######## fft_spectrum_buffer ########
fft_spectrum_buffer/registers.png
Bar = 100 um.
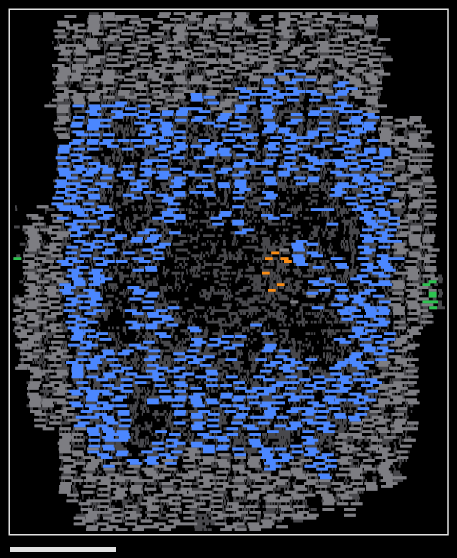

`src/rtl/fft_spectrum_buffer.sv`:
```
// Double-buffered spectrum frame store: scales streamed FFT bin magnitudes to bar
// heights, keeps decaying peak markers, and exposes only completed frames for reading.
module fft_spectrum_buffer #(
  parameter int FFT_LEN = 128,
  parameter int BAR_NUM = 64,
  parameter int ADDR_W  = 6,
  parameter int SHIFT   = 4,
  parameter int BAR_MAX = 255,
  parameter int DECAY   = 1
) (
  input  logic              sys_clk,
  input  logic              sys_rst,
  input  logic              data_sop,
  input  logic              data_eop,
  input  logic              data_valid,
  input  logic [15:0]       data_modulus,
  input  logic [ADDR_W-1:0] rd_addr,
  output logic [7:0]        rd_bar,
  output logic [7:0]        rd_peak,
  output logic              bank_sel,
  output logic              frame_done,
  output logic              frame_err
);

  localparam int IDX_W = (FFT_LEN > 1) ? $clog2(FFT_LEN) : 1;
  localparam int BIN_W = (BAR_NUM > 1) ? $clog2(BAR_NUM) : 1;
  localparam logic [IDX_W-1:0] LAST_IDX = IDX_W'(FFT_LEN - 1);

  typedef enum logic {IDLE, CAPTURE} state_t;

  state_t            state_q, state_d;
  logic [IDX_W-1:0]  idx_q, idx_d;
  logic              bankSel_q, bankSel_d;
  logic              done_q, done_d;
  logic              err_q, err_d;
  logic              wrEn;
  logic [IDX_W-1:0]  wrIdx;
  logic              wrHit;
  logic [BIN_W-1:0]  wrBin;
  logic [15:0]       shifted;
  logic [7:0]        height;
  logic [7:0]        dispPeak;
  logic [7:0]        decayed;
  logic [7:0]        newPeak;
  logic [BIN_W-1:0]  rdBin;
  logic              rdInRange;
  logic [7:0]        rdBar_q, rdPeak_q;
  logic [7:0]        bar_q  [2][BAR_NUM];
  logic [7:0]        peak_q [2][BAR_NUM];

  assign shifted  = data_modulus >> SHIFT;
  assign height   = (shifted > 16'(BAR_MAX)) ? 8'(BAR_MAX) : shifted[7:0];
  assign wrBin    = wrIdx[BIN_W-1:0];
  assign wrHit    = wrEn && ({1'b0, wrIdx} < (IDX_W+1)'(BAR_NUM));
  // The display bank is frozen during capture, so the decay source never races the write.
  assign dispPeak = peak_q[bankSel_q][wrBin];
  assign decayed  = (dispPeak > 8'(DECAY)) ? dispPeak - 8'(DECAY) : 8'd0;
  assign newPeak  = (height > decayed) ? height : decayed;

  always_comb begin
    state_d   = state_q;
    idx_d     = idx_q;
    bankSel_d = bankSel_q;
    done_d    = 1'b0;
    err_d     = 1'b0;
    wrEn      = 1'b0;
    wrIdx     = idx_q;
    if (data_valid) begin
      case (state_q)
        IDLE: begin
          if (data_sop) begin
            wrIdx = '0;
            if (!data_eop) begin
              wrEn    = 1'b1;
              idx_d   = IDX_W'(1);
              state_d = CAPTURE;
            end else if (FFT_LEN == 1) begin
              wrEn      = 1'b1;
              bankSel_d = ~bankSel_q;
              done_d    = 1'b1;
            end else begin
              err_d = 1'b1;
            end
          end
        end
        CAPTURE: begin
          if (data_sop) begin
            err_d = 1'b1;
            wrEn  = 1'b1;
            wrIdx = '0;
            idx_d = IDX_W'(1);
          end else if (idx_q == LAST_IDX) begin
            state_d = IDLE;
            idx_d   = '0;
            if (data_eop) begin
              wrEn      = 1'b1;
              bankSel_d = ~bankSel_q;
              done_d    = 1'b1;
            end else begin
              err_d = 1'b1;
            end
          end else if (data_eop) begin
            err_d   = 1'b1;
            state_d = IDLE;
            idx_d   = '0;
          end else begin
            wrEn  = 1'b1;
            idx_d = idx_q + IDX_W'(1);
          end
        end
        default: state_d = IDLE;
      endcase
    end
  end

  always_ff @(posedge sys_clk) begin
    if (sys_rst) begin
      state_q   <= IDLE;
      idx_q     <= '0;
      bankSel_q <= 1'b0;
      done_q    <= 1'b0;
      err_q     <= 1'b0;
    end else begin
      state_q   <= state_d;
      idx_q     <= idx_d;
      bankSel_q <= bankSel_d;
      done_q    <= done_d;
      err_q     <= err_d;
    end
  end

  always_ff @(posedge sys_clk) begin
    if (sys_rst) begin
      for (int b = 0; b < 2; b++) begin
        for (int k = 0; k < BAR_NUM; k++) begin
          bar_q[b][k]  <= '0;
          peak_q[b][k] <= '0;
        end
      end
    end else if (wrHit) begin
      bar_q[~bankSel_q][wrBin]  <= height;
      peak_q[~bankSel_q][wrBin] <= newPeak;
    end
  end

  assign rdBin     = rd_addr[BIN_W-1:0];
  assign rdInRange = ({1'b0, rd_addr} < (ADDR_W+1)'(BAR_NUM));

  always_ff @(posedge sys_clk) begin
    if (sys_rst) begin
      rdBar_q  <= '0;
      rdPeak_q <= '0;
    end else if (rdInRange) begin
      rdBar_q  <= bar_q[bankSel_q][rdBin];
      rdPeak_q <= peak_q[bankSel_q][rdBin];
    end else begin
      rdBar_q  <= '0;
      rdPeak_q <= '0;
    end
  end

  assign rd_bar     = rdBar_q;
  assign rd_peak    = rdPeak_q;
  assign bank_sel   = bankSel_q;
  assign frame_done = done_q;
  assign frame_err  = err_q;

endmodule

```
`config.mk`:
```
export PLATFORM = sky130hd
export DESIGN_NAME = fft_spectrum_buffer
export DESIGN_NICKNAME = d
export VERILOG_FILES = /design/src/rtl/fft_spectrum_buffer.sv
export SDC_FILE = /design/constraint.sdc
export NUM_CORES = 2
export LEC_CHECK = 0
export ABC_AREA = 1
export CAP_MARGIN = 10
export CORE_ASPECT_RATIO = 1.2
export CORE_MARGIN = 2
export CORE_UTILIZATION = 47
export DETAILED_ROUTE_END_ITERATION = 7
export PLACE_DENSITY = 0.64
export SYNTH_ARGS = -nofsm -noshare
export SYNTH_HDL_FRONTEND = slang
export SYNTH_SLANG_ARGS = --single-unit
```
`constraint.sdc`:
```
create_clock -name sys_clk -period 5.89 [get_ports sys_clk]
set_input_delay 0.8835 -clock sys_clk [delete_from_list [all_inputs] [get_ports sys_clk]]
set_output_delay 0.8835 -clock sys_clk [all_outputs]
set_load 0.005 [all_outputs]
```
######## present_serial_enc ########
[src/rtl/present_pkg.sv]
// Shared encodings and widths for the serial PRESENT-80 encryptor.
package present_pkg;

   localparam int STATE_W    = 64;
   localparam int KEY_W      = 80;
   localparam int NIB_W      = 4;
   localparam int RND_W      = 5;
   localparam int ROUNDS_DEF = 31;

   typedef enum logic [2:0] {
      IDLE   = 3'd0,
      ADDKEY = 3'd1,
      SBOX   = 3'd2,
      PLAYER = 3'd3,
      KEYUPD = 3'd4,
      FINAL  = 3'd5,
      DONE   = 3'd6
   } fsm_e;

endpackage

[src/rtl/present_serial_enc_sbox.sv]
// PRESENT 4-bit substitution box, purely combinational.
module s_box (
   input  logic [3:0] din,
   output logic [3:0] dout
);

   always_comb begin
      dout = 4'h0;
      case (din)
         4'h0: dout = 4'hC;
         4'h1: dout = 4'h5;
         4'h2: dout = 4'h6;
         4'h3: dout = 4'hB;
         4'h4: dout = 4'h9;
         4'h5: dout = 4'h0;
         4'h6: dout = 4'hA;
         4'h7: dout = 4'hD;
         4'h8: dout = 4'h3;
         4'h9: dout = 4'hE;
         4'hA: dout = 4'hF;
         4'hB: dout = 4'h8;
         4'hC: dout = 4'h4;
         4'hD: dout = 4'h7;
         4'hE: dout = 4'h1;
         4'hF: dout = 4'h2;
         default: dout = 4'h0;
      endcase
   end

endmodule

[src/rtl/present_serial_enc.sv]
// Nibble-serial PRESENT-80 encryptor sharing one S-box between the
// state substitution and the key schedule.
module present_serial_enc
   import present_pkg::*;
#(
   parameter int ROUNDS = ROUNDS_DEF
) (
   input  logic               Clk_ik,
   input  logic               Reset_irn,
   input  logic               Start_i,
   input  logic [STATE_W-1:0] Data_ib,
   input  logic [KEY_W-1:0]   Key_ib,
   output logic               Busy_o,
   output logic               Done_o,
   output logic [STATE_W-1:0] Data_ob
);

   fsm_e               fsm, fsm_nxt;
   logic [STATE_W-1:0] state;
   logic [KEY_W-1:0]   key;
   logic [RND_W-1:0]   round;
   logic [NIB_W-1:0]   nib;

   logic [STATE_W-1:0] player;
   logic [KEY_W-1:0]   key_rot;
   logic [KEY_W-1:0]   key_nxt;
   logic [3:0]         sbox_in, sbox_out;

   // pLayer: bit i moves to (16*i) mod 63, bit 63 is fixed
   for (genvar i = 0; i < STATE_W - 1; i++) begin : g_player
      assign player[(16 * i) % 63] = state[i];
   end
   assign player[STATE_W-1] = state[STATE_W-1];

   assign key_rot = {key[18:0], key[KEY_W-1:19]};
   assign key_nxt = {sbox_out, key_rot[75:20], key_rot[19:15] ^ round, key_rot[14:0]};

   always_comb begin
      sbox_in = 4'h0;
      case (fsm)
         SBOX:    sbox_in = state[3:0];
         KEYUPD:  sbox_in = key_rot[KEY_W-1:KEY_W-4];
         default: sbox_in = 4'h0;
      endcase
   end

   s_box u_sbox (
      .din  (sbox_in),
      .dout (sbox_out)
   );

   always_ff @(posedge Clk_ik or negedge Reset_irn) begin
      if (!Reset_irn) fsm <= IDLE;
      else            fsm <= fsm_nxt;
   end

   always_comb begin
      fsm_nxt = fsm;
      case (fsm)
         IDLE:    if (Start_i) fsm_nxt = ADDKEY;
         ADDKEY:  fsm_nxt = SBOX;
         SBOX:    if (nib == '1) fsm_nxt = PLAYER;
         PLAYER:  fsm_nxt = KEYUPD;
         KEYUPD:  fsm_nxt = (round == RND_W'(ROUNDS)) ? FINAL : ADDKEY;
         FINAL:   fsm_nxt = DONE;
         DONE:    fsm_nxt = IDLE;
         default: fsm_nxt = IDLE;
      endcase
   end

   always_ff @(posedge Clk_ik or negedge Reset_irn) begin
      if (!Reset_irn) begin
         state   <= '0;
         key     <= '0;
         round   <= '0;
         nib     <= '0;
         Data_ob <= '0;
      end else begin
         case (fsm)
            IDLE: if (Start_i) begin
               state <= Data_ib;
               key   <= Key_ib;
               round <= RND_W'(1);
               nib   <= '0;
            end
            ADDKEY: state <= state ^ key[KEY_W-1:16];
            // rotate right one nibble per cycle; 16 steps restore the order
            SBOX: begin
               state <= {sbox_out, state[STATE_W-1:4]};
               nib   <= nib + NIB_W'(1);
            end
            PLAYER: state <= player;
            KEYUPD: begin
               key <= key_nxt;
               if (round != RND_W'(ROUNDS)) round <= round + RND_W'(1);
            end
            FINAL: Data_ob <= state ^ key[KEY_W-1:16];
            default: ;
         endcase
      end
   end

   assign Busy_o = (fsm != IDLE);
   assign Done_o = (fsm == DONE);

endmodule

[config.mk]
export PLATFORM = sky130hd
export DESIGN_NAME = present_serial_enc
export DESIGN_NICKNAME = d
export VERILOG_FILES = /design/src/rtl/present_pkg.sv /design/src/rtl/present_serial_enc_sbox.sv /design/src/rtl/present_serial_enc.sv
export SDC_FILE = /design/constraint.sdc
export NUM_CORES = 1
export LEC_CHECK = 0
export CAP_MARGIN = 20
export CORE_MARGIN = 5
export CORE_UTILIZATION = 59
export CTS_BUF_LIST = sky130_fd_sc_hd__clkbuf_8
export CTS_CLUSTER_DIAMETER = 40
export DETAILED_ROUTE_END_ITERATION = 12
export GPL_TIMING_DRIVEN = 0
export PLACE_DENSITY_LB_ADDON = 0.15
export SLEW_MARGIN = 40
export SYNTH_ARGS = -nofsm -noshare
export SYNTH_HDL_FRONTEND = slang
export SYNTH_SLANG_ARGS = --single-unit
export TNS_END_PERCENT = 100
[constraint.sdc]
create_clock -name Clk_ik -period 4.25 [get_ports Clk_ik]
set_clock_uncertainty 0.2 [all_clocks]
set_input_delay 0.6375 -clock Clk_ik [delete_from_list [all_inputs] [get_ports Clk_ik]]
set_output_delay 0.6375 -clock Clk_ik [all_outputs]
set_load 0.01 [all_outputs]
######## kpscan ########
[src/rtl/kpscan.sv]
// rtl/kpscan.sv - matrix keypad scanner with frame debounce and press/release strobes
// Optional: KPSCAN_LEGACY_MAP_EN selects the legacy 4x4 label map for key_code.
module kpscan #(
    parameter int ROWS     = 4,
    parameter int COLS     = 4,
    parameter int SCAN_DIV = 50000,
    parameter int DEBOUNCE = 4,
    parameter int CODE_W   = (ROWS * COLS > 1) ? $clog2(ROWS * COLS) : 1,
`ifdef KPSCAN_LEGACY_MAP_EN
    localparam int KW      = 4
`else
    localparam int KW      = CODE_W
`endif
) (
    input  logic            clk,
    input  logic            reset_n,
    input  logic [ROWS-1:0] kpr,
    output logic [COLS-1:0] kpc,
    output logic [KW-1:0]   key_code,
    output logic            key_valid,
    output logic            key_strobe,
    output logic            key_release
);

    localparam int RW = (ROWS > 1) ? $clog2(ROWS) : 1;
    localparam int CW = (COLS > 1) ? $clog2(COLS) : 1;
    localparam int DW = $clog2(SCAN_DIV);
    localparam logic [DW-1:0] DWELL_LAST = DW'(SCAN_DIV - 1);
    localparam logic [CW-1:0] COL_LAST   = CW'(COLS - 1);
    localparam logic [3:0]    DEB        = 4'(DEBOUNCE);

    localparam logic [0:0] IDLE    = 1'b0;
    localparam logic [0:0] PRESSED = 1'b1;

    generate
        if (ROWS < 1 || ROWS > 8 || COLS < 1 || COLS > 8 || SCAN_DIV < 4 ||
            DEBOUNCE < 1 || DEBOUNCE > 15) begin : g_bad_param
            $error("kpscan: parameter out of legal range");
        end
`ifdef KPSCAN_LEGACY_MAP_EN
        if (ROWS != 4 || COLS != 4) begin : g_bad_legacy
            $error("kpscan: legacy label map requires a 4x4 keypad");
        end
`endif
    endgenerate

    function automatic logic [COLS-1:0] col_drive(input logic [CW-1:0] c);
        logic [COLS-1:0] v;
        v = '1;
        v[COLS-1-int'(c)] = 1'b0;
        return v;
    endfunction

    function automatic logic [KW-1:0] code_of(input logic [RW-1:0] r, input logic [CW-1:0] c);
`ifdef KPSCAN_LEGACY_MAP_EN
        logic [3:0] idx;
        logic [3:0] lbl;
        idx = 4'(int'(r) * 4 + int'(c));
        case (idx)
            4'd0:  lbl = 4'd1;
            4'd1:  lbl = 4'd2;
            4'd2:  lbl = 4'd3;
            4'd3:  lbl = 4'd10;
            4'd4:  lbl = 4'd4;
            4'd5:  lbl = 4'd5;
            4'd6:  lbl = 4'd6;
            4'd7:  lbl = 4'd11;
            4'd8:  lbl = 4'd7;
            4'd9:  lbl = 4'd8;
            4'd10: lbl = 4'd9;
            4'd11: lbl = 4'd12;
            4'd12: lbl = 4'd14;
            4'd13: lbl = 4'd0;
            4'd14: lbl = 4'd15;
            default: lbl = 4'd13;
        endcase
        return lbl;
`else
        return KW'(int'(r) * COLS + int'(c));
`endif
    endfunction

    logic [ROWS-1:0] sync1, sync2;
    logic [DW-1:0]   dwell;
    logic [CW-1:0]   col;
    logic            acc_hit;
    logic [RW-1:0]   acc_r;
    logic [CW-1:0]   acc_c;
    logic            prev_hit;
    logic [RW-1:0]   prev_r;
    logic [CW-1:0]   prev_c;
    logic [3:0]      match;
    logic [0:0]      state;

    logic            col_hit;
    logic [RW-1:0]   col_hit_r;
    logic [CW-1:0]   col_next;
    logic            res_hit;
    logic [RW-1:0]   res_r;
    logic [CW-1:0]   res_c;
    logic            same;
    logic [3:0]      match_n;
    logic [KW-1:0]   res_code;

    // Descending scan so the lowest row index is the one left standing.
    always_comb begin
        col_hit   = 1'b0;
        col_hit_r = '0;
        for (int r = ROWS - 1; r >= 0; r--) begin
            if (!sync2[ROWS-1-r]) begin
                col_hit   = 1'b1;
                col_hit_r = RW'(r);
            end
        end
    end

    always_comb begin
        col_next = (col == COL_LAST) ? '0 : col + 1'b1;
        res_hit  = acc_hit | col_hit;
        res_r    = acc_hit ? acc_r : col_hit_r;
        res_c    = acc_hit ? acc_c : col;
        same     = (res_hit == prev_hit) && (!res_hit || (res_r == prev_r && res_c == prev_c));
        match_n  = !same ? 4'd1 : (match >= DEB) ? DEB : match + 4'd1;
        res_code = code_of(res_r, res_c);
    end

    always_ff @(posedge clk or negedge reset_n) begin
        if (!reset_n) begin
            sync1       <= '1;
            sync2       <= '1;
            dwell       <= '0;
            col         <= '0;
            kpc         <= col_drive('0);
            acc_hit     <= 1'b0;
            acc_r       <= '0;
            acc_c       <= '0;
            prev_hit    <= 1'b0;
            prev_r      <= '0;
            prev_c      <= '0;
            match       <= '0;
            state       <= IDLE;
            key_code    <= '0;
            key_valid   <= 1'b0;
            key_strobe  <= 1'b0;
            key_release <= 1'b0;
        end else begin
            sync1       <= kpr;
            sync2       <= sync1;
            key_strobe  <= 1'b0;
            key_release <= 1'b0;
            if (dwell == DWELL_LAST) begin
                dwell <= '0;
                col   <= col_next;
                kpc   <= col_drive(col_next);
                if (col == COL_LAST) begin
                    acc_hit  <= 1'b0;
                    prev_hit <= res_hit;
                    prev_r   <= res_r;
                    prev_c   <= res_c;
                    match    <= match_n;
                    if (match_n == DEB) begin
                        if (state == IDLE && res_hit) begin
                            state      <= PRESSED;
                            key_code   <= res_code;
                            key_valid  <= 1'b1;
                            key_strobe <= 1'b1;
                        end else if (state == PRESSED && !res_hit) begin
                            state       <= IDLE;
                            key_valid   <= 1'b0;
                            key_release <= 1'b1;
                        end else if (state == PRESSED && res_code != key_code) begin
                            key_code   <= res_code;
                            key_strobe <= 1'b1;
                        end
                    end
                end else if (!acc_hit && col_hit) begin
                    acc_hit <= 1'b1;
                    acc_r   <= col_hit_r;
                    acc_c   <= col;
                end
            end else begin
                dwell <= dwell + 1'b1;
            end
        end
    end

endmodule

[config.mk]
export PLATFORM = sky130hd
export DESIGN_NAME = kpscan
export DESIGN_NICKNAME = d
export VERILOG_FILES = /design/src/rtl/kpscan.sv
export SDC_FILE = /design/constraint.sdc
export NUM_CORES = 1
export LEC_CHECK = 0
export CORE_ASPECT_RATIO = 0.5
export CORE_MARGIN = 2
export CORE_UTILIZATION = 35
export CTS_CLUSTER_DIAMETER = 60
export DETAILED_ROUTE_END_ITERATION = 10
export MAX_ROUTING_LAYER = met4
export SLEW_MARGIN = 5
export SYNTH_ARGS = -nofsm -noshare
export SYNTH_HDL_FRONTEND = slang
export SYNTH_SLANG_ARGS = --single-unit
[constraint.sdc]
create_clock -name clk -period 2.8 [get_ports clk]
set_clock_uncertainty 0.1 [all_clocks]
set_input_delay 0.7 -clock clk [delete_from_list [all_inputs] [get_ports clk]]
set_output_delay 0.7 -clock clk [all_outputs]
set_load 0.005 [all_outputs]
######## ee357_nx_mux_arb_flat ########
[src/rtl/ee357_nx_mux_arb_if.sv]
// ee357_nx_mux_arb_if: producer channels, select and consumer handshake of the registered mux/arbiter
interface ee357_nx_mux_arb_if #(
    parameter int WIDTH = 32,
    parameter int N     = 4,
    parameter int SELW  = 2
);
    logic [N*WIDTH-1:0] in_data;
    logic [N-1:0]       in_valid;
    logic [N-1:0]       in_ready;
    logic [SELW-1:0]    sel;
    logic [WIDTH-1:0]   out_data;
    logic               out_valid;
    logic               out_ready;
    logic [SELW-1:0]    out_src;
    modport master (
        output in_data, in_valid, sel, out_ready,
        input  in_ready, out_data, out_valid, out_src
    );
    modport slave (
        input  in_data, in_valid, sel, out_ready,
        output in_ready, out_data, out_valid, out_src
    );
endinterface

[src/rtl/ee357_nx_mux_arb.sv]
// ee357_nx_mux_arb: one-word registered N-way mux, channel chosen by sel (MODE 0) or round-robin (MODE 1)
module ee357_nx_mux_arb #(
    parameter int WIDTH = 32,
    parameter int N     = 4,
    parameter int SELW  = 2,
    parameter int MODE  = 0
) (
    input logic               clk,
    input logic               rst,
    ee357_nx_mux_arb_if.slave bus
);
    typedef enum logic {EMPTY, FULL} state_t;
    state_t           state, state_nxt;
    logic [SELW-1:0]  rr_ptr, g, idx, src_q;
    logic [WIDTH-1:0] data_q;
    logic             gv, accept, xfer;
    always_comb begin
        g   = '0;
        gv  = 1'b0;
        idx = '0;
        if (MODE == 0) begin
            g  = bus.sel;
            gv = (int'(bus.sel) < N) && bus.in_valid[bus.sel];
        end else begin
            // scan from farthest to nearest so the channel right after rr_ptr wins
            for (int k = N; k >= 1; k--) begin
                idx = SELW'((int'(rr_ptr) + k) % N);
                if (bus.in_valid[idx]) begin
                    g  = idx;
                    gv = 1'b1;
                end
            end
        end
    end
    assign accept       = (state == EMPTY) || bus.out_ready;
    assign xfer         = accept && gv;
    assign bus.in_ready = xfer ? (N'(1) << g) : '0;
    assign bus.out_valid = (state == FULL);
    assign bus.out_data  = data_q;
    assign bus.out_src   = src_q;
    always_comb begin
        state_nxt = state;
        state_nxt = xfer ? FULL : (bus.out_ready ? EMPTY : state);
    end
    always_ff @(posedge clk) begin
        if (rst) begin
            state  <= EMPTY;
            data_q <= '0;
            src_q  <= '0;
            rr_ptr <= SELW'(N - 1);
        end else begin
            state <= state_nxt;
            if (xfer) begin
                data_q <= bus.in_data[int'(g)*WIDTH +: WIDTH];
                src_q  <= g;
                if (MODE == 1) rr_ptr <= g;
            end
        end
    end
endmodule
[src/flat_wrapper.sv]
// flat-port wrapper written by rule: the top's interface ports become plain ports
module ee357_nx_mux_arb_flat 
#(
    parameter int WIDTH = 32,
    parameter int N     = 4,
    parameter int SELW  = 2,
    parameter int MODE  = 0
)
  (clk, rst, bus_in_data, bus_in_valid, bus_sel, bus_out_ready, bus_in_ready, bus_out_data, bus_out_valid, bus_out_src);
  ee357_nx_mux_arb_if #(.WIDTH(WIDTH), .N(N), .SELW(SELW)) bus_i ();
  input logic clk;
  input logic rst;
  input wire logic [$bits(bus_i.in_data)-1:0] bus_in_data;
  input wire logic [$bits(bus_i.in_valid)-1:0] bus_in_valid;
  input wire logic [$bits(bus_i.sel)-1:0] bus_sel;
  input wire logic [$bits(bus_i.out_ready)-1:0] bus_out_ready;
  output wire logic [$bits(bus_i.in_ready)-1:0] bus_in_ready;
  output wire logic [$bits(bus_i.out_data)-1:0] bus_out_data;
  output wire logic [$bits(bus_i.out_valid)-1:0] bus_out_valid;
  output wire logic [$bits(bus_i.out_src)-1:0] bus_out_src;
  assign bus_i.in_data = bus_in_data;
  assign bus_i.in_valid = bus_in_valid;
  assign bus_i.sel = bus_sel;
  assign bus_i.out_ready = bus_out_ready;
  assign bus_in_ready = bus_i.in_ready;
  assign bus_out_data = bus_i.out_data;
  assign bus_out_valid = bus_i.out_valid;
  assign bus_out_src = bus_i.out_src;
  ee357_nx_mux_arb #(.WIDTH(WIDTH), .N(N), .SELW(SELW), .MODE(MODE)) u_core (.clk(clk), .rst(rst), .bus(bus_i));
endmodule
[config.mk]
export PLATFORM = sky130hd
export DESIGN_NAME = ee357_nx_mux_arb_flat
export DESIGN_NICKNAME = d
export VERILOG_FILES = /design/src/rtl/ee357_nx_mux_arb_if.sv /design/src/rtl/ee357_nx_mux_arb.sv /design/src/flat_wrapper.sv
export SDC_FILE = /design/constraint.sdc
export NUM_CORES = 1
export LEC_CHECK = 0
export CAP_MARGIN = 20
export CORE_MARGIN = 1.5
export CORE_UTILIZATION = 33
export DETAILED_ROUTE_END_ITERATION = 6
export GPL_TIMING_DRIVEN = 0
export PLACE_DENSITY = 0.78
export SYNTH_ARGS = -nofsm -noshare
export SYNTH_HDL_FRONTEND = slang
export SYNTH_SLANG_ARGS = --single-unit
[constraint.sdc]
create_clock -name clk -period 1.5 [get_ports clk]
set_input_delay 0.15 -clock clk [delete_from_list [all_inputs] [get_ports clk]]
set_output_delay 0.15 -clock clk [all_outputs]
set_load 0.01 [all_outputs]
fft_spectrum_buffer/met3.png
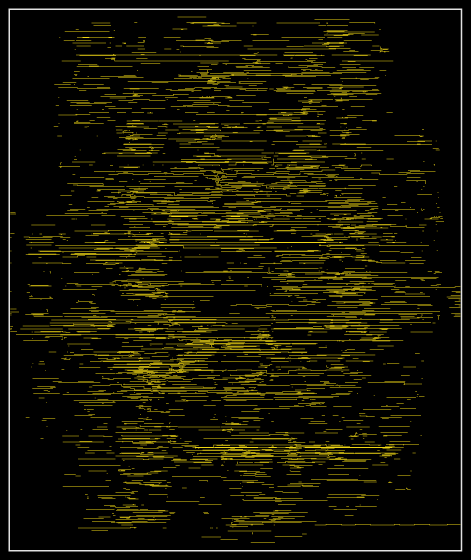
main direction	horizontal
nets with wire on the layer	1083

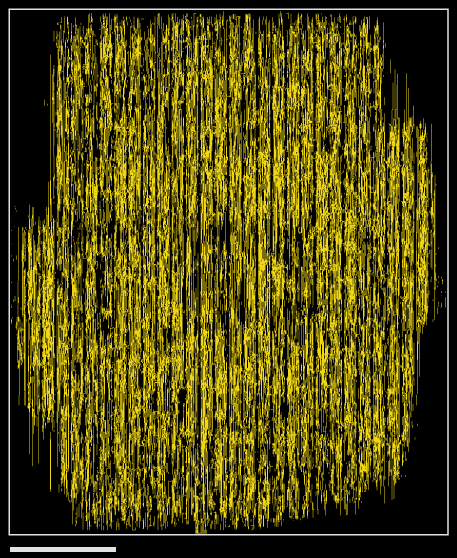
fft_spectrum_buffer/met2.png
Bar = 100 um.
longest straight run	212 um
share of all routed wire	45%
wire length on this layer	158 mm
met2 usage: 51.9%
Detailed Route WL: 352 mm
number of vias after detailed routing: 74600

Notes on fft_spectrum_buffer/registers.png above:
name in the netlist	color	flops
peak_q	blue	1024
rd_peak	green	8
idx_q	orange	7
not colored	1037
share of the core filled with cells in the final layout: 53.6%
FF/Latch Area: 0.0621 sq mm
Flop+latch power: 17.4 mW
sequential fraction of total cell area: 58.0%

==> Table 3: Implementation characteristics, fft_spectrum_buffer <==
Physical design parameters

Parameter                              Value

Routing
  TritonRoute pass-1 iters .................. 6

Clock tree
  CTS Hold Buffers Added .................. 0

Logic synthesis
  Registers, synthesis .................. 2076
  Cell area after synthesis .................. 0.0942 sq mm
  Yosys Instances .................. between 9000 and 10000
  Area fraction of the dominant cell type after synthesis .................. approximately 65%
  Number of library cell types mapped by synthesis .................. approximately 50
  Post-synthesis async set-or-reset flop share .................. 0%
  Top flip-flop cell by instance count after synthesis .................. sky130_fd_sc_hd__edfxtp_1
  Yosys Warn Count .................. 0

Final timing
  Final Hold Fails .................. 0
  Highest Clock Rate .................. 0.179 GHz
  RSZ-0062 raised after global routing .................. no

Setup path
  Worst setup path startpoint .................. data_valid
  Sort of element at the end of the critical path .................. register
  Critical-path top delay cell .................. sky130_fd_sc_hd__clkdlybuf4s50_1
  Register-to-Register Path Depth .................. 28
  Worst endpoint required time .................. 6.46 ns

Place
  Post-DP Area .................. 0.100 sq mm
  Port-buffer cells .................. approximately 41

GRT
  Met3 demand-to-capacity share in global routing .................. 7.36%
  GR peak layer .................. met2

Final layout
  Fraction of layout cells with a size suffix above 1 .................. a little under an eighth

Run
  Max Cap Violations .................. 0

Die
  Vert. Die Dim .................. between 400 and 500 um
  Row cnt .................. 180

Status
  Run status .................. completed

Hold path
  Endpoint of the worst hold path .................. idx_q[6]$_SDFFE_PP0P_
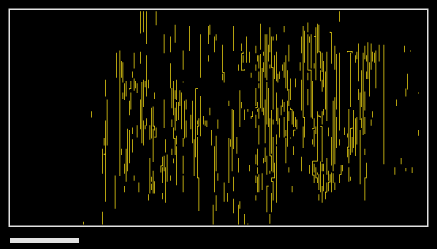
kpscan/met2.png
Bar = 20 um.
wire length on this layer	2060 um
main direction	vertical
share of all routed wire	46%

==> Table 3: Implementation characteristics, kpscan <==
Physical design parameters

Parameter                              Value

Final timing
  Fin crit period .................. 2.56 ns
  Minimum setup slack in the final design .................. 0.239 ns
  Hold slack final .................. 0.180 ns

Logic synthesis
  Yosys Warn Count .................. 0
  Simple-gate area share of the yosys netlist .................. 18.2%
  Most used standard cell by instance count after synthesis .................. sky130_fd_sc_hd__dfrtp_1

Final layout
  Fill count .................. around 660
  Non-CTS inverters .................. 10

Clock tree
  Cts bufs inserted .................. 5
  CTS Hold Buffers Added .................. 0
  Number of H-tree branching levels .................. 2
  Cells resized by post-CTS repair .................. 0
  Clock tree from TritonCTS .................. done

GRT
  GR peak layer .................. met2
  Via count of the first global-routing pass .................. between 1500 and 2000
  Overall global routing resource usage .................. 13.6%
  Met3 demand-to-capacity share in global routing .................. 3.01%

Place
  Dpl cells .................. 335

Setup path
  Stages on the worst setup path .................. 6
  Worst setup path startpoint .................. sync2[2]$_DFF_PN1_

Die
  Row cnt .................. 21

Routing
  Uppermost layer routed .................. met4

Status
  Run status .................. completed
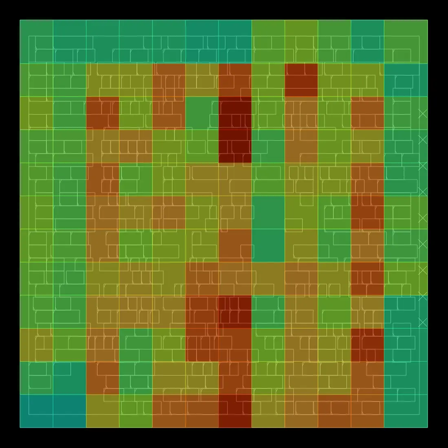
ee357_nx_mux_arb_flat/final_congestion.png
overall global routing resource usage: 23.1%
met2 usage: 40.5%
share of the core filled with cells in the final layout: 66.5%

==> Table 3: Implementation characteristics, ee357_nx_mux_arb_flat <==
Physical design parameters

Parameter                              Value

Setup path
  Kind of critical path .................. register to primary output
  Worst setup path endpoint .................. bus_in_ready[0]
  Capture instance of the worst register-to-register path .................. u_core.bus.out_data[15]$_SDFFE_PP0P_

Status
  Run status .................. finished with violations
  Violated checks .................. design-rule violations, negative setup slack

Power
  Logic gate share of total power .................. 39.1%
  Power per cell area .................. 670 mW/mm^2

Routing
  Uppermost layer routed .................. met4
  Residual DRC count .................. 9

Logic synthesis
  Post-synthesis async set-or-reset flop share .................. 0%
  Logic family by area .................. multiplexers
  Most frequent cells after synthesis .................. 35 x sky130_fd_sc_hd__dfxtp_1, 34 x sky130_fd_sc_hd__a21oi_1, 33 x sky130_fd_sc_hd__nand3_1, 32 x sky130_fd_sc_hd__mux4_2, 27 x sky130_fd_sc_hd__o21ai_1
  Average footprint of a synthesized cell .................. 10.6 sq um
  Chip area from the yosys synthesis statistics .................. 0.00222 sq mm

Die
  Vert. Die Dim .................. around 85 um
  Floorplan core area .................. about 0.0064 sq mm
  Ports placed on the boundary .................. 176
  Initial core utilization .................. between 30% and 40%

Run
  Tool warnings .................. 28
  Max Cap Violations .................. 0

Final timing
  Slew at the pin with the worst max-slew slack .................. 0.664 ns
  Final setup viols .................. 1
  Minimum setup slack in the final design .................. -0.0796 ns
  Highest Clock Rate .................. approximately 0.63 GHz
  Fin crit period .................. 1.58 ns

Final layout
  Fraction of area in multi-input gates .................. 32.8%
  Number of sequential storage elements .................. 35

Clock tree
  Insertion Delay late pin .................. 0.28 ns
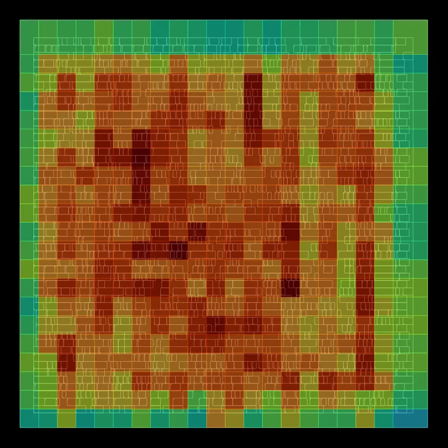
present_serial_enc/final_congestion.png
post-DR wirelength/cell: 25.2 um
met2 usage: 63.2%
GR peak layer: met2
met1 track demand over resource: 54.9%
met3 demand-to-capacity share in global routing: 11.0%

==> Table 3: Implementation characteristics, present_serial_enc <==
Physical design parameters

Parameter                              Value

Status
  Run status .................. completed

Setup path
  Critical-path top delay cell .................. sky130_fd_sc_hd__clkbuf_1
  CP Max Fanout .................. 10
  Critical path's most frequent cell .................. sky130_fd_sc_hd__clkbuf_1
  CP peak stage delay .................. around 0.57 ns

Clock tree
  Clock tree from TritonCTS .................. done
  Cells resized by post-CTS repair .................. 0

GRT
  Remaining global-route overflow .................. 0

Place
  Routability-driven placement congestion ratio .................. 0.984
  Post-DP Area .................. 0.0142 sq mm

Logic synthesis
  Mux frac, synth .................. 7.76%
  Chip area from the yosys synthesis statistics .................. 0.0117 sq mm
  Area fraction of the dominant cell type after synthesis .................. 47.1%
  Cell type with the largest total area after synthesis .................. sky130_fd_sc_hd__dfrtp_1
  Cell area after synthesis .................. 0.0117 sq mm
  Most frequent cells after synthesis .................. 324 x sky130_fd_sc_hd__nand2_1, 306 x sky130_fd_sc_hd__o21ai_0, 220 x sky130_fd_sc_hd__dfrtp_1, 85 x sky130_fd_sc_hd__mux2i_1, 65 x sky130_fd_sc_hd__xnor2_1
  Yosys Warn Count .................. 0

Routing
  Met1 routed wirelength after detailed routing .................. 16.9 mm
  TritonRoute pass-1 iters .................. 6

Power
  Fraction of power consumed by the clock network .................. 41.7%

######## rah_result_packetizer_flat ########
rah_result_packetizer_flat/registers.png
Bar = 50 um.
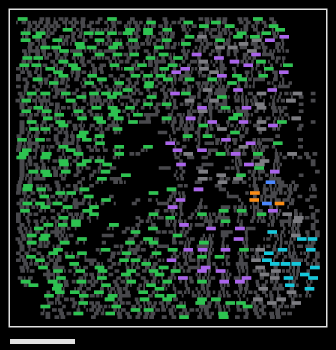

## config.mk

```make
export PLATFORM = sky130hd
export DESIGN_NAME = rah_result_packetizer_flat
export DESIGN_NICKNAME = d
export VERILOG_FILES = /design/src/rtl/rah_result_packetizer_if.sv /design/src/rtl/rah_result_packetizer.sv /design/src/flat_wrapper.sv
export SDC_FILE = /design/constraint.sdc
export NUM_CORES = 1
export LEC_CHECK = 0
export CELL_PAD_IN_SITES_DETAIL_PLACEMENT = 1
export CELL_PAD_IN_SITES_GLOBAL_PLACEMENT = 2
export CORE_MARGIN = 4
export CORE_UTILIZATION = 34
export CTS_CLUSTER_SIZE = 12
export DETAILED_ROUTE_END_ITERATION = 10
export PLACE_DENSITY = 0.85
export SYNTH_ARGS = -nofsm -noshare
export SYNTH_HDL_FRONTEND = slang
export SYNTH_SLANG_ARGS = --single-unit
export TNS_END_PERCENT = 50
```

## constraint.sdc

```tcl
create_clock -name clk -period 5.6 [get_ports clk]
set_clock_uncertainty 0.15 [all_clocks]
set_input_delay 1.12 -clock clk [delete_from_list [all_inputs] [get_ports clk]]
set_output_delay 1.12 -clock clk [all_outputs]
set_load 0.05 [all_outputs]
```

## src/rtl/rah_result_packetizer_if.sv

```systemverilog
// ----------------------------------------------------------------------------
// rah_result_packetizer_if
// Bundles the result handshake (app core -> packetizer) and the encoder FIFO
// write port (packetizer -> rah_encoder slot) into one interface.
//
// Signals:
//   in_valid        result available (core -> packetizer)
//   in_ready        packetizer can accept a result
//   in_data         result payload, PAYLOAD_WIDTH bits
//   wr_fifo_full    encoder FIFO slot full; no write may occur while high
//   write_apps_data write strobe into the encoder FIFO
//   wr_data         word written when write_apps_data is high
//
// Modports:
//   master  the packetizer, which masters the encoder FIFO write port
//   slave   the surroundings: result source plus encoder FIFO
// ----------------------------------------------------------------------------
interface rah_result_packetizer_if #(
    parameter int unsigned RAH_PACKET_WIDTH = 48,
    parameter int unsigned PAYLOAD_WIDTH    = 288
) ();
    logic                        in_valid;
    logic                        in_ready;
    logic [PAYLOAD_WIDTH-1:0]    in_data;
    logic                        wr_fifo_full;
    logic                        write_apps_data;
    logic [RAH_PACKET_WIDTH-1:0] wr_data;

    modport master (
        input  in_valid,
        input  in_data,
        input  wr_fifo_full,
        output in_ready,
        output write_apps_data,
        output wr_data
    );

    modport slave (
        output in_valid,
        output in_data,
        output wr_fifo_full,
        input  in_ready,
        input  write_apps_data,
        input  wr_data
    );
endinterface

```

## src/rtl/rah_result_packetizer.sv

```systemverilog
// ----------------------------------------------------------------------------
// rah_result_packetizer
// Accepts one wide result per valid/ready handshake and serializes it into a
// framed burst for the rah_encoder write FIFO:
//   header  {MAGIC, APP_ID, seq_num, NUM_WORDS[15:0]}
//   payload NUM_WORDS words, MSB first, last word zero-padded in its LSBs
//   trailer XOR of all payload words
// Writes are throttled by wr_fifo_full; nothing advances on a stalled cycle.
//
// Ports:
//   clk       single clock (encoder write domain)
//   rst       synchronous active-high reset
//   bus       result handshake + encoder FIFO write port (master modport)
//   busy      packet in progress
//   pkt_done  one-cycle pulse coinciding with the trailer write
//   seq_num   sequence number of the next packet
// ----------------------------------------------------------------------------
module rah_result_packetizer #(
    parameter int unsigned RAH_PACKET_WIDTH = 48,
    parameter int unsigned PAYLOAD_WIDTH    = 288,
    parameter logic [7:0]  APP_ID           = 8'd1,
    parameter logic [7:0]  MAGIC            = 8'h5A,
    // Reset value of seq_num
    parameter logic [15:0] SEQ_INIT         = 16'h0000
) (
    input  logic                   clk,
    input  logic                   rst,
    rah_result_packetizer_if.master bus,
    output logic                   busy,
    output logic                   pkt_done,
    output logic [15:0]            seq_num
);

    localparam int unsigned NUM_WORDS =
        (PAYLOAD_WIDTH + RAH_PACKET_WIDTH - 1) / RAH_PACKET_WIDTH;
    localparam int unsigned SHIFT_W   = NUM_WORDS * RAH_PACKET_WIDTH;
    localparam int unsigned CNT_W     = $clog2(NUM_WORDS + 1);
    localparam logic [CNT_W-1:0] LAST_IDX  = CNT_W'(NUM_WORDS - 1);
    localparam logic [15:0]      LEN_FIELD = 16'(NUM_WORDS);

    typedef enum logic [1:0] {
        StIdle,
        StHeader,
        StPayload,
        StTrailer
    } state_e;

    state_e                      r_state, w_state_nxt;
    logic [SHIFT_W-1:0]          r_shift, w_shift_nxt;
    logic [SHIFT_W-1:0]          w_padded;
    logic [RAH_PACKET_WIDTH-1:0] r_csum, w_csum_nxt;
    logic [RAH_PACKET_WIDTH-1:0] r_word, w_word_nxt;
    logic [RAH_PACKET_WIDTH-1:0] w_top;
    logic [RAH_PACKET_WIDTH-1:0] w_header;
    logic [CNT_W-1:0]            r_cnt, w_cnt_nxt;
    logic [15:0]                 r_seq, w_seq_nxt;
    logic                        w_write;

    // Left-justify the payload; unused LSBs of the last word stay zero.
    always_comb begin
        w_padded = '0;
        w_padded[SHIFT_W-1 -: PAYLOAD_WIDTH] = bus.in_data;
    end

    assign w_top    = r_shift[SHIFT_W-1 -: RAH_PACKET_WIDTH];
    assign w_header = RAH_PACKET_WIDTH'({MAGIC, APP_ID, r_seq, LEN_FIELD});

    // rst gates the strobe so an abandoned packet never leaks a word.
    assign w_write  = (r_state != StIdle) && !bus.wr_fifo_full && !rst;

    // r_word always holds the word of the current state, so each transition
    // preloads the word of the state being entered.
    always_comb begin
        w_state_nxt = r_state;
        w_shift_nxt = r_shift;
        w_csum_nxt  = r_csum;
        w_word_nxt  = r_word;
        w_cnt_nxt   = r_cnt;
        w_seq_nxt   = r_seq;
        unique case (r_state)
            StIdle: begin
                if (bus.in_valid) begin
                    w_shift_nxt = w_padded;
                    w_csum_nxt  = '0;
                    w_cnt_nxt   = '0;
                    w_word_nxt  = w_header;
                    w_state_nxt = StHeader;
                end
            end
            StHeader: begin
                if (w_write) begin
                    w_word_nxt  = w_top;
                    w_state_nxt = StPayload;
                end
            end
            StPayload: begin
                if (w_write) begin
                    w_shift_nxt = r_shift << RAH_PACKET_WIDTH;
                    w_csum_nxt  = r_csum ^ w_top;
                    w_cnt_nxt   = r_cnt + 1'b1;
                    if (r_cnt == LAST_IDX) begin
                        w_word_nxt  = r_csum ^ w_top;
                        w_state_nxt = StTrailer;
                    end else begin
                        w_word_nxt  = w_shift_nxt[SHIFT_W-1 -: RAH_PACKET_WIDTH];
                    end
                end
            end
            StTrailer: begin
                if (w_write) begin
                    w_word_nxt  = '0;
                    w_seq_nxt   = r_seq + 16'd1;
                    w_state_nxt = StIdle;
                end
            end
            default: begin
                w_state_nxt = StIdle;
            end
        endcase
    end

    always_ff @(posedge clk) begin
        if (rst) begin
            r_state <= StIdle;
            r_shift <= '0;
            r_csum  <= '0;
            r_word  <= '0;
            r_cnt   <= '0;
            r_seq   <= SEQ_INIT;
        end else begin
            r_state <= w_state_nxt;
            r_shift <= w_shift_nxt;
            r_csum  <= w_csum_nxt;
            r_word  <= w_word_nxt;
            r_cnt   <= w_cnt_nxt;
            r_seq   <= w_seq_nxt;
        end
    end

    assign bus.in_ready        = (r_state == StIdle);
    assign bus.write_apps_data = w_write;
    assign bus.wr_data         = r_word;
    assign busy                = (r_state != StIdle);
    assign pkt_done            = w_write && (r_state == StTrailer);
    assign seq_num             = r_seq;

endmodule
```

## src/flat_wrapper.sv

```systemverilog
// flat-port wrapper written by rule: the top's interface ports become plain ports
module rah_result_packetizer_flat 
#(
    parameter int unsigned RAH_PACKET_WIDTH = 48,
    parameter int unsigned PAYLOAD_WIDTH    = 288,
    parameter logic [7:0]  APP_ID           = 8'd1,
    parameter logic [7:0]  MAGIC            = 8'h5A,
                             
    parameter logic [15:0] SEQ_INIT         = 16'h0000
)
  (clk, rst, busy, pkt_done, seq_num, bus_in_valid, bus_in_data, bus_wr_fifo_full, bus_in_ready, bus_write_apps_data, bus_wr_data);
  rah_result_packetizer_if #(.RAH_PACKET_WIDTH(RAH_PACKET_WIDTH), .PAYLOAD_WIDTH(PAYLOAD_WIDTH)) bus_i ();
  input  logic clk;
  input  logic rst;
  output logic busy;
  output logic pkt_done;
  output logic [15:0] seq_num;
  input wire logic [$bits(bus_i.in_valid)-1:0] bus_in_valid;
  input wire logic [$bits(bus_i.in_data)-1:0] bus_in_data;
  input wire logic [$bits(bus_i.wr_fifo_full)-1:0] bus_wr_fifo_full;
  output wire logic [$bits(bus_i.in_ready)-1:0] bus_in_ready;
  output wire logic [$bits(bus_i.write_apps_data)-1:0] bus_write_apps_data;
  output wire logic [$bits(bus_i.wr_data)-1:0] bus_wr_data;
  assign bus_i.in_valid = bus_in_valid;
  assign bus_i.in_data = bus_in_data;
  assign bus_i.wr_fifo_full = bus_wr_fifo_full;
  assign bus_in_ready = bus_i.in_ready;
  assign bus_write_apps_data = bus_i.write_apps_data;
  assign bus_wr_data = bus_i.wr_data;
  rah_result_packetizer #(.RAH_PACKET_WIDTH(RAH_PACKET_WIDTH), .PAYLOAD_WIDTH(PAYLOAD_WIDTH), .APP_ID(APP_ID), .MAGIC(MAGIC), .SEQ_INIT(SEQ_INIT)) u_core (.clk(clk), .rst(rst), .bus(bus_i), .busy(busy), .pkt_done(pkt_done), .seq_num(seq_num));
endmodule
```

######## triplet_loader_flat ########
===== src/rtl/triplet_pkg.sv =====
// Shared types and defaults for the triplet loader: FSM states and
// default operand/counter widths.
package triplet_pkg;
    localparam int WIDTH_DEF = 3;
    localparam int CNT_W_DEF = 8;

    typedef enum logic [1:0] {
        S_A   = 2'd0,
        S_B   = 2'd1,
        S_C   = 2'd2,
        S_OUT = 2'd3
    } state_t;
endpackage


===== src/rtl/triplet_loader_if.sv =====
// Upstream word stream, downstream triplet handshake and delivered-triplet count,
// bundled for the loader (slave) and its environment (master).
interface triplet_loader_if
    import triplet_pkg::*;
#(
    parameter int WIDTH = WIDTH_DEF,
    parameter int CNT_W = CNT_W_DEF
);
    // Handshakes: a transfer happens on a rising edge where valid and ready are
    // both high; valid never waits on ready, and payload is held while valid is high.
    logic [WIDTH-1:0] din;
    logic             din_valid;
    logic             din_ready;
    logic             flush;
    logic [WIDTH-1:0] A;
    logic [WIDTH-1:0] B;
    logic [WIDTH-1:0] C;
    logic             abc_valid;
    logic             abc_ready;
    logic [CNT_W-1:0] trip_cnt;

    modport slave (
        input  din, din_valid, flush, abc_ready,
        output din_ready, A, B, C, abc_valid, trip_cnt
    );

    modport master (
        output din, din_valid, flush, abc_ready,
        input  din_ready, A, B, C, abc_valid, trip_cnt
    );
endinterface


===== src/rtl/wrap_counter.sv =====
// Free-running enable counter that wraps silently modulo 2^W.
module wrap_counter #(
    parameter int W = 8
) (
    input  logic         clk,
    input  logic         rst,
    input  logic         en,
    output logic [W-1:0] count
);
    always_ff @(posedge clk or posedge rst) begin
        if (rst) begin
            count <= '0;
        end else if (en) begin
            count <= count + W'(1);
        end
    end
endmodule


===== src/rtl/triplet_loader.sv =====
// Collects three upstream words into A, B, C and presents them as one triplet
// to the downstream comparator stage; counts delivered triplets.
module triplet_loader
    import triplet_pkg::*;
#(
    parameter int WIDTH = WIDTH_DEF,
    parameter int CNT_W = CNT_W_DEF
) (
    input  logic                    clk,
    input  logic                    rst,
    triplet_loader_if.slave         bus,
    output state_t                  state_dbg
);
    state_t           state;
    state_t           state_nxt;
    logic [WIDTH-1:0] a_q;
    logic [WIDTH-1:0] b_q;
    logic [WIDTH-1:0] c_q;
    logic             accept;
    logic             handshake;

    // rst is folded in so ready drops the instant reset asserts, not at the next edge.
    assign bus.din_ready = (state != S_OUT) && !bus.flush && !rst;
    assign accept        = bus.din_valid && bus.din_ready;
    assign bus.abc_valid = (state == S_OUT);
    assign handshake     = bus.abc_valid && bus.abc_ready;
    assign bus.A         = a_q;
    assign bus.B         = b_q;
    assign bus.C         = c_q;
    assign state_dbg     = state;

    always_ff @(posedge clk or posedge rst) begin
        if (rst) begin
            state <= S_A;
        end else begin
            state <= state_nxt;
        end
    end

    always_comb begin
        state_nxt = state;
        case (state)
            S_A:     if (accept) state_nxt = S_B;
            S_B:     if (accept) state_nxt = S_C;
            S_C:     if (accept) state_nxt = S_OUT;
            S_OUT:   if (handshake) state_nxt = S_A;
            default: state_nxt = S_A;
        endcase
        if (bus.flush) begin
            state_nxt = S_A;
        end
    end

    always_ff @(posedge clk or posedge rst) begin
        if (rst) begin
            a_q <= '0;
            b_q <= '0;
            c_q <= '0;
        end else if (bus.flush) begin
            a_q <= '0;
            b_q <= '0;
            c_q <= '0;
        end else if (accept) begin
            case (state)
                S_A:     a_q <= bus.din;
                S_B:     b_q <= bus.din;
                S_C:     c_q <= bus.din;
                default: ;
            endcase
        end
    end

    // A flush landing on a completed handshake still counts that triplet.
    wrap_counter #(.W(CNT_W)) u_trip_cnt (
        .clk   (clk),
        .rst   (rst),
        .en    (handshake),
        .count (bus.trip_cnt)
    );
endmodule

===== src/flat_wrapper.sv =====
// flat-port wrapper written by rule: the top's interface ports become plain ports
module triplet_loader_flat import triplet_pkg::*;
#(
    parameter int WIDTH = WIDTH_DEF,
    parameter int CNT_W = CNT_W_DEF
)
  (clk, rst, state_dbg, bus_din, bus_din_valid, bus_flush, bus_abc_ready, bus_din_ready, bus_A, bus_B, bus_C, bus_abc_valid, bus_trip_cnt);
  triplet_loader_if #(.WIDTH(WIDTH), .CNT_W(CNT_W)) bus_i ();
  input  logic clk;
  input  logic rst;
  output state_t state_dbg;
  input wire logic [$bits(bus_i.din)-1:0] bus_din;
  input wire logic [$bits(bus_i.din_valid)-1:0] bus_din_valid;
  input wire logic [$bits(bus_i.flush)-1:0] bus_flush;
  input wire logic [$bits(bus_i.abc_ready)-1:0] bus_abc_ready;
  output wire logic [$bits(bus_i.din_ready)-1:0] bus_din_ready;
  output wire logic [$bits(bus_i.A)-1:0] bus_A;
  output wire logic [$bits(bus_i.B)-1:0] bus_B;
  output wire logic [$bits(bus_i.C)-1:0] bus_C;
  output wire logic [$bits(bus_i.abc_valid)-1:0] bus_abc_valid;
  output wire logic [$bits(bus_i.trip_cnt)-1:0] bus_trip_cnt;
  assign bus_i.din = bus_din;
  assign bus_i.din_valid = bus_din_valid;
  assign bus_i.flush = bus_flush;
  assign bus_i.abc_ready = bus_abc_ready;
  assign bus_din_ready = bus_i.din_ready;
  assign bus_A = bus_i.A;
  assign bus_B = bus_i.B;
  assign bus_C = bus_i.C;
  assign bus_abc_valid = bus_i.abc_valid;
  assign bus_trip_cnt = bus_i.trip_cnt;
  triplet_loader #(.WIDTH(WIDTH), .CNT_W(CNT_W)) u_core (.clk(clk), .rst(rst), .bus(bus_i), .state_dbg(state_dbg));
endmodule

===== config.mk =====
export PLATFORM = sky130hd
export DESIGN_NAME = triplet_loader_flat
export DESIGN_NICKNAME = d
export VERILOG_FILES = /design/src/rtl/triplet_pkg.sv /design/src/rtl/triplet_loader_if.sv /design/src/rtl/wrap_counter.sv /design/src/rtl/triplet_loader.sv /design/src/flat_wrapper.sv
export SDC_FILE = /design/constraint.sdc
export NUM_CORES = 1
export LEC_CHECK = 0
export CAP_MARGIN = 0
export CORE_ASPECT_RATIO = 1.25
export CORE_UTILIZATION = 45
export CTS_CLUSTER_SIZE = 30
export DETAILED_ROUTE_END_ITERATION = 7
export DONT_BUFFER_PORTS = 1
export GPL_TIMING_DRIVEN = 0
export PLACE_DENSITY = 0.64
export SLEW_MARGIN = 20
export SYNTH_ARGS = -nofsm -noshare
export SYNTH_HDL_FRONTEND = slang
export SYNTH_SLANG_ARGS = --single-unit

===== constraint.sdc =====
create_clock -name clk -period 2.1 [get_ports clk]
set_input_delay 0.42 -clock clk [delete_from_list [all_inputs] [get_ports clk]]
set_output_delay 0.42 -clock clk [all_outputs]
set_load 0.1 [all_outputs]


## Gallery

Met3 routing.
picture 1
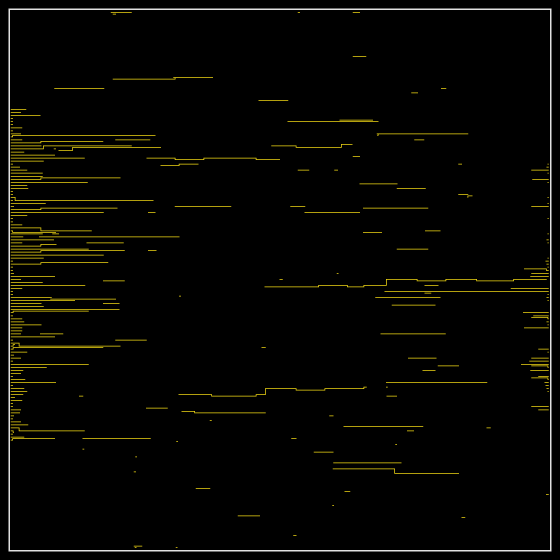
picture 2
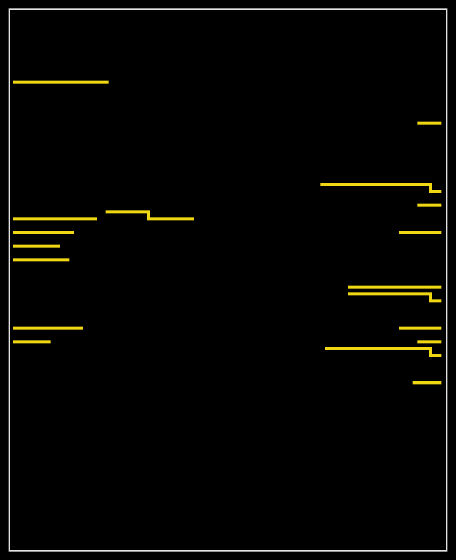
| picture | from |
|---|---|
| picture 2 | triplet_loader_flat |
| picture 1 | rah_result_packetizer_flat |

Key to picture 1:
wire length on this layer	3130 um
longest straight run	73.4 um
nets with wire on the layer	191
share of all routed wire	5.0%
main direction	horizontal

triplet_loader_flat/met2.png
Bar = 10 um.
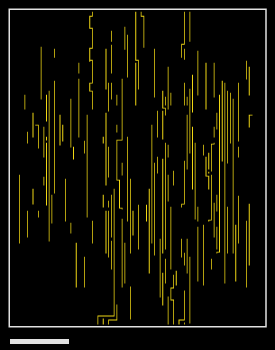
wire length on this layer	996 um
nets with wire on the layer	92
main direction	vertical
Detailed Route WL: 1.81 mm
met2 usage: 32.1%
number of vias after detailed routing: 682

==> Table 3: Implementation characteristics, triplet_loader_flat <==
Physical design parameters

Parameter                              Value

Logic synthesis
  Complex Gates by Area .................. 11.7%
  Post-synthesis sequential area ratio .................. just under 50%
  Chip area from the yosys synthesis statistics .................. 965 sq um

Final layout
  Fraction of layout cells with a size suffix above 1 .................. between 10% and 20%

Status
  Violated checks .................. design-rule violations, negative setup slack
  Run status .................. finished with violations

Final timing
  Final setup viols .................. 1
  Minimum setup slack in the final design .................. -0.418 ns

Power
  Net Sw Frac .................. approximately 48%
  Leakage power total .................. approximately 0.48 nW

Setup path
  CP peak stage delay .................. 0.79 ns

Routing
  Residual DRC count .................. 6
  Total length of routed met2 wires .................. 995 um
  Met3 routed WL .................. 111 um

GRT
  Global-route wire length before repair .................. 2.84 mm
  Remaining global-route overflow .................. 0

Die
  Floorplan core area .................. 0.00200 sq mm
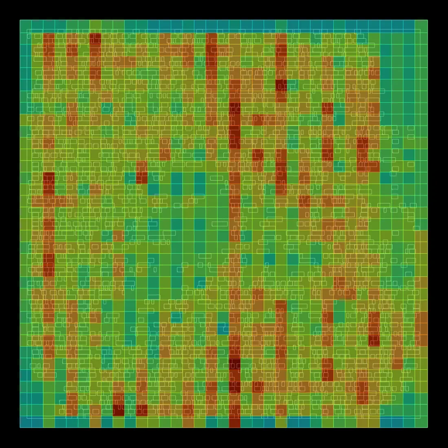
rah_result_packetizer_flat/final_congestion.png
met3 demand-to-capacity share in global routing: 5.18%
share of the core filled with cells in the final layout: 44.7%
met2 usage: 33.0%
post-DR wirelength/cell: 20.9 um
met1 track demand over resource: 27.6%

Notes on rah_result_packetizer_flat/registers.png above:
name in the netlist	color	flops
u_core.r_cnt	orange	3
u_core.r_shift	green	288
u_core.r_csum	purple	48
u_core.r_state	blue	2
u_core.seq_num	cyan	16
not colored	48
FF/Latch Area: 0.00811 sq mm
sequential fraction of total cell area: 33.6%
Flop+latch power: 4.38 mW

==> Table 3: Implementation characteristics, rah_result_packetizer_flat <==
Physical design parameters

Parameter                              Value

Die
  Row cnt .................. 85
  Number of tapcells .................. ~700
  Die footprint .................. just under 0.06 sq mm

Logic synthesis
  Post-synthesis sequential area ratio .................. 43.5%
  Cells after synthesis .................. 2011

Final layout
  Fraction of area in multi-input gates .................. 40.3%

Status
  Run status .................. completed

Final timing
  Period utilization .................. 80.6%
  Slew at the pin with the worst max-slew slack .................. 1.22 ns

Routing
  Met3 routed WL .................. 3.13 mm
  DR iter-0 viols .................. about 870
  Residual DRC count .................. 0

GRT
  Maximum number of pins on one net before global-route repair .................. 223

Clock tree
  Cells resized by post-CTS repair .................. 0

Hold path
  Endpoint of the worst hold path .................. u_core.bus.wr_data[7]$_SDFFE_PP0P_

Setup path
  Worst Path Arrival .................. 3.24 ns
  CP Max Fanout .................. 8

######## gray_codec ########
gray_codec/final_congestion.png
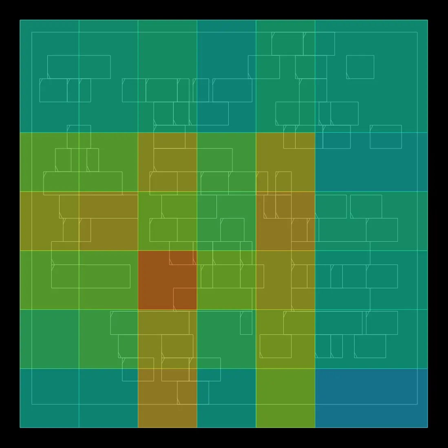

[config.mk]
export PLATFORM = sky130hd
export DESIGN_NAME = gray_codec
export DESIGN_NICKNAME = d
export VERILOG_FILES = /design/src/rtl/gray_codec.sv
export SDC_FILE = /design/constraint.sdc
export NUM_CORES = 1
export LEC_CHECK = 0
export CELL_PAD_IN_SITES_DETAIL_PLACEMENT = 0
export CELL_PAD_IN_SITES_GLOBAL_PLACEMENT = 2
export CORE_UTILIZATION = 27
export CTS_CLUSTER_DIAMETER = 30
export CTS_CLUSTER_SIZE = 10
export DETAILED_ROUTE_END_ITERATION = 8
export PLACE_DENSITY_LB_ADDON = 0.1
export SLEW_MARGIN = 0
export SYNTH_ARGS = -nofsm -noshare
export SYNTH_HDL_FRONTEND = slang
export SYNTH_SLANG_ARGS = --single-unit
export TNS_END_PERCENT = 5
[constraint.sdc]
create_clock -name clk -period 1.6 [get_ports clk]
set_input_delay 0.16 -clock clk [delete_from_list [all_inputs] [get_ports clk]]
set_output_delay 0.16 -clock clk [all_outputs]
set_load 0.01 [all_outputs]
[src/rtl/gray_codec.sv]
// gray_codec: binary/Gray converter and Gray up/down counter behind a one-deep valid/ready output register.
module gray_codec #(
    parameter int WIDTH = 4
) (
    input  logic             clk,
    input  logic             rst_n,
    input  logic [1:0]       mode,
    input  logic             in_valid,
    output logic             in_ready,
    input  logic [WIDTH-1:0] in_data,
    output logic             out_valid,
    input  logic             out_ready,
    output logic [WIDTH-1:0] out_data
);
    logic             valid_q, valid_d, accept;
    logic [WIDTH-1:0] data_q, data_d, cnt_q, cnt_d, bin, res;
    assign in_ready  = !valid_q || out_ready;
    assign accept    = in_valid && in_ready;
    assign out_valid = valid_q;
    assign out_data  = data_q;
    // Gray-to-binary: bit i is the parity of every Gray bit at or above i
    always_comb begin
        bin = '0;
        for (int i = 0; i < WIDTH; i++) bin[i] = ^(in_data >> i);
    end
    always_comb begin
        res     = mode[1] ? cnt_q ^ (cnt_q >> 1) : mode[0] ? bin : in_data ^ (in_data >> 1);
        cnt_d   = accept && mode[1] ? (mode[0] ? cnt_q - WIDTH'(1) : cnt_q + WIDTH'(1)) : cnt_q;
        valid_d = accept || (valid_q && !out_ready);
        data_d  = accept ? res : data_q;
    end
    always_ff @(posedge clk or negedge rst_n) begin
        if (!rst_n) begin
            valid_q <= 1'b0;
            data_q  <= '0;
            cnt_q   <= '0;
        end else begin
            valid_q <= valid_d;
            data_q  <= data_d;
            cnt_q   <= cnt_d;
        end
    end
endmodule
######## pc_rx_frame ########
===== config.mk =====
export PLATFORM = sky130hd
export DESIGN_NAME = pc_rx_frame
export DESIGN_NICKNAME = d
export VERILOG_FILES = /design/src/rtl/pc_proto_pkg.sv /design/src/rtl/cb_crc32.sv /design/src/rtl/pc_rx_frame.sv
export SDC_FILE = /design/constraint.sdc
export NUM_CORES = 1
export LEC_CHECK = 0
export CAP_MARGIN = 20
export CORE_MARGIN = 4
export CORE_UTILIZATION = 59
export CTS_CLUSTER_DIAMETER = 150
export DETAILED_ROUTE_END_ITERATION = 10
export HOLD_SLACK_MARGIN = 0.08
export PLACE_DENSITY = 0.9
export RECOVER_POWER = 100
export REMOVE_ABC_BUFFERS = 1
export SYNTH_ARGS = -nofsm -noshare
export SYNTH_HDL_FRONTEND = slang
export SYNTH_HIERARCHICAL = 1
export SYNTH_SLANG_ARGS = --single-unit

===== constraint.sdc =====
create_clock -name clk_sys -period 3.3 [get_ports clk_sys]
set_clock_uncertainty 0.1 [all_clocks]
set_input_delay 0.33 -clock clk_sys [delete_from_list [all_inputs] [get_ports clk_sys]]
set_output_delay 0.33 -clock clk_sys [all_outputs]
set_load 0.1 [all_outputs]

===== src/rtl/pc_proto_pkg.sv =====
// Protocol constants shared by the PC link receive and transmit sides:
// sync pattern, frame type base and parser state encodings.
package pc_proto_pkg;

    localparam logic [7:0]  SYNC_B0   = 8'hEF;
    localparam logic [7:0]  SYNC_B1   = 8'h91;
    localparam logic [7:0]  SYNC_B2   = 8'h19;
    localparam logic [7:0]  SYNC_B3   = 8'hFE;
    localparam logic [15:0] TYPE_BASE = 16'h4000;

    typedef enum logic [2:0] {
        ST_HUNT = 3'd0,
        ST_TYPE = 3'd1,
        ST_DATA = 3'd2,
        ST_CRC  = 3'd3,
        ST_DONE = 3'd4
    } pc_state_e;

    function automatic logic [7:0] sync_byte(input logic [1:0] idx);
        logic [7:0] b;
        case (idx)
            2'd0:    b = SYNC_B0;
            2'd1:    b = SYNC_B1;
            2'd2:    b = SYNC_B2;
            2'd3:    b = SYNC_B3;
            default: b = SYNC_B0;
        endcase
        return b;
    endfunction

endpackage


===== src/rtl/cb_crc32.sv =====
// Byte-wide CRC-32 (reflected 0xEDB88320, init all-ones, final inversion).
// crc_data always holds the finished CRC of the bytes fed since the last clear.
module cb_crc32 (
    input  logic        clk_sys,
    input  logic        rst_n,
    input  logic        crc_clear,
    input  logic [7:0]  src_data,
    input  logic        src_data_valid,
    output logic [31:0] crc_data
);

    function automatic logic [31:0] crc32_step(input logic [31:0] crc, input logic [7:0] data);
        logic [31:0] c;
        c = crc;
        for (int i = 0; i < 8; i++) begin
            if ((c[0] ^ data[i]) == 1'b1) begin
                c = (c >> 1) ^ 32'hEDB88320;
            end else begin
                c = c >> 1;
            end
        end
        return c;
    endfunction

    logic [31:0] base_s;

    // Clear restarts from the all-ones seed; a byte fed in the same cycle folds into the seed.
    always_comb begin
        if (crc_clear) begin
            base_s = 32'hFFFF_FFFF;
        end else begin
            base_s = ~crc_data;
        end
    end

    // Stored value is the inverted state so that reset to zero equals a cleared engine.
    always_ff @(posedge clk_sys or negedge rst_n) begin
        if (!rst_n) begin
            crc_data <= 32'h0000_0000;
        end else if (src_data_valid) begin
            crc_data <= ~crc32_step(base_s, src_data);
        end else if (crc_clear) begin
            crc_data <= 32'h0000_0000;
        end else begin
            crc_data <= crc_data;
        end
    end

endmodule


===== src/rtl/pc_rx_frame.sv =====
// PC link frame receiver: sync hunt, type decode, per-channel payload strobes, CRC-32 verdict.
// Define PC_RX_TIMEOUT_EN to abort stalled frames after TIMEOUT_CYC idle cycles.
module pc_rx_frame
    import pc_proto_pkg::*;
#(
    parameter int          U_DLY       = 32'sd1,
    parameter logic [15:0] LEN0        = 16'd16,
    parameter logic [15:0] LEN1        = 16'd16,
    parameter logic [15:0] LEN2        = 16'd16,
    parameter logic [15:0] LEN3        = 16'd16,
    parameter logic [15:0] TIMEOUT_CYC = 16'd1000
) (
    input  logic        clk_sys,
    input  logic        rst_n,
    input  logic [7:0]  pc_rx_data,
    input  logic        pc_rx_data_valid,
    output logic [3:0]  pkg_rx_en,
    output logic [7:0]  pkg_rx_data,
    output logic [3:0]  pkg_rx_done,
    output logic        pkg_rx_crc_ok,
    output logic [15:0] frm_ok_cnt,
    output logic [15:0] frm_err_cnt
);

    pc_state_e   state_r, state_s;
    logic [1:0]  sync_idx_r, sync_idx_s;
    logic        type_sel_r;
    logic [7:0]  type_hi_r;
    logic [1:0]  chan_r;
    logic [15:0] len_r, len_sel_s;
    logic [15:0] byte_cnt_r;
    logic [31:0] rx_crc_r;
    logic [31:0] calc_crc_s;
    logic        hunt_match_s, hunt_clear_s, hunt_feed_s, type_good_s;
    logic [1:0]  hunt_idx_s;
    logic        crc_clear_s, crc_feed_s, fwd_s, done_s, crc_ok_s, ok_inc_s, err_inc_s;
    logic        timeout_s;
    logic        cfg_unused_s;

    cb_crc32 u_crc (
        .clk_sys        (clk_sys),
        .rst_n          (rst_n),
        .crc_clear      (crc_clear_s),
        .src_data       (pc_rx_data),
        .src_data_valid (crc_feed_s),
        .crc_data       (calc_crc_s)
    );

`ifdef PC_RX_TIMEOUT_EN
    logic [15:0] idle_cnt_r;

    // Abort fires on the TIMEOUT_CYC-th consecutive idle cycle inside a frame.
    always_comb begin
        timeout_s = (state_r inside {ST_TYPE, ST_DATA, ST_CRC}) && !pc_rx_data_valid &&
                    (idle_cnt_r == TIMEOUT_CYC - 16'd1);
    end

    // Idle cycle counter, restarted by every byte and whenever no frame is open.
    always_ff @(posedge clk_sys or negedge rst_n) begin
        if (!rst_n) begin
            idle_cnt_r <= 16'd0;
        end else if (pc_rx_data_valid || timeout_s || state_r == ST_HUNT || state_r == ST_DONE) begin
            idle_cnt_r <= 16'd0;
        end else begin
            idle_cnt_r <= idle_cnt_r + 16'd1;
        end
    end

    assign cfg_unused_s = (U_DLY != 32'sd0);
`else
    assign timeout_s    = 1'b0;
    assign cfg_unused_s = (U_DLY != 32'sd0) ^ (|TIMEOUT_CYC);
`endif

    // Sync matcher, type decode and payload length lookup for the incoming byte.
    always_comb begin
        hunt_match_s = (pc_rx_data == sync_byte(sync_idx_r));
        if (hunt_match_s) begin
            hunt_idx_s = sync_idx_r + 2'd1;
        end else if (pc_rx_data == SYNC_B0) begin
            hunt_idx_s = 2'd1;
        end else begin
            hunt_idx_s = 2'd0;
        end
        // Any byte that does not extend a partial sync restarts the CRC.
        hunt_clear_s = !(hunt_match_s && sync_idx_r != 2'd0);
        hunt_feed_s  = hunt_match_s || (pc_rx_data == SYNC_B0);
        type_good_s  = ({type_hi_r, pc_rx_data[7:2], 2'b00} == TYPE_BASE);
        case (pc_rx_data[1:0])
            2'd0:    len_sel_s = LEN0;
            2'd1:    len_sel_s = LEN1;
            2'd2:    len_sel_s = LEN2;
            2'd3:    len_sel_s = LEN3;
            default: len_sel_s = LEN0;
        endcase
    end

    // Next-state and per-cycle control decode.
    always_comb begin
        state_s     = state_r;
        sync_idx_s  = sync_idx_r;
        crc_clear_s = 1'b0;
        crc_feed_s  = 1'b0;
        fwd_s       = 1'b0;
        done_s      = 1'b0;
        crc_ok_s    = 1'b0;
        ok_inc_s    = 1'b0;
        err_inc_s   = 1'b0;
        case (state_r)
            ST_HUNT: begin
                if (pc_rx_data_valid) begin
                    sync_idx_s  = hunt_idx_s;
                    crc_clear_s = hunt_clear_s;
                    crc_feed_s  = hunt_feed_s;
                    if (hunt_match_s && sync_idx_r == 2'd3) begin
                        state_s = ST_TYPE;
                    end else begin
                        state_s = ST_HUNT;
                    end
                end else begin
                    state_s = ST_HUNT;
                end
            end
            ST_TYPE: begin
                if (pc_rx_data_valid) begin
                    crc_feed_s = 1'b1;
                    if (!type_sel_r) begin
                        state_s = ST_TYPE;
                    end else if (type_good_s) begin
                        state_s = ST_DATA;
                    end else begin
                        state_s   = ST_HUNT;
                        err_inc_s = 1'b1;
                    end
                end else if (timeout_s) begin
                    state_s   = ST_HUNT;
                    err_inc_s = 1'b1;
                end else begin
                    state_s = ST_TYPE;
                end
            end
            ST_DATA: begin
                if (pc_rx_data_valid) begin
                    crc_feed_s = 1'b1;
                    fwd_s      = 1'b1;
                    if (byte_cnt_r + 16'd1 == len_r) begin
                        state_s = ST_CRC;
                    end else begin
                        state_s = ST_DATA;
                    end
                end else if (timeout_s) begin
                    state_s   = ST_HUNT;
                    err_inc_s = 1'b1;
                    done_s    = 1'b1;
                end else begin
                    state_s = ST_DATA;
                end
            end
            ST_CRC: begin
                if (pc_rx_data_valid) begin
                    if (type_sel_r == 1'b0 && rx_crc_idx_last(byte_cnt_r)) begin
                        state_s = ST_DONE;
                    end else begin
                        state_s = ST_CRC;
                    end
                end else if (timeout_s) begin
                    state_s   = ST_HUNT;
                    err_inc_s = 1'b1;
                    done_s    = 1'b1;
                end else begin
                    state_s = ST_CRC;
                end
            end
            ST_DONE: begin
                done_s    = 1'b1;
                crc_ok_s  = (rx_crc_r == calc_crc_s);
                ok_inc_s  = crc_ok_s;
                err_inc_s = !crc_ok_s;
                state_s   = ST_HUNT;
                // The byte of this cycle already belongs to the next hunt.
                if (pc_rx_data_valid) begin
                    sync_idx_s  = hunt_idx_s;
                    crc_clear_s = hunt_clear_s;
                    crc_feed_s  = hunt_feed_s;
                end else begin
                    sync_idx_s = sync_idx_r;
                end
            end
            default: begin
                state_s    = ST_HUNT;
                sync_idx_s = 2'd0;
            end
        endcase
    end

    // CRC byte position reuses the payload counter: it counts on to len_r + 3.
    function automatic logic rx_crc_idx_last(input logic [15:0] cnt);
        return (cnt == len_r + 16'd3);
    endfunction

    // FSM state register.
    always_ff @(posedge clk_sys or negedge rst_n) begin
        if (!rst_n) begin
            state_r <= ST_HUNT;
        end else begin
            state_r <= state_s;
        end
    end

    // Frame context: sync index, type, channel, length, byte counter, received CRC.
    always_ff @(posedge clk_sys or negedge rst_n) begin
        if (!rst_n) begin
            sync_idx_r <= 2'd0;
            type_sel_r <= 1'b0;
            type_hi_r  <= 8'd0;
            chan_r     <= 2'd0;
            len_r      <= 16'd0;
            byte_cnt_r <= 16'd0;
            rx_crc_r   <= 32'd0;
        end else begin
            sync_idx_r <= sync_idx_s;
            case (state_r)
                ST_HUNT: begin
                    type_sel_r <= 1'b0;
                end
                ST_TYPE: begin
                    if (pc_rx_data_valid) begin
                        type_sel_r <= !type_sel_r;
                        if (!type_sel_r) begin
                            type_hi_r <= pc_rx_data;
                        end else begin
                            chan_r     <= pc_rx_data[1:0];
                            len_r      <= len_sel_s;
                            byte_cnt_r <= 16'd0;
                        end
                    end
                end
                ST_DATA, ST_CRC: begin
                    if (pc_rx_data_valid) begin
                        byte_cnt_r <= byte_cnt_r + 16'd1;
                        if (state_r == ST_CRC) begin
                            rx_crc_r <= {rx_crc_r[23:0], pc_rx_data};
                        end
                    end
                end
                default: begin
                    type_sel_r <= 1'b0;
                end
            endcase
        end
    end

    // Registered payload strobes, end-of-frame verdict and saturating frame counters.
    always_ff @(posedge clk_sys or negedge rst_n) begin
        if (!rst_n) begin
            pkg_rx_en     <= 4'd0;
            pkg_rx_data   <= 8'd0;
            pkg_rx_done   <= 4'd0;
            pkg_rx_crc_ok <= 1'b0;
            frm_ok_cnt    <= 16'd0;
            frm_err_cnt   <= 16'd0;
        end else begin
            pkg_rx_en     <= fwd_s ? (4'b0001 << chan_r) : 4'b0000;
            pkg_rx_done   <= done_s ? (4'b0001 << chan_r) : 4'b0000;
            pkg_rx_crc_ok <= done_s & crc_ok_s;
            if (fwd_s) begin
                pkg_rx_data <= pc_rx_data;
            end
            if (ok_inc_s && frm_ok_cnt != 16'hFFFF) begin
                frm_ok_cnt <= frm_ok_cnt + 16'd1;
            end
            if (err_inc_s && frm_err_cnt != 16'hFFFF) begin
                frm_err_cnt <= frm_err_cnt + 16'd1;
            end
        end
    end

endmodule


######## acc_input_fifo ########
==> config.mk <==
export PLATFORM = sky130hd
export DESIGN_NAME = acc_input_fifo
export DESIGN_NICKNAME = d
export VERILOG_FILES = /design/src/rtl/acc_pkg.sv /design/src/rtl/acc_fifo_mem.sv /design/src/rtl/acc_input_fifo.sv
export SDC_FILE = /design/constraint.sdc
export NUM_CORES = 1
export LEC_CHECK = 0
export ABC_CLOCK_PERIOD_IN_PS = 3600
export CORE_MARGIN = 2
export CORE_UTILIZATION = 28
export DETAILED_ROUTE_END_ITERATION = 6
export SLEW_MARGIN = 0
export SYNTH_ARGS = -nofsm -noshare
export SYNTH_HDL_FRONTEND = slang
export SYNTH_HIERARCHICAL = 1
export SYNTH_SLANG_ARGS = --single-unit
export TNS_END_PERCENT = 100
==> constraint.sdc <==
create_clock -name clk -period 3.6 [get_ports clk]
set_input_delay 0.72 -clock clk [delete_from_list [all_inputs] [get_ports clk]]
set_output_delay 0.72 -clock clk [all_outputs]
set_load 0.05 [all_outputs]
==> src/rtl/acc_pkg.sv <==
// Shared types and constants for the accumulator datapath and its input FIFO.
package acc_pkg;

    localparam int DATA_W = 8;
    localparam int SUM_W  = 16;

    typedef logic [DATA_W-1:0] byte_t;
    typedef logic [SUM_W-1:0]  sum_t;

    // Zero-extend a byte and add it to a running sum (wraps at SUM_W bits).
    function automatic sum_t sum_add(input sum_t acc, input byte_t b);
        return acc + sum_t'(b);
    endfunction

endpackage

==> src/rtl/acc_fifo_mem.sv <==
// Storage array for the accumulator input FIFO: one write port, one read port
// addressed by the (registered) read pointer. Contents are not reset; the
// pointers alone define which entries are valid.
module acc_fifo_mem #(
    parameter  int DEPTH  = 16,
    parameter  int DATA_W = 8,
    localparam int AW     = $clog2(DEPTH)
) (
    input  logic              clk,
    input  logic              wr_en_i,
    input  logic [AW-1:0]     wr_addr_i,
    input  logic [DATA_W-1:0] wr_data_i,
    input  logic [AW-1:0]     rd_addr_i,
    output logic [DATA_W-1:0] rd_data_o
);

    logic [DATA_W-1:0] mem_q [DEPTH];

    // Write the accepted byte into the entry selected by the write pointer.
    always_ff @(posedge clk) begin
        if (wr_en_i) begin
            mem_q[wr_addr_i] <= wr_data_i;
        end
    end

    assign rd_data_o = mem_q[rd_addr_i];

endmodule

==> src/rtl/acc_input_fifo.sv <==
// Byte FIFO feeding the accumulator. The accumulator adds its input on every
// clock, so data_out is forced to zero on any cycle without a popped byte.
module acc_input_fifo #(
    parameter  int DEPTH  = 16,
    parameter  int DATA_W = acc_pkg::DATA_W,
    localparam int AW     = $clog2(DEPTH),
    localparam int PW     = AW + 1
) (
    input  logic              clk,
    input  logic              rst,
    input  logic              in_valid,
    input  logic [DATA_W-1:0] in_data,
    output logic              in_ready,
    input  logic              drain_en,
    input  logic              flush,
    output logic [DATA_W-1:0] data_out,
    output logic              data_out_valid,
    output logic [PW-1:0]     level,
    output logic              empty,
    output logic              full
);

    import acc_pkg::*;

    logic [PW-1:0]     wr_ptr_q, wr_ptr_d;
    logic [PW-1:0]     rd_ptr_q, rd_ptr_d;
    logic [DATA_W-1:0] data_out_q, data_out_d;
    logic              data_out_valid_q, data_out_valid_d;
    logic              in_ready_q, in_ready_d;

    logic [PW-1:0]     level_s;
    logic [PW-1:0]     level_next_s;
    logic              empty_s;
    logic              full_s;
    logic              push_s;
    logic              pop_s;
    logic [DATA_W-1:0] rd_data_s;

    // Occupancy and flags follow directly from the extra-MSB pointer scheme.
    assign level_s = wr_ptr_q - rd_ptr_q;
    assign empty_s = (wr_ptr_q == rd_ptr_q);
    assign full_s  = (wr_ptr_q[AW] != rd_ptr_q[AW]) &&
                     (wr_ptr_q[AW-1:0] == rd_ptr_q[AW-1:0]);

    acc_fifo_mem #(
        .DEPTH  (DEPTH),
        .DATA_W (DATA_W)
    ) u_mem (
        .clk       (clk),
        .wr_en_i   (push_s),
        .wr_addr_i (wr_ptr_q[AW-1:0]),
        .wr_data_i (in_data),
        .rd_addr_i (rd_ptr_q[AW-1:0]),
        .rd_data_o (rd_data_s)
    );

    // Next-state: flush wins; otherwise push/pop from registered flags only,
    // and in_ready is derived from the post-update occupancy.
    always_comb begin
        wr_ptr_d         = wr_ptr_q;
        rd_ptr_d         = rd_ptr_q;
        data_out_d       = '0;
        data_out_valid_d = 1'b0;
        push_s           = 1'b0;
        pop_s            = 1'b0;
        if (flush) begin
            wr_ptr_d = '0;
            rd_ptr_d = '0;
        end else begin
            push_s = in_valid && in_ready_q && !full_s;
            pop_s  = drain_en && !empty_s;
            if (push_s) begin
                wr_ptr_d = wr_ptr_q + PW'(1);
            end else begin
                wr_ptr_d = wr_ptr_q;
            end
            if (pop_s) begin
                rd_ptr_d         = rd_ptr_q + PW'(1);
                data_out_d       = rd_data_s;
                data_out_valid_d = 1'b1;
            end else begin
                rd_ptr_d         = rd_ptr_q;
                data_out_d       = '0;
                data_out_valid_d = 1'b0;
            end
        end
        level_next_s = wr_ptr_d - rd_ptr_d;
        if (flush) begin
            in_ready_d = 1'b1;
        end else begin
            in_ready_d = (level_next_s < PW'(DEPTH));
        end
    end

    // State register; async reset leaves in_ready low until the first clean edge.
    always_ff @(posedge clk or posedge rst) begin
        if (rst) begin
            wr_ptr_q         <= '0;
            rd_ptr_q         <= '0;
            data_out_q       <= '0;
            data_out_valid_q <= 1'b0;
            in_ready_q       <= 1'b0;
        end else begin
            wr_ptr_q         <= wr_ptr_d;
            rd_ptr_q         <= rd_ptr_d;
            data_out_q       <= data_out_d;
            data_out_valid_q <= data_out_valid_d;
            in_ready_q       <= in_ready_d;
        end
    end

    assign in_ready       = in_ready_q;
    assign data_out       = data_out_q;
    assign data_out_valid = data_out_valid_q;
    assign level          = level_s;
    assign empty          = empty_s;
    assign full           = full_s;

endmodule

######## df_spi_master ########
**src/rtl/df_spi_master.sv**
```systemverilog
// df_spi_master: SPI master for the port-#xxDF register card configuration link.
// Sends one 16-bit frame {5'b0, reg_sel, wdata} per request, MSB first, with a
// leading dummy falling edge. It optionally captures the card's 16-bit response.
// Optional feature macro: DF_SPI_READBACK_EN enables miso capture, rdata and hdr_err.
module df_spi_master #(
   parameter int unsigned CLK_DIV = 4   // SCK half-period in clk cycles, >= 1
) (
   input  logic       clk,
   input  logic       rst,
   input  logic       start,
   input  logic [2:0] reg_sel,
   input  logic [7:0] wdata,
   output logic       busy,
   output logic       done,
   output logic [7:0] rdata,
   output logic       hdr_err,
   output logic       sck,
   output logic       mosi,
   output logic       ss_n,
   input  logic       miso
);

   localparam int CW = (CLK_DIV > 1) ? $clog2(CLK_DIV) : 1;
   localparam logic [CW-1:0] CNT_MAX = CW'(CLK_DIV - 1);

   typedef enum logic [2:0] {IDLE, LEAD, SHIFT, TRAIL, GAP} state_t;

   state_t        state, state_nxt;
   logic [CW-1:0] cnt, cnt_nxt;
   logic [5:0]    n_edge, n_edge_nxt;   // SCK edges issued so far, f1 counts as 1
   logic [15:0]   frame, frame_nxt;
   logic          sck_q, sck_nxt;
   logic          mosi_q, mosi_nxt;
   logic          ss_n_q, ss_n_nxt;
   logic          busy_q, busy_nxt;
   logic          done_q, done_nxt;
   logic          tick;

   assign tick = (cnt == CNT_MAX);

`ifdef DF_SPI_READBACK_EN
   logic [15:0] rx, rx_nxt;
   logic [7:0]  rdata_q, rdata_nxt;
   logic        hdr_err_q, hdr_err_nxt;
`endif

   // State and output registers; every output comes straight from a flop
   always_ff @(posedge clk) begin
      if (rst) begin
         state  <= IDLE;
         cnt    <= '0;
         n_edge <= '0;
         frame  <= '0;
         sck_q  <= 1'b1;
         mosi_q <= 1'b0;
         ss_n_q <= 1'b1;
         busy_q <= 1'b0;
         done_q <= 1'b0;
`ifdef DF_SPI_READBACK_EN
         rx        <= '0;
         rdata_q   <= '0;
         hdr_err_q <= 1'b0;
`endif
      end else begin
         state  <= state_nxt;
         cnt    <= cnt_nxt;
         n_edge <= n_edge_nxt;
         frame  <= frame_nxt;
         sck_q  <= sck_nxt;
         mosi_q <= mosi_nxt;
         ss_n_q <= ss_n_nxt;
         busy_q <= busy_nxt;
         done_q <= done_nxt;
`ifdef DF_SPI_READBACK_EN
         rx        <= rx_nxt;
         rdata_q   <= rdata_nxt;
         hdr_err_q <= hdr_err_nxt;
`endif
      end
   end

   // Next-state and next-output logic for the frame sequencer
   always_comb begin
      state_nxt  = state;
      cnt_nxt    = cnt;
      n_edge_nxt = n_edge;
      frame_nxt  = frame;
      sck_nxt    = sck_q;
      mosi_nxt   = mosi_q;
      ss_n_nxt   = ss_n_q;
      busy_nxt   = busy_q;
      done_nxt   = 1'b0;
`ifdef DF_SPI_READBACK_EN
      rx_nxt      = rx;
      rdata_nxt   = rdata_q;
      hdr_err_nxt = hdr_err_q;
`endif
      case (state)
         IDLE: begin
            // A start coinciding with done is dropped so back-to-back frames keep their gap
            if (start && !done_q) begin
               state_nxt  = LEAD;
               cnt_nxt    = '0;
               n_edge_nxt = '0;
               frame_nxt  = {5'b0, reg_sel, wdata};
               ss_n_nxt   = 1'b0;
               busy_nxt   = 1'b1;
               mosi_nxt   = 1'b0;
`ifdef DF_SPI_READBACK_EN
               rx_nxt = '0;
`endif
            end
         end
         LEAD: begin
            if (tick) begin
               // f1: dummy fall, mosi stays 0
               state_nxt  = SHIFT;
               cnt_nxt    = '0;
               sck_nxt    = 1'b0;
               n_edge_nxt = 6'd1;
            end else begin
               cnt_nxt = cnt + 1'b1;
            end
         end
         SHIFT: begin
            if (tick) begin
               cnt_nxt    = '0;
               n_edge_nxt = n_edge + 6'd1;
               if (!sck_q) begin
                  // rise: present the next frame bit, the card samples it on the next fall
                  sck_nxt   = 1'b1;
                  mosi_nxt  = frame[15];
                  frame_nxt = {frame[14:0], 1'b0};
               end else begin
                  // fall f2..f17: sample miso in the same edge that lowers sck
                  sck_nxt = 1'b0;
`ifdef DF_SPI_READBACK_EN
                  rx_nxt = {rx[14:0], miso};
`endif
                  if (n_edge == 6'd32) state_nxt = TRAIL;
               end
            end else begin
               cnt_nxt = cnt + 1'b1;
            end
         end
         TRAIL: begin
            if (tick) begin
               // ss_n rise commits the register on the card
               state_nxt = GAP;
               cnt_nxt   = '0;
               ss_n_nxt  = 1'b1;
               mosi_nxt  = 1'b0;
            end else begin
               cnt_nxt = cnt + 1'b1;
            end
         end
         GAP: begin
            if (tick) begin
               state_nxt = IDLE;
               cnt_nxt   = '0;
               sck_nxt   = 1'b1;
               done_nxt  = 1'b1;
               busy_nxt  = 1'b0;
`ifdef DF_SPI_READBACK_EN
               rdata_nxt   = rx[7:0];
               hdr_err_nxt = (rx[15:8] != 8'hEE);
`endif
            end else begin
               cnt_nxt = cnt + 1'b1;
            end
         end
         default: state_nxt = IDLE;
      endcase
   end

   assign sck  = sck_q;
   assign mosi = mosi_q;
   assign ss_n = ss_n_q;
   assign busy = busy_q;
   assign done = done_q;

`ifdef DF_SPI_READBACK_EN
   assign rdata   = rdata_q;
   assign hdr_err = hdr_err_q;
`else
   logic unused_miso;
   assign unused_miso = miso;
   assign rdata   = 8'h00;
   assign hdr_err = 1'b0;
`endif

endmodule

```
**config.mk**
```make
export PLATFORM = sky130hd
export DESIGN_NAME = df_spi_master
export DESIGN_NICKNAME = d
export VERILOG_FILES = /design/src/rtl/df_spi_master.sv
export SDC_FILE = /design/constraint.sdc
export NUM_CORES = 1
export LEC_CHECK = 0
export CORE_ASPECT_RATIO = 1.5
export CORE_MARGIN = 5
export CORE_UTILIZATION = 58
export CTS_BUF_LIST = sky130_fd_sc_hd__clkbuf_2 sky130_fd_sc_hd__clkbuf_4 sky130_fd_sc_hd__clkbuf_8
export DETAILED_ROUTE_END_ITERATION = 10
export PLACE_DENSITY = 0.84
export SYNTH_ARGS = -nofsm -noshare
export SYNTH_HDL_FRONTEND = slang
export SYNTH_SLANG_ARGS = --single-unit
```
**constraint.sdc**
```tcl
create_clock -name clk -period 2.6 [get_ports clk]
set_input_delay 0.39 -clock clk [delete_from_list [all_inputs] [get_ports clk]]
set_output_delay 0.39 -clock clk [all_outputs]
set_load 0.05 [all_outputs]
```
df_spi_master/gate_families.png
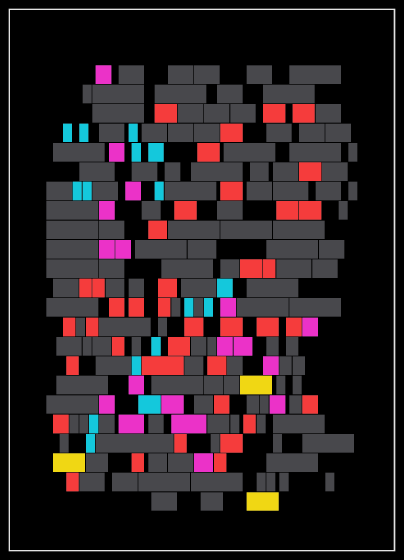
family	color	cells	most used
AND and OR gates	magenta	18	and2_1
adder and majority cells	yellow	3	ha_1
NOR gates	cyan	16	nor2_1
inverting AOI/OAI gates	red	39	o2bb2ai_1

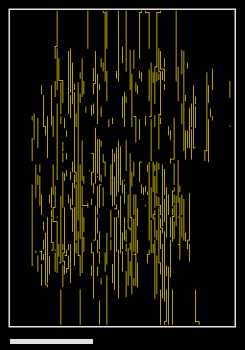
df_spi_master/met2.png
Bar = 20 um.
longest straight run	33.0 um
nets with wire on the layer	188
main direction	vertical
share of all routed wire	54%
wire length on this layer	1890 um
met2 usage: 33.3%
number of vias after detailed routing: 1349
Detailed Route WL: 3.52 mm

==> Table 3: Implementation characteristics, df_spi_master <==
Physical design parameters

Parameter                              Value

Final timing
  Setup clock skew after layout .................. 0.00264 ns
  Max-slew violation count .................. 0
  Highest Clock Rate .................. 0.496 GHz

Setup path
  Cells along the critical path .................. clkdlybuf4s50_1
  Bufs and invs on worst path .................. 1
  Kind of critical path .................. register to primary output
  CP Max Fanout .................. 8
  Capture instance of the worst register-to-register path .................. frame[7]$_SDFFE_PP0P_

GRT
  Maximum number of pins on one net before global-route repair .................. 23
  GR peak layer .................. met2

Final layout
  Reg with most FFs .................. frame
  Final standard cell count with taps included and fillers excluded .................. 237
  Fill count .................. 221
  Top Registers .................. frame x16, n_edge x6, state x3
  Dominant class by area .................. logic gates

Logic synthesis
  Xor/xnor share of the synthesized area .................. less than 1%

Clock tree
  CTS Hold Buffers Added .................. 0
  Insertion Delay late pin .................. 0.28 ns
  CTS Root Cell .................. sky130_fd_sc_hd__clkbuf_8

Power
  Net load switching power .................. ~290 uW
  Fraction of power consumed by the clock network .................. approximately 41%
  Reported clock group power .................. 475 uW

Routing
  DR iter-0 viols .................. 27

Status
  Run status .................. completed
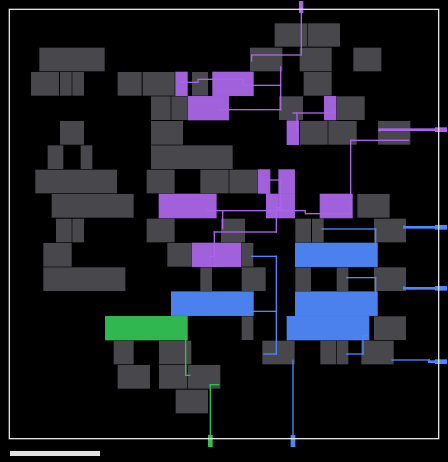
gray_codec/port_nets.png
Bar = 10 um.
port	color	bits	direction	end cells	wire
out_data	blue	4	output	4	56.0 um
out_valid	green	1	output	1	11.4 um
mode	purple	2	input	13	99.7 um
ports placed on the boundary: 16
Port-buffer cells: 15

About gray_codec/final_congestion.png:
post-DR wirelength/cell: 10.2 um
overall global routing resource usage: 11.2%
met3 demand-to-capacity share in global routing: 5.66%
GR peak layer: met1

==> Table 3: Implementation characteristics, gray_codec <==
Physical design parameters

Parameter                              Value

Place
  Routability-driven placement congestion ratio .................. 0.671
  Post-DP Area .................. 754 sq um

Final layout
  Comb_multi_in .................. 43
  Share of the core filled with cells in the final layout .................. 39.8%
  Signal buffers .................. 18
  Highest-count cells in the layout ignoring fill and taps .................. 15 x sky130_fd_sc_hd__clkdlybuf4s50_1, 11 x sky130_fd_sc_hd__nand2_1, 9 x sky130_fd_sc_hd__dfrtp_1, 6 x sky130_fd_sc_hd__xnor2_1, 5 x sky130_fd_sc_hd__xor2_1

Logic synthesis
  Simple-gate area share of the yosys netlist .................. 18.9%
  Cells after synthesis .................. between 50 and 60
  Complex Gates by Area .................. 9.56%

Clock tree
  TritonCTS sink count .................. 9
  Number of H-tree branching levels .................. 1
  Clock transition at the registers of the reported paths .................. 0.06 ns
  Clk buf depth .................. 2

Setup path
  Worst endpoint required time .................. between 1 and 1.5 ns
  Register-to-Register Path Depth .................. 5

Final timing
  Setup clock skew after layout .................. 0.00265 ns
  Max-slew violation count .................. 0
  Final Hold Fails .................. 0
  Period utilization .................. 94.5%

Routing
  Number of vias after detailed routing .................. 435
  Met3 routed WL .................. 56 um
  Residual DRC count .................. 0
  Met1 routed wirelength after detailed routing .................. 529 um

Status
  Run status .................. completed

Power
  Reported clock group power .................. 174 uW
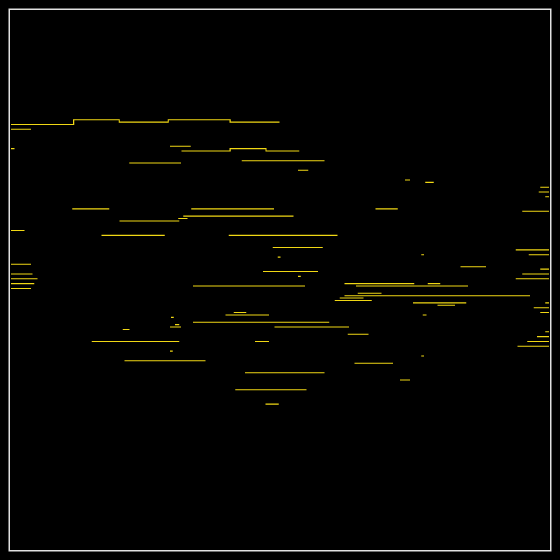
acc_input_fifo/met3.png
wire length on this layer	820 um
nets with wire on the layer	56

==> Table 3: Implementation characteristics, acc_input_fifo <==
Physical design parameters

Parameter                              Value

Setup path
  Stages on the worst setup path .................. 15
  Worst setup path startpoint .................. wr_ptr_q[0]$_DFF_PP0_
  CP Max Fanout .................. 10
  Reg-to-Reg Start .................. wr_ptr_q[0]$_DFF_PP0_
  Bufs and invs on worst path .................. 1

Status
  Run status .................. completed

Power
  Reported clock group power .................. 1.66 mW
  Net load switching power .................. 1.35 mW

Final timing
  Period utilization .................. between 80% and 90%
  Final setup viols .................. 0
  Worst rel slew slack .................. 36.8%

Logic synthesis
  Most frequent cells after synthesis .................. 128 x sky130_fd_sc_hd__edfxtp_1, 27 x sky130_fd_sc_hd__nor2_1, 20 x sky130_fd_sc_hd__dfrtp_1, 18 x sky130_fd_sc_hd__mux4_2, 16 x sky130_fd_sc_hd__a22oi_1
  Post-synthesis sequential area ratio .................. 70.5%

Clock tree
  Clock tree from TritonCTS .................. done
  Clock transition at the registers of the reported paths .................. 0.06 ns

Final layout
  Fill count .................. ~2000
  Layout clock buffer count .................. 21
  Most common cell after layout, fill and taps aside .................. sky130_fd_sc_hd__edfxtp_1
  Flip-flop count of the largest register, all copies and words added .................. 128

Die
  Row cnt .................. roughly 54
  Die footprint .................. 0.0232 sq mm

Hold path
  Worst Hold Depth .................. 2
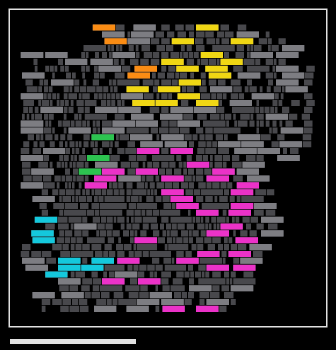
pc_rx_frame/registers.png
Bar = 50 um.
name in the netlist	color	flops
type_hi_r	cyan	8
frm_err_cnt	yellow	16
pkg_rx_en	orange	4
u_crc/crc_data	magenta	32
state_r	green	3
not colored	83

==> Table 3: Implementation characteristics, pc_rx_frame <==
Physical design parameters

Parameter                              Value

Final timing
  Max-slew violation count .................. 90
  Final Hold Fails .................. 0

Setup path
  Worst setup path startpoint .................. sync_idx_r[1]$_DFFE_PN0P_

GRT
  Remaining global-route overflow .................. 0
  Initial antenna violation count .................. 0

Hold path
  Start point of the worst min-delay path .................. frm_err_cnt[12]$_DFFE_PN0P_

Power
  Net Sw Frac .................. 33.8%
  Flop+latch power .................. 2.32 mW

Run
  Max Cap Violations .................. 1

Logic synthesis
  Adder-Cell Fraction of Synth Area .................. roughly 1.2%
  Complex Gates by Area .................. between 10 and 15%

Status
  Violated checks .................. max-capacitance violations, max-slew violations
  Run status .................. finished with violations

Routing
  Post-detailed-route via-to-cell ratio .................. 6.17

Final layout
  Dominant class by area .................. logic gates

==> screenshots <==
Congestion heat map.
image #1
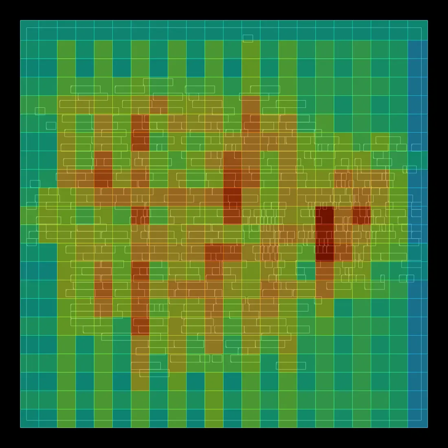
image #2
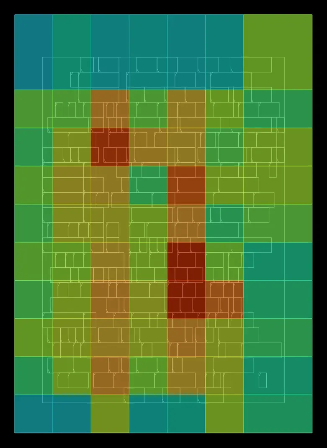
image #3
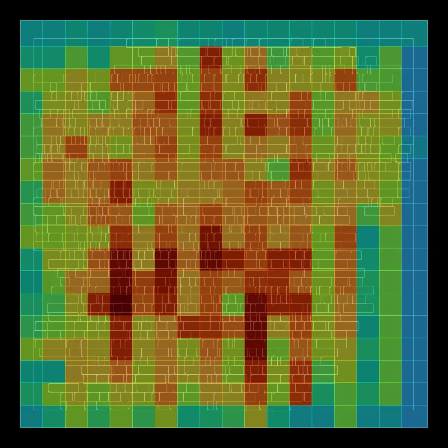
df_spi_master: image #2
acc_input_fifo: image #1
pc_rx_frame: image #3


######## registro_universal ########
registro_universal/registers.png
Bar = 10 um.
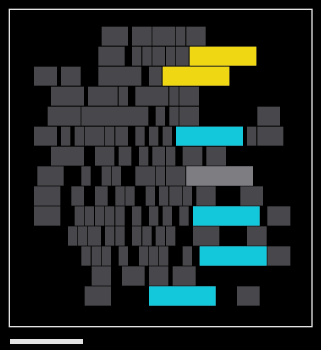

<file path="src/rtl/registro_universal.sv">
// Bidirectional universal shift register: parallel load, shift, rotate or hold,
// with a one-cycle flag after every N completed serial shifts.
module registro_universal #(
    parameter int N = 4
) (
    input  logic         clk,
    input  logic         rst,
    input  logic         enb,
    input  logic [1:0]   modo,
    input  logic         dir,
    input  logic         s_in,
    input  logic [N-1:0] d,
    output logic [N-1:0] q,
    output logic         s_der,
    output logic         s_izq,
    output logic         lleno
);

    localparam int            CW         = (N > 1) ? $clog2(N) : 1;
    localparam logic [CW-1:0] CNT_MAX    = CW'(N - 1);
    localparam logic [1:0]    MODO_SHIFT = 2'b00;
    localparam logic [1:0]    MODO_ROT   = 2'b01;
    localparam logic [1:0]    MODO_LOAD  = 2'b10;

    logic [N-1:0]  q_r;
    logic [N-1:0]  q_next_s;
    logic [CW-1:0] cnt_r;
    logic [CW-1:0] cnt_next_s;
    logic          lleno_r;
    logic          lleno_next_s;

    // Next-state selection; lleno defaults low so a pulse never outlasts one edge.
    always_comb begin
        q_next_s     = q_r;
        cnt_next_s   = cnt_r;
        lleno_next_s = 1'b0;
        if (enb) begin
            case (modo)
                MODO_SHIFT: begin
                    if (dir) begin
                        q_next_s = {q_r[N-2:0], s_in};
                    end else begin
                        q_next_s = {s_in, q_r[N-1:1]};
                    end
                    if (cnt_r == CNT_MAX) begin
                        cnt_next_s   = {CW{1'b0}};
                        lleno_next_s = 1'b1;
                    end else begin
                        cnt_next_s = cnt_r + CW'(1);
                    end
                end
                MODO_ROT: begin
                    if (dir) begin
                        q_next_s = {q_r[N-2:0], q_r[N-1]};
                    end else begin
                        q_next_s = {q_r[0], q_r[N-1:1]};
                    end
                end
                MODO_LOAD: begin
                    q_next_s   = d;
                    cnt_next_s = {CW{1'b0}};
                end
                default: begin
                    q_next_s   = q_r;
                    cnt_next_s = cnt_r;
                end
            endcase
        end else begin
            q_next_s   = q_r;
            cnt_next_s = cnt_r;
        end
    end

    // State registers with immediate clear on reset.
    always_ff @(posedge clk or posedge rst) begin
        if (rst) begin
            q_r     <= {N{1'b0}};
            cnt_r   <= {CW{1'b0}};
            lleno_r <= 1'b0;
        end else begin
            q_r     <= q_next_s;
            cnt_r   <= cnt_next_s;
            lleno_r <= lleno_next_s;
        end
    end

    // Edge bits come straight from the register so the selector sees a stable value.
    assign q     = q_r;
    assign s_der = q_r[0];
    assign s_izq = q_r[N-1];
    assign lleno = lleno_r;

endmodule

</file>
<file path="config.mk">
export PLATFORM = sky130hd
export DESIGN_NAME = registro_universal
export DESIGN_NICKNAME = d
export VERILOG_FILES = /design/src/rtl/registro_universal.sv
export SDC_FILE = /design/constraint.sdc
export NUM_CORES = 1
export LEC_CHECK = 0
export ABC_AREA = 1
export CORE_AREA = 2 2 39 41
export DETAILED_ROUTE_END_ITERATION = 8
export DIE_AREA = 0 0 41 43
export PLACE_DENSITY = 0.73
export SLEW_MARGIN = 40
export SYNTH_ARGS = -nofsm -noshare
export SYNTH_HDL_FRONTEND = slang
export SYNTH_SLANG_ARGS = --single-unit
</file>
<file path="constraint.sdc">
create_clock -name clk -period 1.41 [get_ports clk]
set_clock_uncertainty 0.2 [all_clocks]
set_input_delay 0.2115 -clock clk [delete_from_list [all_inputs] [get_ports clk]]
set_output_delay 0.2115 -clock clk [all_outputs]
set_load 0.01 [all_outputs]
</file>
######## pipeline_hazard_ctrl ########
--- config.mk ---
export PLATFORM = sky130hd
export DESIGN_NAME = pipeline_hazard_ctrl
export DESIGN_NICKNAME = d
export VERILOG_FILES = /design/src/rtl/pipeline_hazard_ctrl.sv
export SDC_FILE = /design/constraint.sdc
export NUM_CORES = 1
export LEC_CHECK = 0
export CAP_MARGIN = 20
export CORE_MARGIN = 2
export CORE_UTILIZATION = 30
export CTS_CLUSTER_SIZE = 20
export DETAILED_ROUTE_END_ITERATION = 7
export PLACE_DENSITY = 0.8
export RECOVER_POWER = 50
export SLEW_MARGIN = 10
export SYNTH_ARGS = -nofsm -noshare
export SYNTH_HDL_FRONTEND = slang
export SYNTH_SLANG_ARGS = --single-unit
--- constraint.sdc ---
create_clock -name clk -period 2.7 [get_ports clk]
set_input_delay 0.405 -clock clk [delete_from_list [all_inputs] [get_ports clk]]
set_output_delay 0.405 -clock clk [all_outputs]
set_load 0.01 [all_outputs]
--- src/rtl/pipeline_hazard_ctrl.sv ---
// Hazard control for a 5-stage in-order pipeline: operand forwarding, load-use stall,
// branch flush and a multi-cycle load wait. Define HAZARD_PERF_CNT_EN to build the perf counters.
module pipeline_hazard_ctrl #(
  parameter int REG_AW   = 5,
  parameter int LOAD_LAT = 1,
  parameter int CNT_W    = 16
) (
  input  logic              clk,
  input  logic              rst_n,
  input  logic [REG_AW-1:0] rs1_d,
  input  logic [REG_AW-1:0] rs2_d,
  input  logic [REG_AW-1:0] rs1_x,
  input  logic [REG_AW-1:0] rs2_x,
  input  logic [REG_AW-1:0] rd_x,
  input  logic              mem_read_x,
  input  logic [REG_AW-1:0] rd_M,
  input  logic              reg_write_en_M,
  input  logic              mem_read_M,
  input  logic [REG_AW-1:0] rd_wb,
  input  logic              reg_write_en_wb,
  input  logic              branch_taken_x,
  input  logic              perf_clr,
  output logic [1:0]        forwardA,
  output logic [1:0]        forwardB,
  output logic              stall_f,
  output logic              stall_d,
  output logic              stall_x,
  output logic              stall_m,
  output logic              flush_d,
  output logic              flush_x,
  output logic [CNT_W-1:0]  load_use_cnt,
  output logic [CNT_W-1:0]  mem_stall_cnt,
  output logic [CNT_W-1:0]  flush_cnt
);

  typedef enum logic {ST_IDLE, ST_WAIT} state_t;

  localparam logic       LAT_EN = (LOAD_LAT > 0);
  localparam logic [3:0] LAT_M1 = (LOAD_LAT > 0) ? 4'(LOAD_LAT - 1) : 4'd0;

  state_t     r_state;
  logic [3:0] r_cnt;
  logic       w_ms;
  logic       w_lu;
  logic       w_lu_eff;
  logic       w_br_eff;

  function automatic logic [1:0] fwd_sel(input logic [REG_AW-1:0] src,
                                         input logic [REG_AW-1:0] dst_m, input logic we_m,
                                         input logic [REG_AW-1:0] dst_wb, input logic we_wb);
    if (src == dst_m && we_m && src != '0)
      return 2'b10;
    else if (src == dst_wb && we_wb && src != '0)
      return 2'b01;
    else
      return 2'b00;
  endfunction

  assign forwardA = fwd_sel(rs1_x, rd_M, reg_write_en_M, rd_wb, reg_write_en_wb);
  assign forwardB = fwd_sel(rs2_x, rd_M, reg_write_en_M, rd_wb, reg_write_en_wb);

  // The memory wait freezes X, so load-use and branch are deferred until it ends.
  assign w_ms     = (r_state == ST_IDLE) ? (mem_read_M && LAT_EN) : (r_cnt != 4'd0);
  assign w_lu     = mem_read_x && (rd_x != '0) && (rd_x == rs1_d || rd_x == rs2_d);
  assign w_br_eff = branch_taken_x && !w_ms;
  assign w_lu_eff = w_lu && !branch_taken_x && !w_ms;

  assign stall_f = rst_n && (w_ms || w_lu_eff);
  assign stall_d = rst_n && (w_ms || w_lu_eff);
  assign stall_x = rst_n && w_ms;
  assign stall_m = rst_n && w_ms;
  assign flush_d = rst_n && w_br_eff;
  assign flush_x = rst_n && (w_br_eff || w_lu_eff);

  // WAIT with cnt==0 releases the load and always returns to IDLE, so it cannot retrigger.
  always_ff @(posedge clk or negedge rst_n) begin
    if (!rst_n) begin
      r_state <= ST_IDLE;
      r_cnt   <= 4'd0;
    end else begin
      case (r_state)
        ST_IDLE: begin
          if (mem_read_M && LAT_EN) begin
            r_state <= ST_WAIT;
            r_cnt   <= LAT_M1;
          end
        end
        ST_WAIT: begin
          if (r_cnt == 4'd0)
            r_state <= ST_IDLE;
          else
            r_cnt <= r_cnt - 4'd1;
        end
        default: r_state <= ST_IDLE;
      endcase
    end
  end

`ifdef HAZARD_PERF_CNT_EN
  logic [CNT_W-1:0] r_lu_cnt;
  logic [CNT_W-1:0] r_ms_cnt;
  logic [CNT_W-1:0] r_fl_cnt;

  function automatic logic [CNT_W-1:0] sat_inc(input logic [CNT_W-1:0] v, input logic en);
    if (en && !(&v))
      return v + CNT_W'(1);
    else
      return v;
  endfunction

  always_ff @(posedge clk or negedge rst_n) begin
    if (!rst_n) begin
      r_lu_cnt <= '0;
      r_ms_cnt <= '0;
      r_fl_cnt <= '0;
    end else if (perf_clr) begin
      r_lu_cnt <= '0;
      r_ms_cnt <= '0;
      r_fl_cnt <= '0;
    end else begin
      r_lu_cnt <= sat_inc(r_lu_cnt, w_lu_eff);
      r_ms_cnt <= sat_inc(r_ms_cnt, w_ms);
      r_fl_cnt <= sat_inc(r_fl_cnt, w_br_eff);
    end
  end

  assign load_use_cnt  = r_lu_cnt;
  assign mem_stall_cnt = r_ms_cnt;
  assign flush_cnt     = r_fl_cnt;
`else
  logic w_unused_perf_clr;
  assign w_unused_perf_clr = perf_clr;
  assign load_use_cnt  = '0;
  assign mem_stall_cnt = '0;
  assign flush_cnt     = '0;
`endif

endmodule

######## simon_input_sequencer ########
--- config.mk ---
export PLATFORM = sky130hd
export DESIGN_NAME = simon_input_sequencer
export DESIGN_NICKNAME = d
export VERILOG_FILES = /design/src/rtl/simon_input_sequencer.sv
export SDC_FILE = /design/constraint.sdc
export NUM_CORES = 1
export LEC_CHECK = 0
export CORE_ASPECT_RATIO = 0.8
export CORE_MARGIN = 8
export CORE_UTILIZATION = 45
export CTS_CLUSTER_SIZE = 12
export DETAILED_ROUTE_END_ITERATION = 10
export GPL_ROUTABILITY_DRIVEN = 1
export MAX_ROUTING_LAYER = met4
export PLACE_DENSITY = 0.71
export SYNTH_ARGS = -nofsm -noshare
export SYNTH_HDL_FRONTEND = slang
export SYNTH_SLANG_ARGS = --single-unit
--- constraint.sdc ---
create_clock -name clk -period 4.2 [get_ports clk]
set_clock_uncertainty 0.15 [all_clocks]
set_input_delay 1.05 -clock clk [delete_from_list [all_inputs] [get_ports clk]]
set_output_delay 1.05 -clock clk [all_outputs]
set_load 0.02 [all_outputs]
--- src/rtl/simon_input_sequencer.sv ---
// simon_input_sequencer: gathers C (key, plaintext) beats, then replays them to Top as one gap-free C-cycle start burst.
// Latency: first start cycle is one clock after the edge that accepts the last beat; all Top-facing outputs registered.
// Backpressure: in_ready is high only in LOAD; the next block is accepted only after Top reports done_final.
module simon_input_sequencer #(
    parameter int N = 8,
    parameter int M = 4,
    parameter int C = 8
) (
    input  logic         clk,
    input  logic         reset,
    input  logic         flush,
    input  logic         in_valid,
    output logic         in_ready,
    input  logic [N-1:0] in_key,
    input  logic [M-1:0] in_pt,
    output logic [N-1:0] key,
    output logic [M-1:0] Plaintxt,
    output logic         start,
    input  logic         done_final,
    output logic         busy,
    output logic [7:0]   blocks_sent
);
    localparam int PW = $clog2(C);
    localparam logic [PW-1:0] LAST = PW'(C - 1);

    typedef enum logic [1:0] {LOAD, STREAM, WAIT_DONE} state_t;

    state_t         state, state_nxt;
    logic [PW-1:0]  wr_ptr, wr_ptr_nxt;
    logic [PW-1:0]  rd_ptr, rd_ptr_nxt;
    logic [N+M-1:0] mem [C];
    logic [N+M-1:0] rd_dat;
    logic           start_nxt;
    logic [N-1:0]   key_nxt;
    logic [M-1:0]   pt_nxt;
    logic [7:0]     blocks_nxt;
    logic           wr_en;

    assign in_ready = (state == LOAD);
    assign busy     = (state == STREAM) || (state == WAIT_DONE);

    always_comb begin
        state_nxt  = state;
        wr_ptr_nxt = wr_ptr;
        rd_ptr_nxt = rd_ptr;
        start_nxt  = 1'b0;
        rd_dat     = '0;
        blocks_nxt = blocks_sent;
        wr_en      = 1'b0;
        if (flush) begin
            // A beat offered alongside flush is dropped, not written.
            state_nxt  = LOAD;
            wr_ptr_nxt = '0;
            rd_ptr_nxt = '0;
        end else begin
            case (state)
                LOAD: begin
                    if (in_valid) begin
                        wr_en = 1'b1;
                        if (wr_ptr == LAST) begin
                            // Entry 0 is already stored, so the burst can start on the very next cycle.
                            state_nxt  = STREAM;
                            wr_ptr_nxt = '0;
                            rd_ptr_nxt = '0;
                            rd_dat     = mem[0];
                            start_nxt  = 1'b1;
                        end else begin
                            wr_ptr_nxt = wr_ptr + PW'(1);
                        end
                    end
                end
                STREAM: begin
                    if (rd_ptr == LAST) begin
                        state_nxt  = WAIT_DONE;
                        rd_ptr_nxt = '0;
                    end else begin
                        rd_ptr_nxt = rd_ptr + PW'(1);
                        rd_dat     = mem[rd_ptr_nxt];
                        start_nxt  = 1'b1;
                    end
                end
                WAIT_DONE: begin
                    if (done_final) begin
                        state_nxt  = LOAD;
                        wr_ptr_nxt = '0;
                        rd_ptr_nxt = '0;
                        blocks_nxt = blocks_sent + 8'd1;
                    end
                end
                default: state_nxt = LOAD;
            endcase
        end
        {key_nxt, pt_nxt} = rd_dat;
    end

    always_ff @(posedge clk or posedge reset) begin
        if (reset) begin
            state       <= LOAD;
            wr_ptr      <= '0;
            rd_ptr      <= '0;
            start       <= 1'b0;
            key         <= '0;
            Plaintxt    <= '0;
            blocks_sent <= '0;
        end else begin
            state       <= state_nxt;
            wr_ptr      <= wr_ptr_nxt;
            rd_ptr      <= rd_ptr_nxt;
            start       <= start_nxt;
            key         <= key_nxt;
            Plaintxt    <= pt_nxt;
            blocks_sent <= blocks_nxt;
        end
    end

    always_ff @(posedge clk) begin
        if (wr_en) mem[wr_ptr] <= {in_key, in_pt};
    end
endmodule

registro_universal/gate_families.png
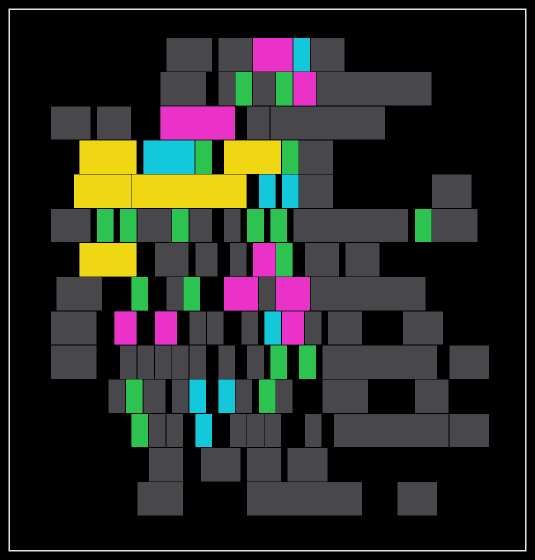
family	color	cells	most used
inverting AOI/OAI gates	magenta	9	a21oi_1
adder and majority cells	yellow	5	ha_1
NOR gates	cyan	8	nor2_1
inverters	green	18	inv_1

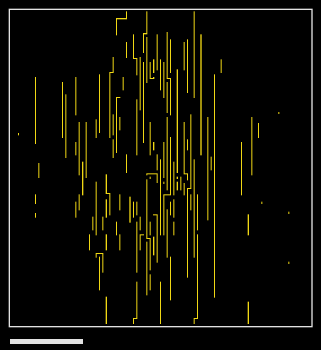
registro_universal/met2.png
Bar = 10 um.
wire length on this layer	555 um
share of all routed wire	51%

About registro_universal/registers.png:
name in the netlist	color	flops
cnt_r	yellow	2
q	cyan	4
not colored	1
Flop+latch power: 273 uW
share of the core filled with cells in the final layout: 59.2%
sequential fraction of total cell area: 21.4%
FF/Latch Area: 175 sq um

==> Table 3: Implementation characteristics, registro_universal <==
Physical design parameters

Parameter                              Value

Power
  Reported clock group power .................. 177 uW
  Maximum vdd ir drop .................. 0.000324 V
  Leakage power total .................. 0.460 nW
  Total chip power .................. 764 uW
  Biggest consumer .................. combinational cells

Final timing
  Final Hold Fails .................. 7
  Hold slack final .................. -0.00874 ns

Clock tree
  Clock transition at the registers of the reported paths .................. around 0.05 ns

Status
  Violated checks .................. negative hold slack
  Run status .................. finished with violations

Routing
  Post-DR wirelength/cell .................. 8.81 um
  Remaining number of nets flagged by the antenna check after routing .................. 0

Setup path
  Stages on the worst setup path .................. 1
  Crit-path leading delay family .................. flip-flops

Final layout
  Final standard cell count with taps included and fillers excluded .................. 124
  Area used by multi-input combinational logic .................. 297 sq um

GRT
  Global-route wire length before repair .................. 1.90 mm

Logic synthesis
  Cell area after synthesis .................. 549 sq um
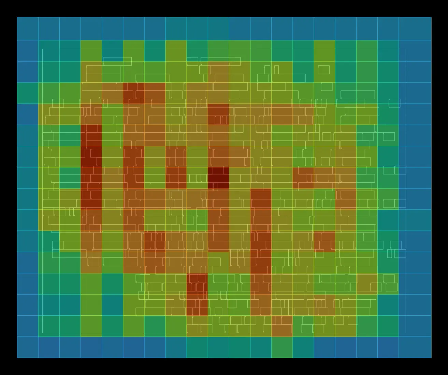
simon_input_sequencer/final_congestion.png
overall global routing resource usage: 15.3%
share of the core filled with cells in the final layout: 56.8%
met3 demand-to-capacity share in global routing: 4.98%
met2 usage: 20.3%
GR peak layer: met1

==> Table 3: Implementation characteristics, simon_input_sequencer <==
Physical design parameters

Parameter                              Value

Logic synthesis
  Post-synthesis sequential area ratio .................. 71.1%
  Number of library cell types mapped by synthesis .................. 35
  Most used standard cell by instance count after synthesis .................. sky130_fd_sc_hd__edfxtp_1

Final layout
  Signal buffers .................. slightly below 50
  Non-clock buffer contribution to total cell area .................. 7.50%
  Sequential fraction of total cell area .................. 58.1%
  Number of sequential storage elements .................. 125

Status
  Run status .................. completed

Power
  Reported clock group power .................. 1.34 mW

Clock tree
  Cells resized by post-CTS repair .................. 0
  CTS Hold Buffers Added .................. 0

Setup path
  Stages on the worst setup path .................. 3
  Critical-path top delay cell .................. sky130_fd_sc_hd__clkdlybuf4s50_1
  Cells along the critical path .................. inv_1 -> ha_1 -> clkdlybuf4s50_1

Final timing
  Slew at the pin with the worst max-slew slack .................. 1.02 ns
  RSZ-0062 raised after global routing .................. no

Place
  Dpl cells .................. 510

Die
  Ports placed on the boundary .................. around 40

Routing
  Detailed Route WL .................. 10.4 mm
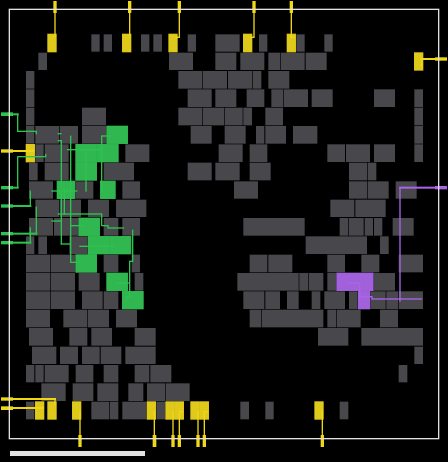
pipeline_hazard_ctrl/port_nets.png
Bar = 20 um.
port	color	bits	direction	end cells	wire
rs2_x	green	5	input	12	131 um
load_use_cnt	yellow	16	output	16	63.2 um
mem_read_M	purple	1	input	2	36.2 um
ports placed on the boundary: 101
Port-buffer cells: 51

==> Table 3: Implementation characteristics, pipeline_hazard_ctrl <==
Physical design parameters

Parameter                              Value

Die
  Die width .................. approximately 63 um
  Initial core utilization .................. 31.4%
  Row cnt .................. 21

GRT
  Global-route wire length before repair .................. 3.23 mm
  GR peak layer .................. met2
  Initial antenna violation count .................. 0

Routing
  Met1 routed wirelength after detailed routing .................. 734 um
  Post-detailed-route via-to-cell ratio .................. slightly below 4
  Uppermost layer routed .................. met4
  Number of vias after detailed routing .................. 941

Final layout
  Reg with most FFs .................. r_cnt
  FF/Latch Area .................. 125 sq um
  Sequential fraction of total cell area .................. between 7 and 8%

Clock tree
  Cts bufs inserted .................. 3
  CTS Root Cell .................. sky130_fd_sc_hd__clkbuf_4

Logic synthesis
  Logic family by area .................. buffers and inverters
  Area fraction of the dominant cell type after synthesis .................. 35.5%
  Post-synthesis async set-or-reset flop share .................. 100%
  Cell type with the largest total area after synthesis .................. sky130_fd_sc_hd__buf_4

Place
  Worst setup slack after placement .................. -0.0956 ns

Final timing
  Setup clock skew after layout .................. 0.00606 ns

Status
  Run status .................. completed

Setup path
  CP peak stage delay .................. 0.40 ns
  Kind of critical path .................. register to primary output

Power
  Biggest consumer .................. combinational cells


==> layout pictures side by side <==
Where the registers sit.
Plate I
Bar = 20 um.
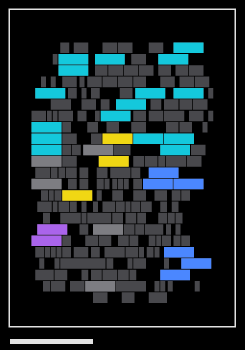
Plate II
Bar = 10 um.
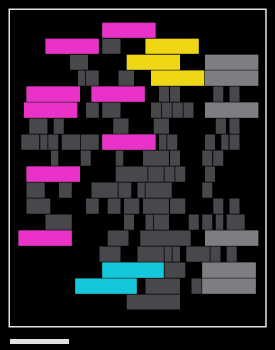
Plate III
Bar = 50 um.
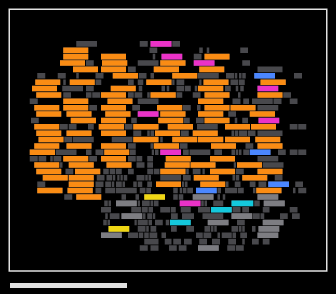
Plate IV
Bar = 20 um.
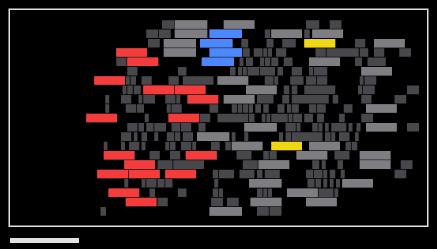
Plate V
Bar = 50 um.
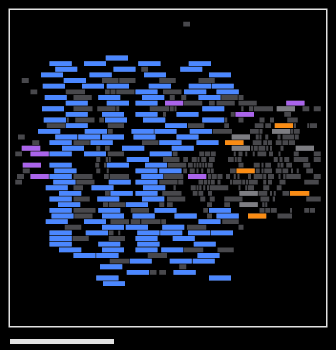
Plate VI
Bar = 20 um.
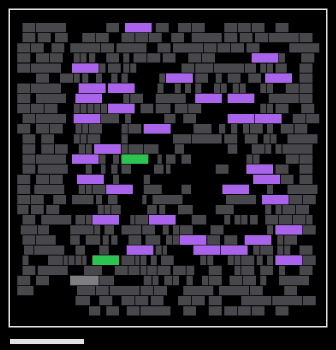
The one with the largest die is Plate V.
The one with the fewest cells is Plate II.
| from | picture |
|---|---|
| triplet_loader_flat | Plate II |
| ee357_nx_mux_arb_flat | Plate VI |
| df_spi_master | Plate I |
| simon_input_sequencer | Plate III |
| acc_input_fifo | Plate V |
| kpscan | Plate IV |

Key to Plate V:
name in the netlist	color	flops
u_mem/mem_q	blue	128
rd_ptr_q	orange	5
data_out	purple	8


## Gallery

Logic cells by family.
panel A
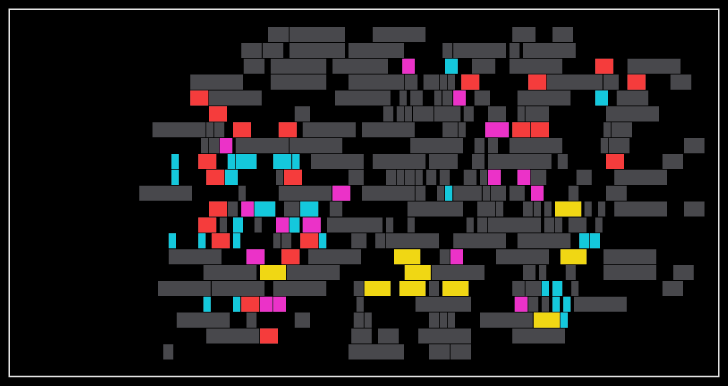
panel B
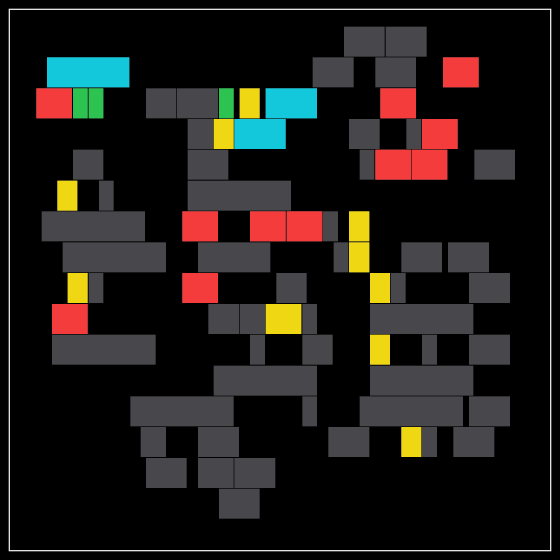
panel C
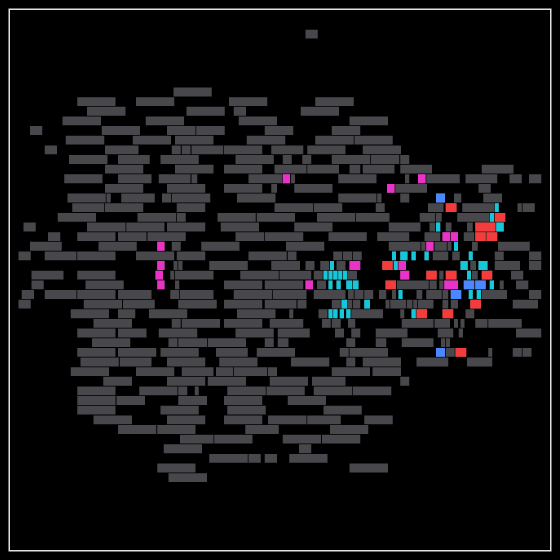
panel D
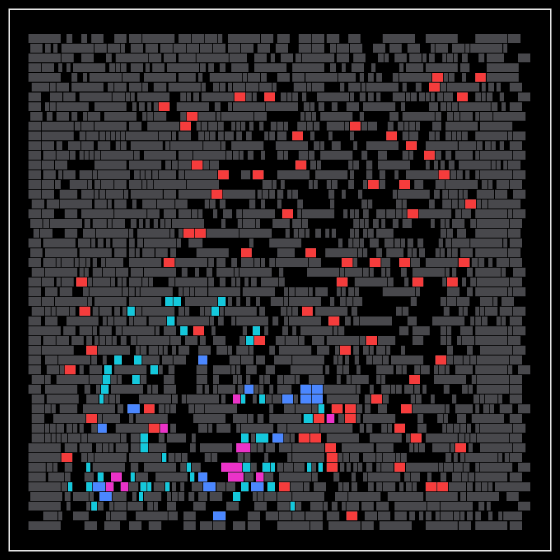
panel E
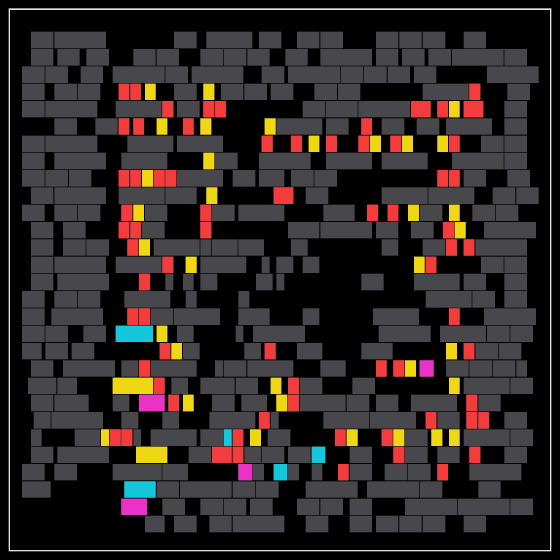
panel F
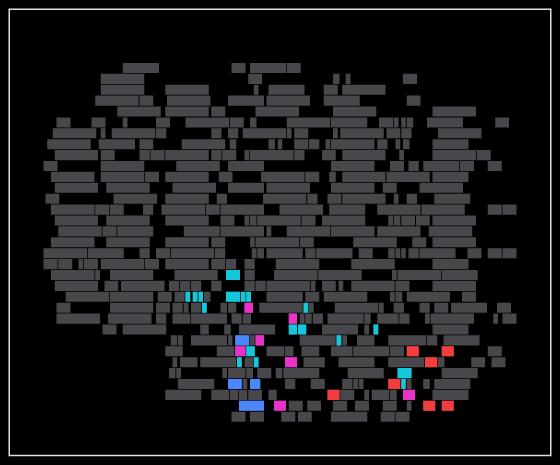
For ee357_nx_mux_arb_flat, see panel E.
For gray_codec, see panel B.
For acc_input_fifo, see panel C.
For kpscan, see panel A.
For present_serial_enc, see panel D.
For simon_input_sequencer, see panel F.
The one with the fewest cells is panel B.
The one with the most cells is panel D.

Power figures rest on the tool's default switching activity, not on a simulated workload.
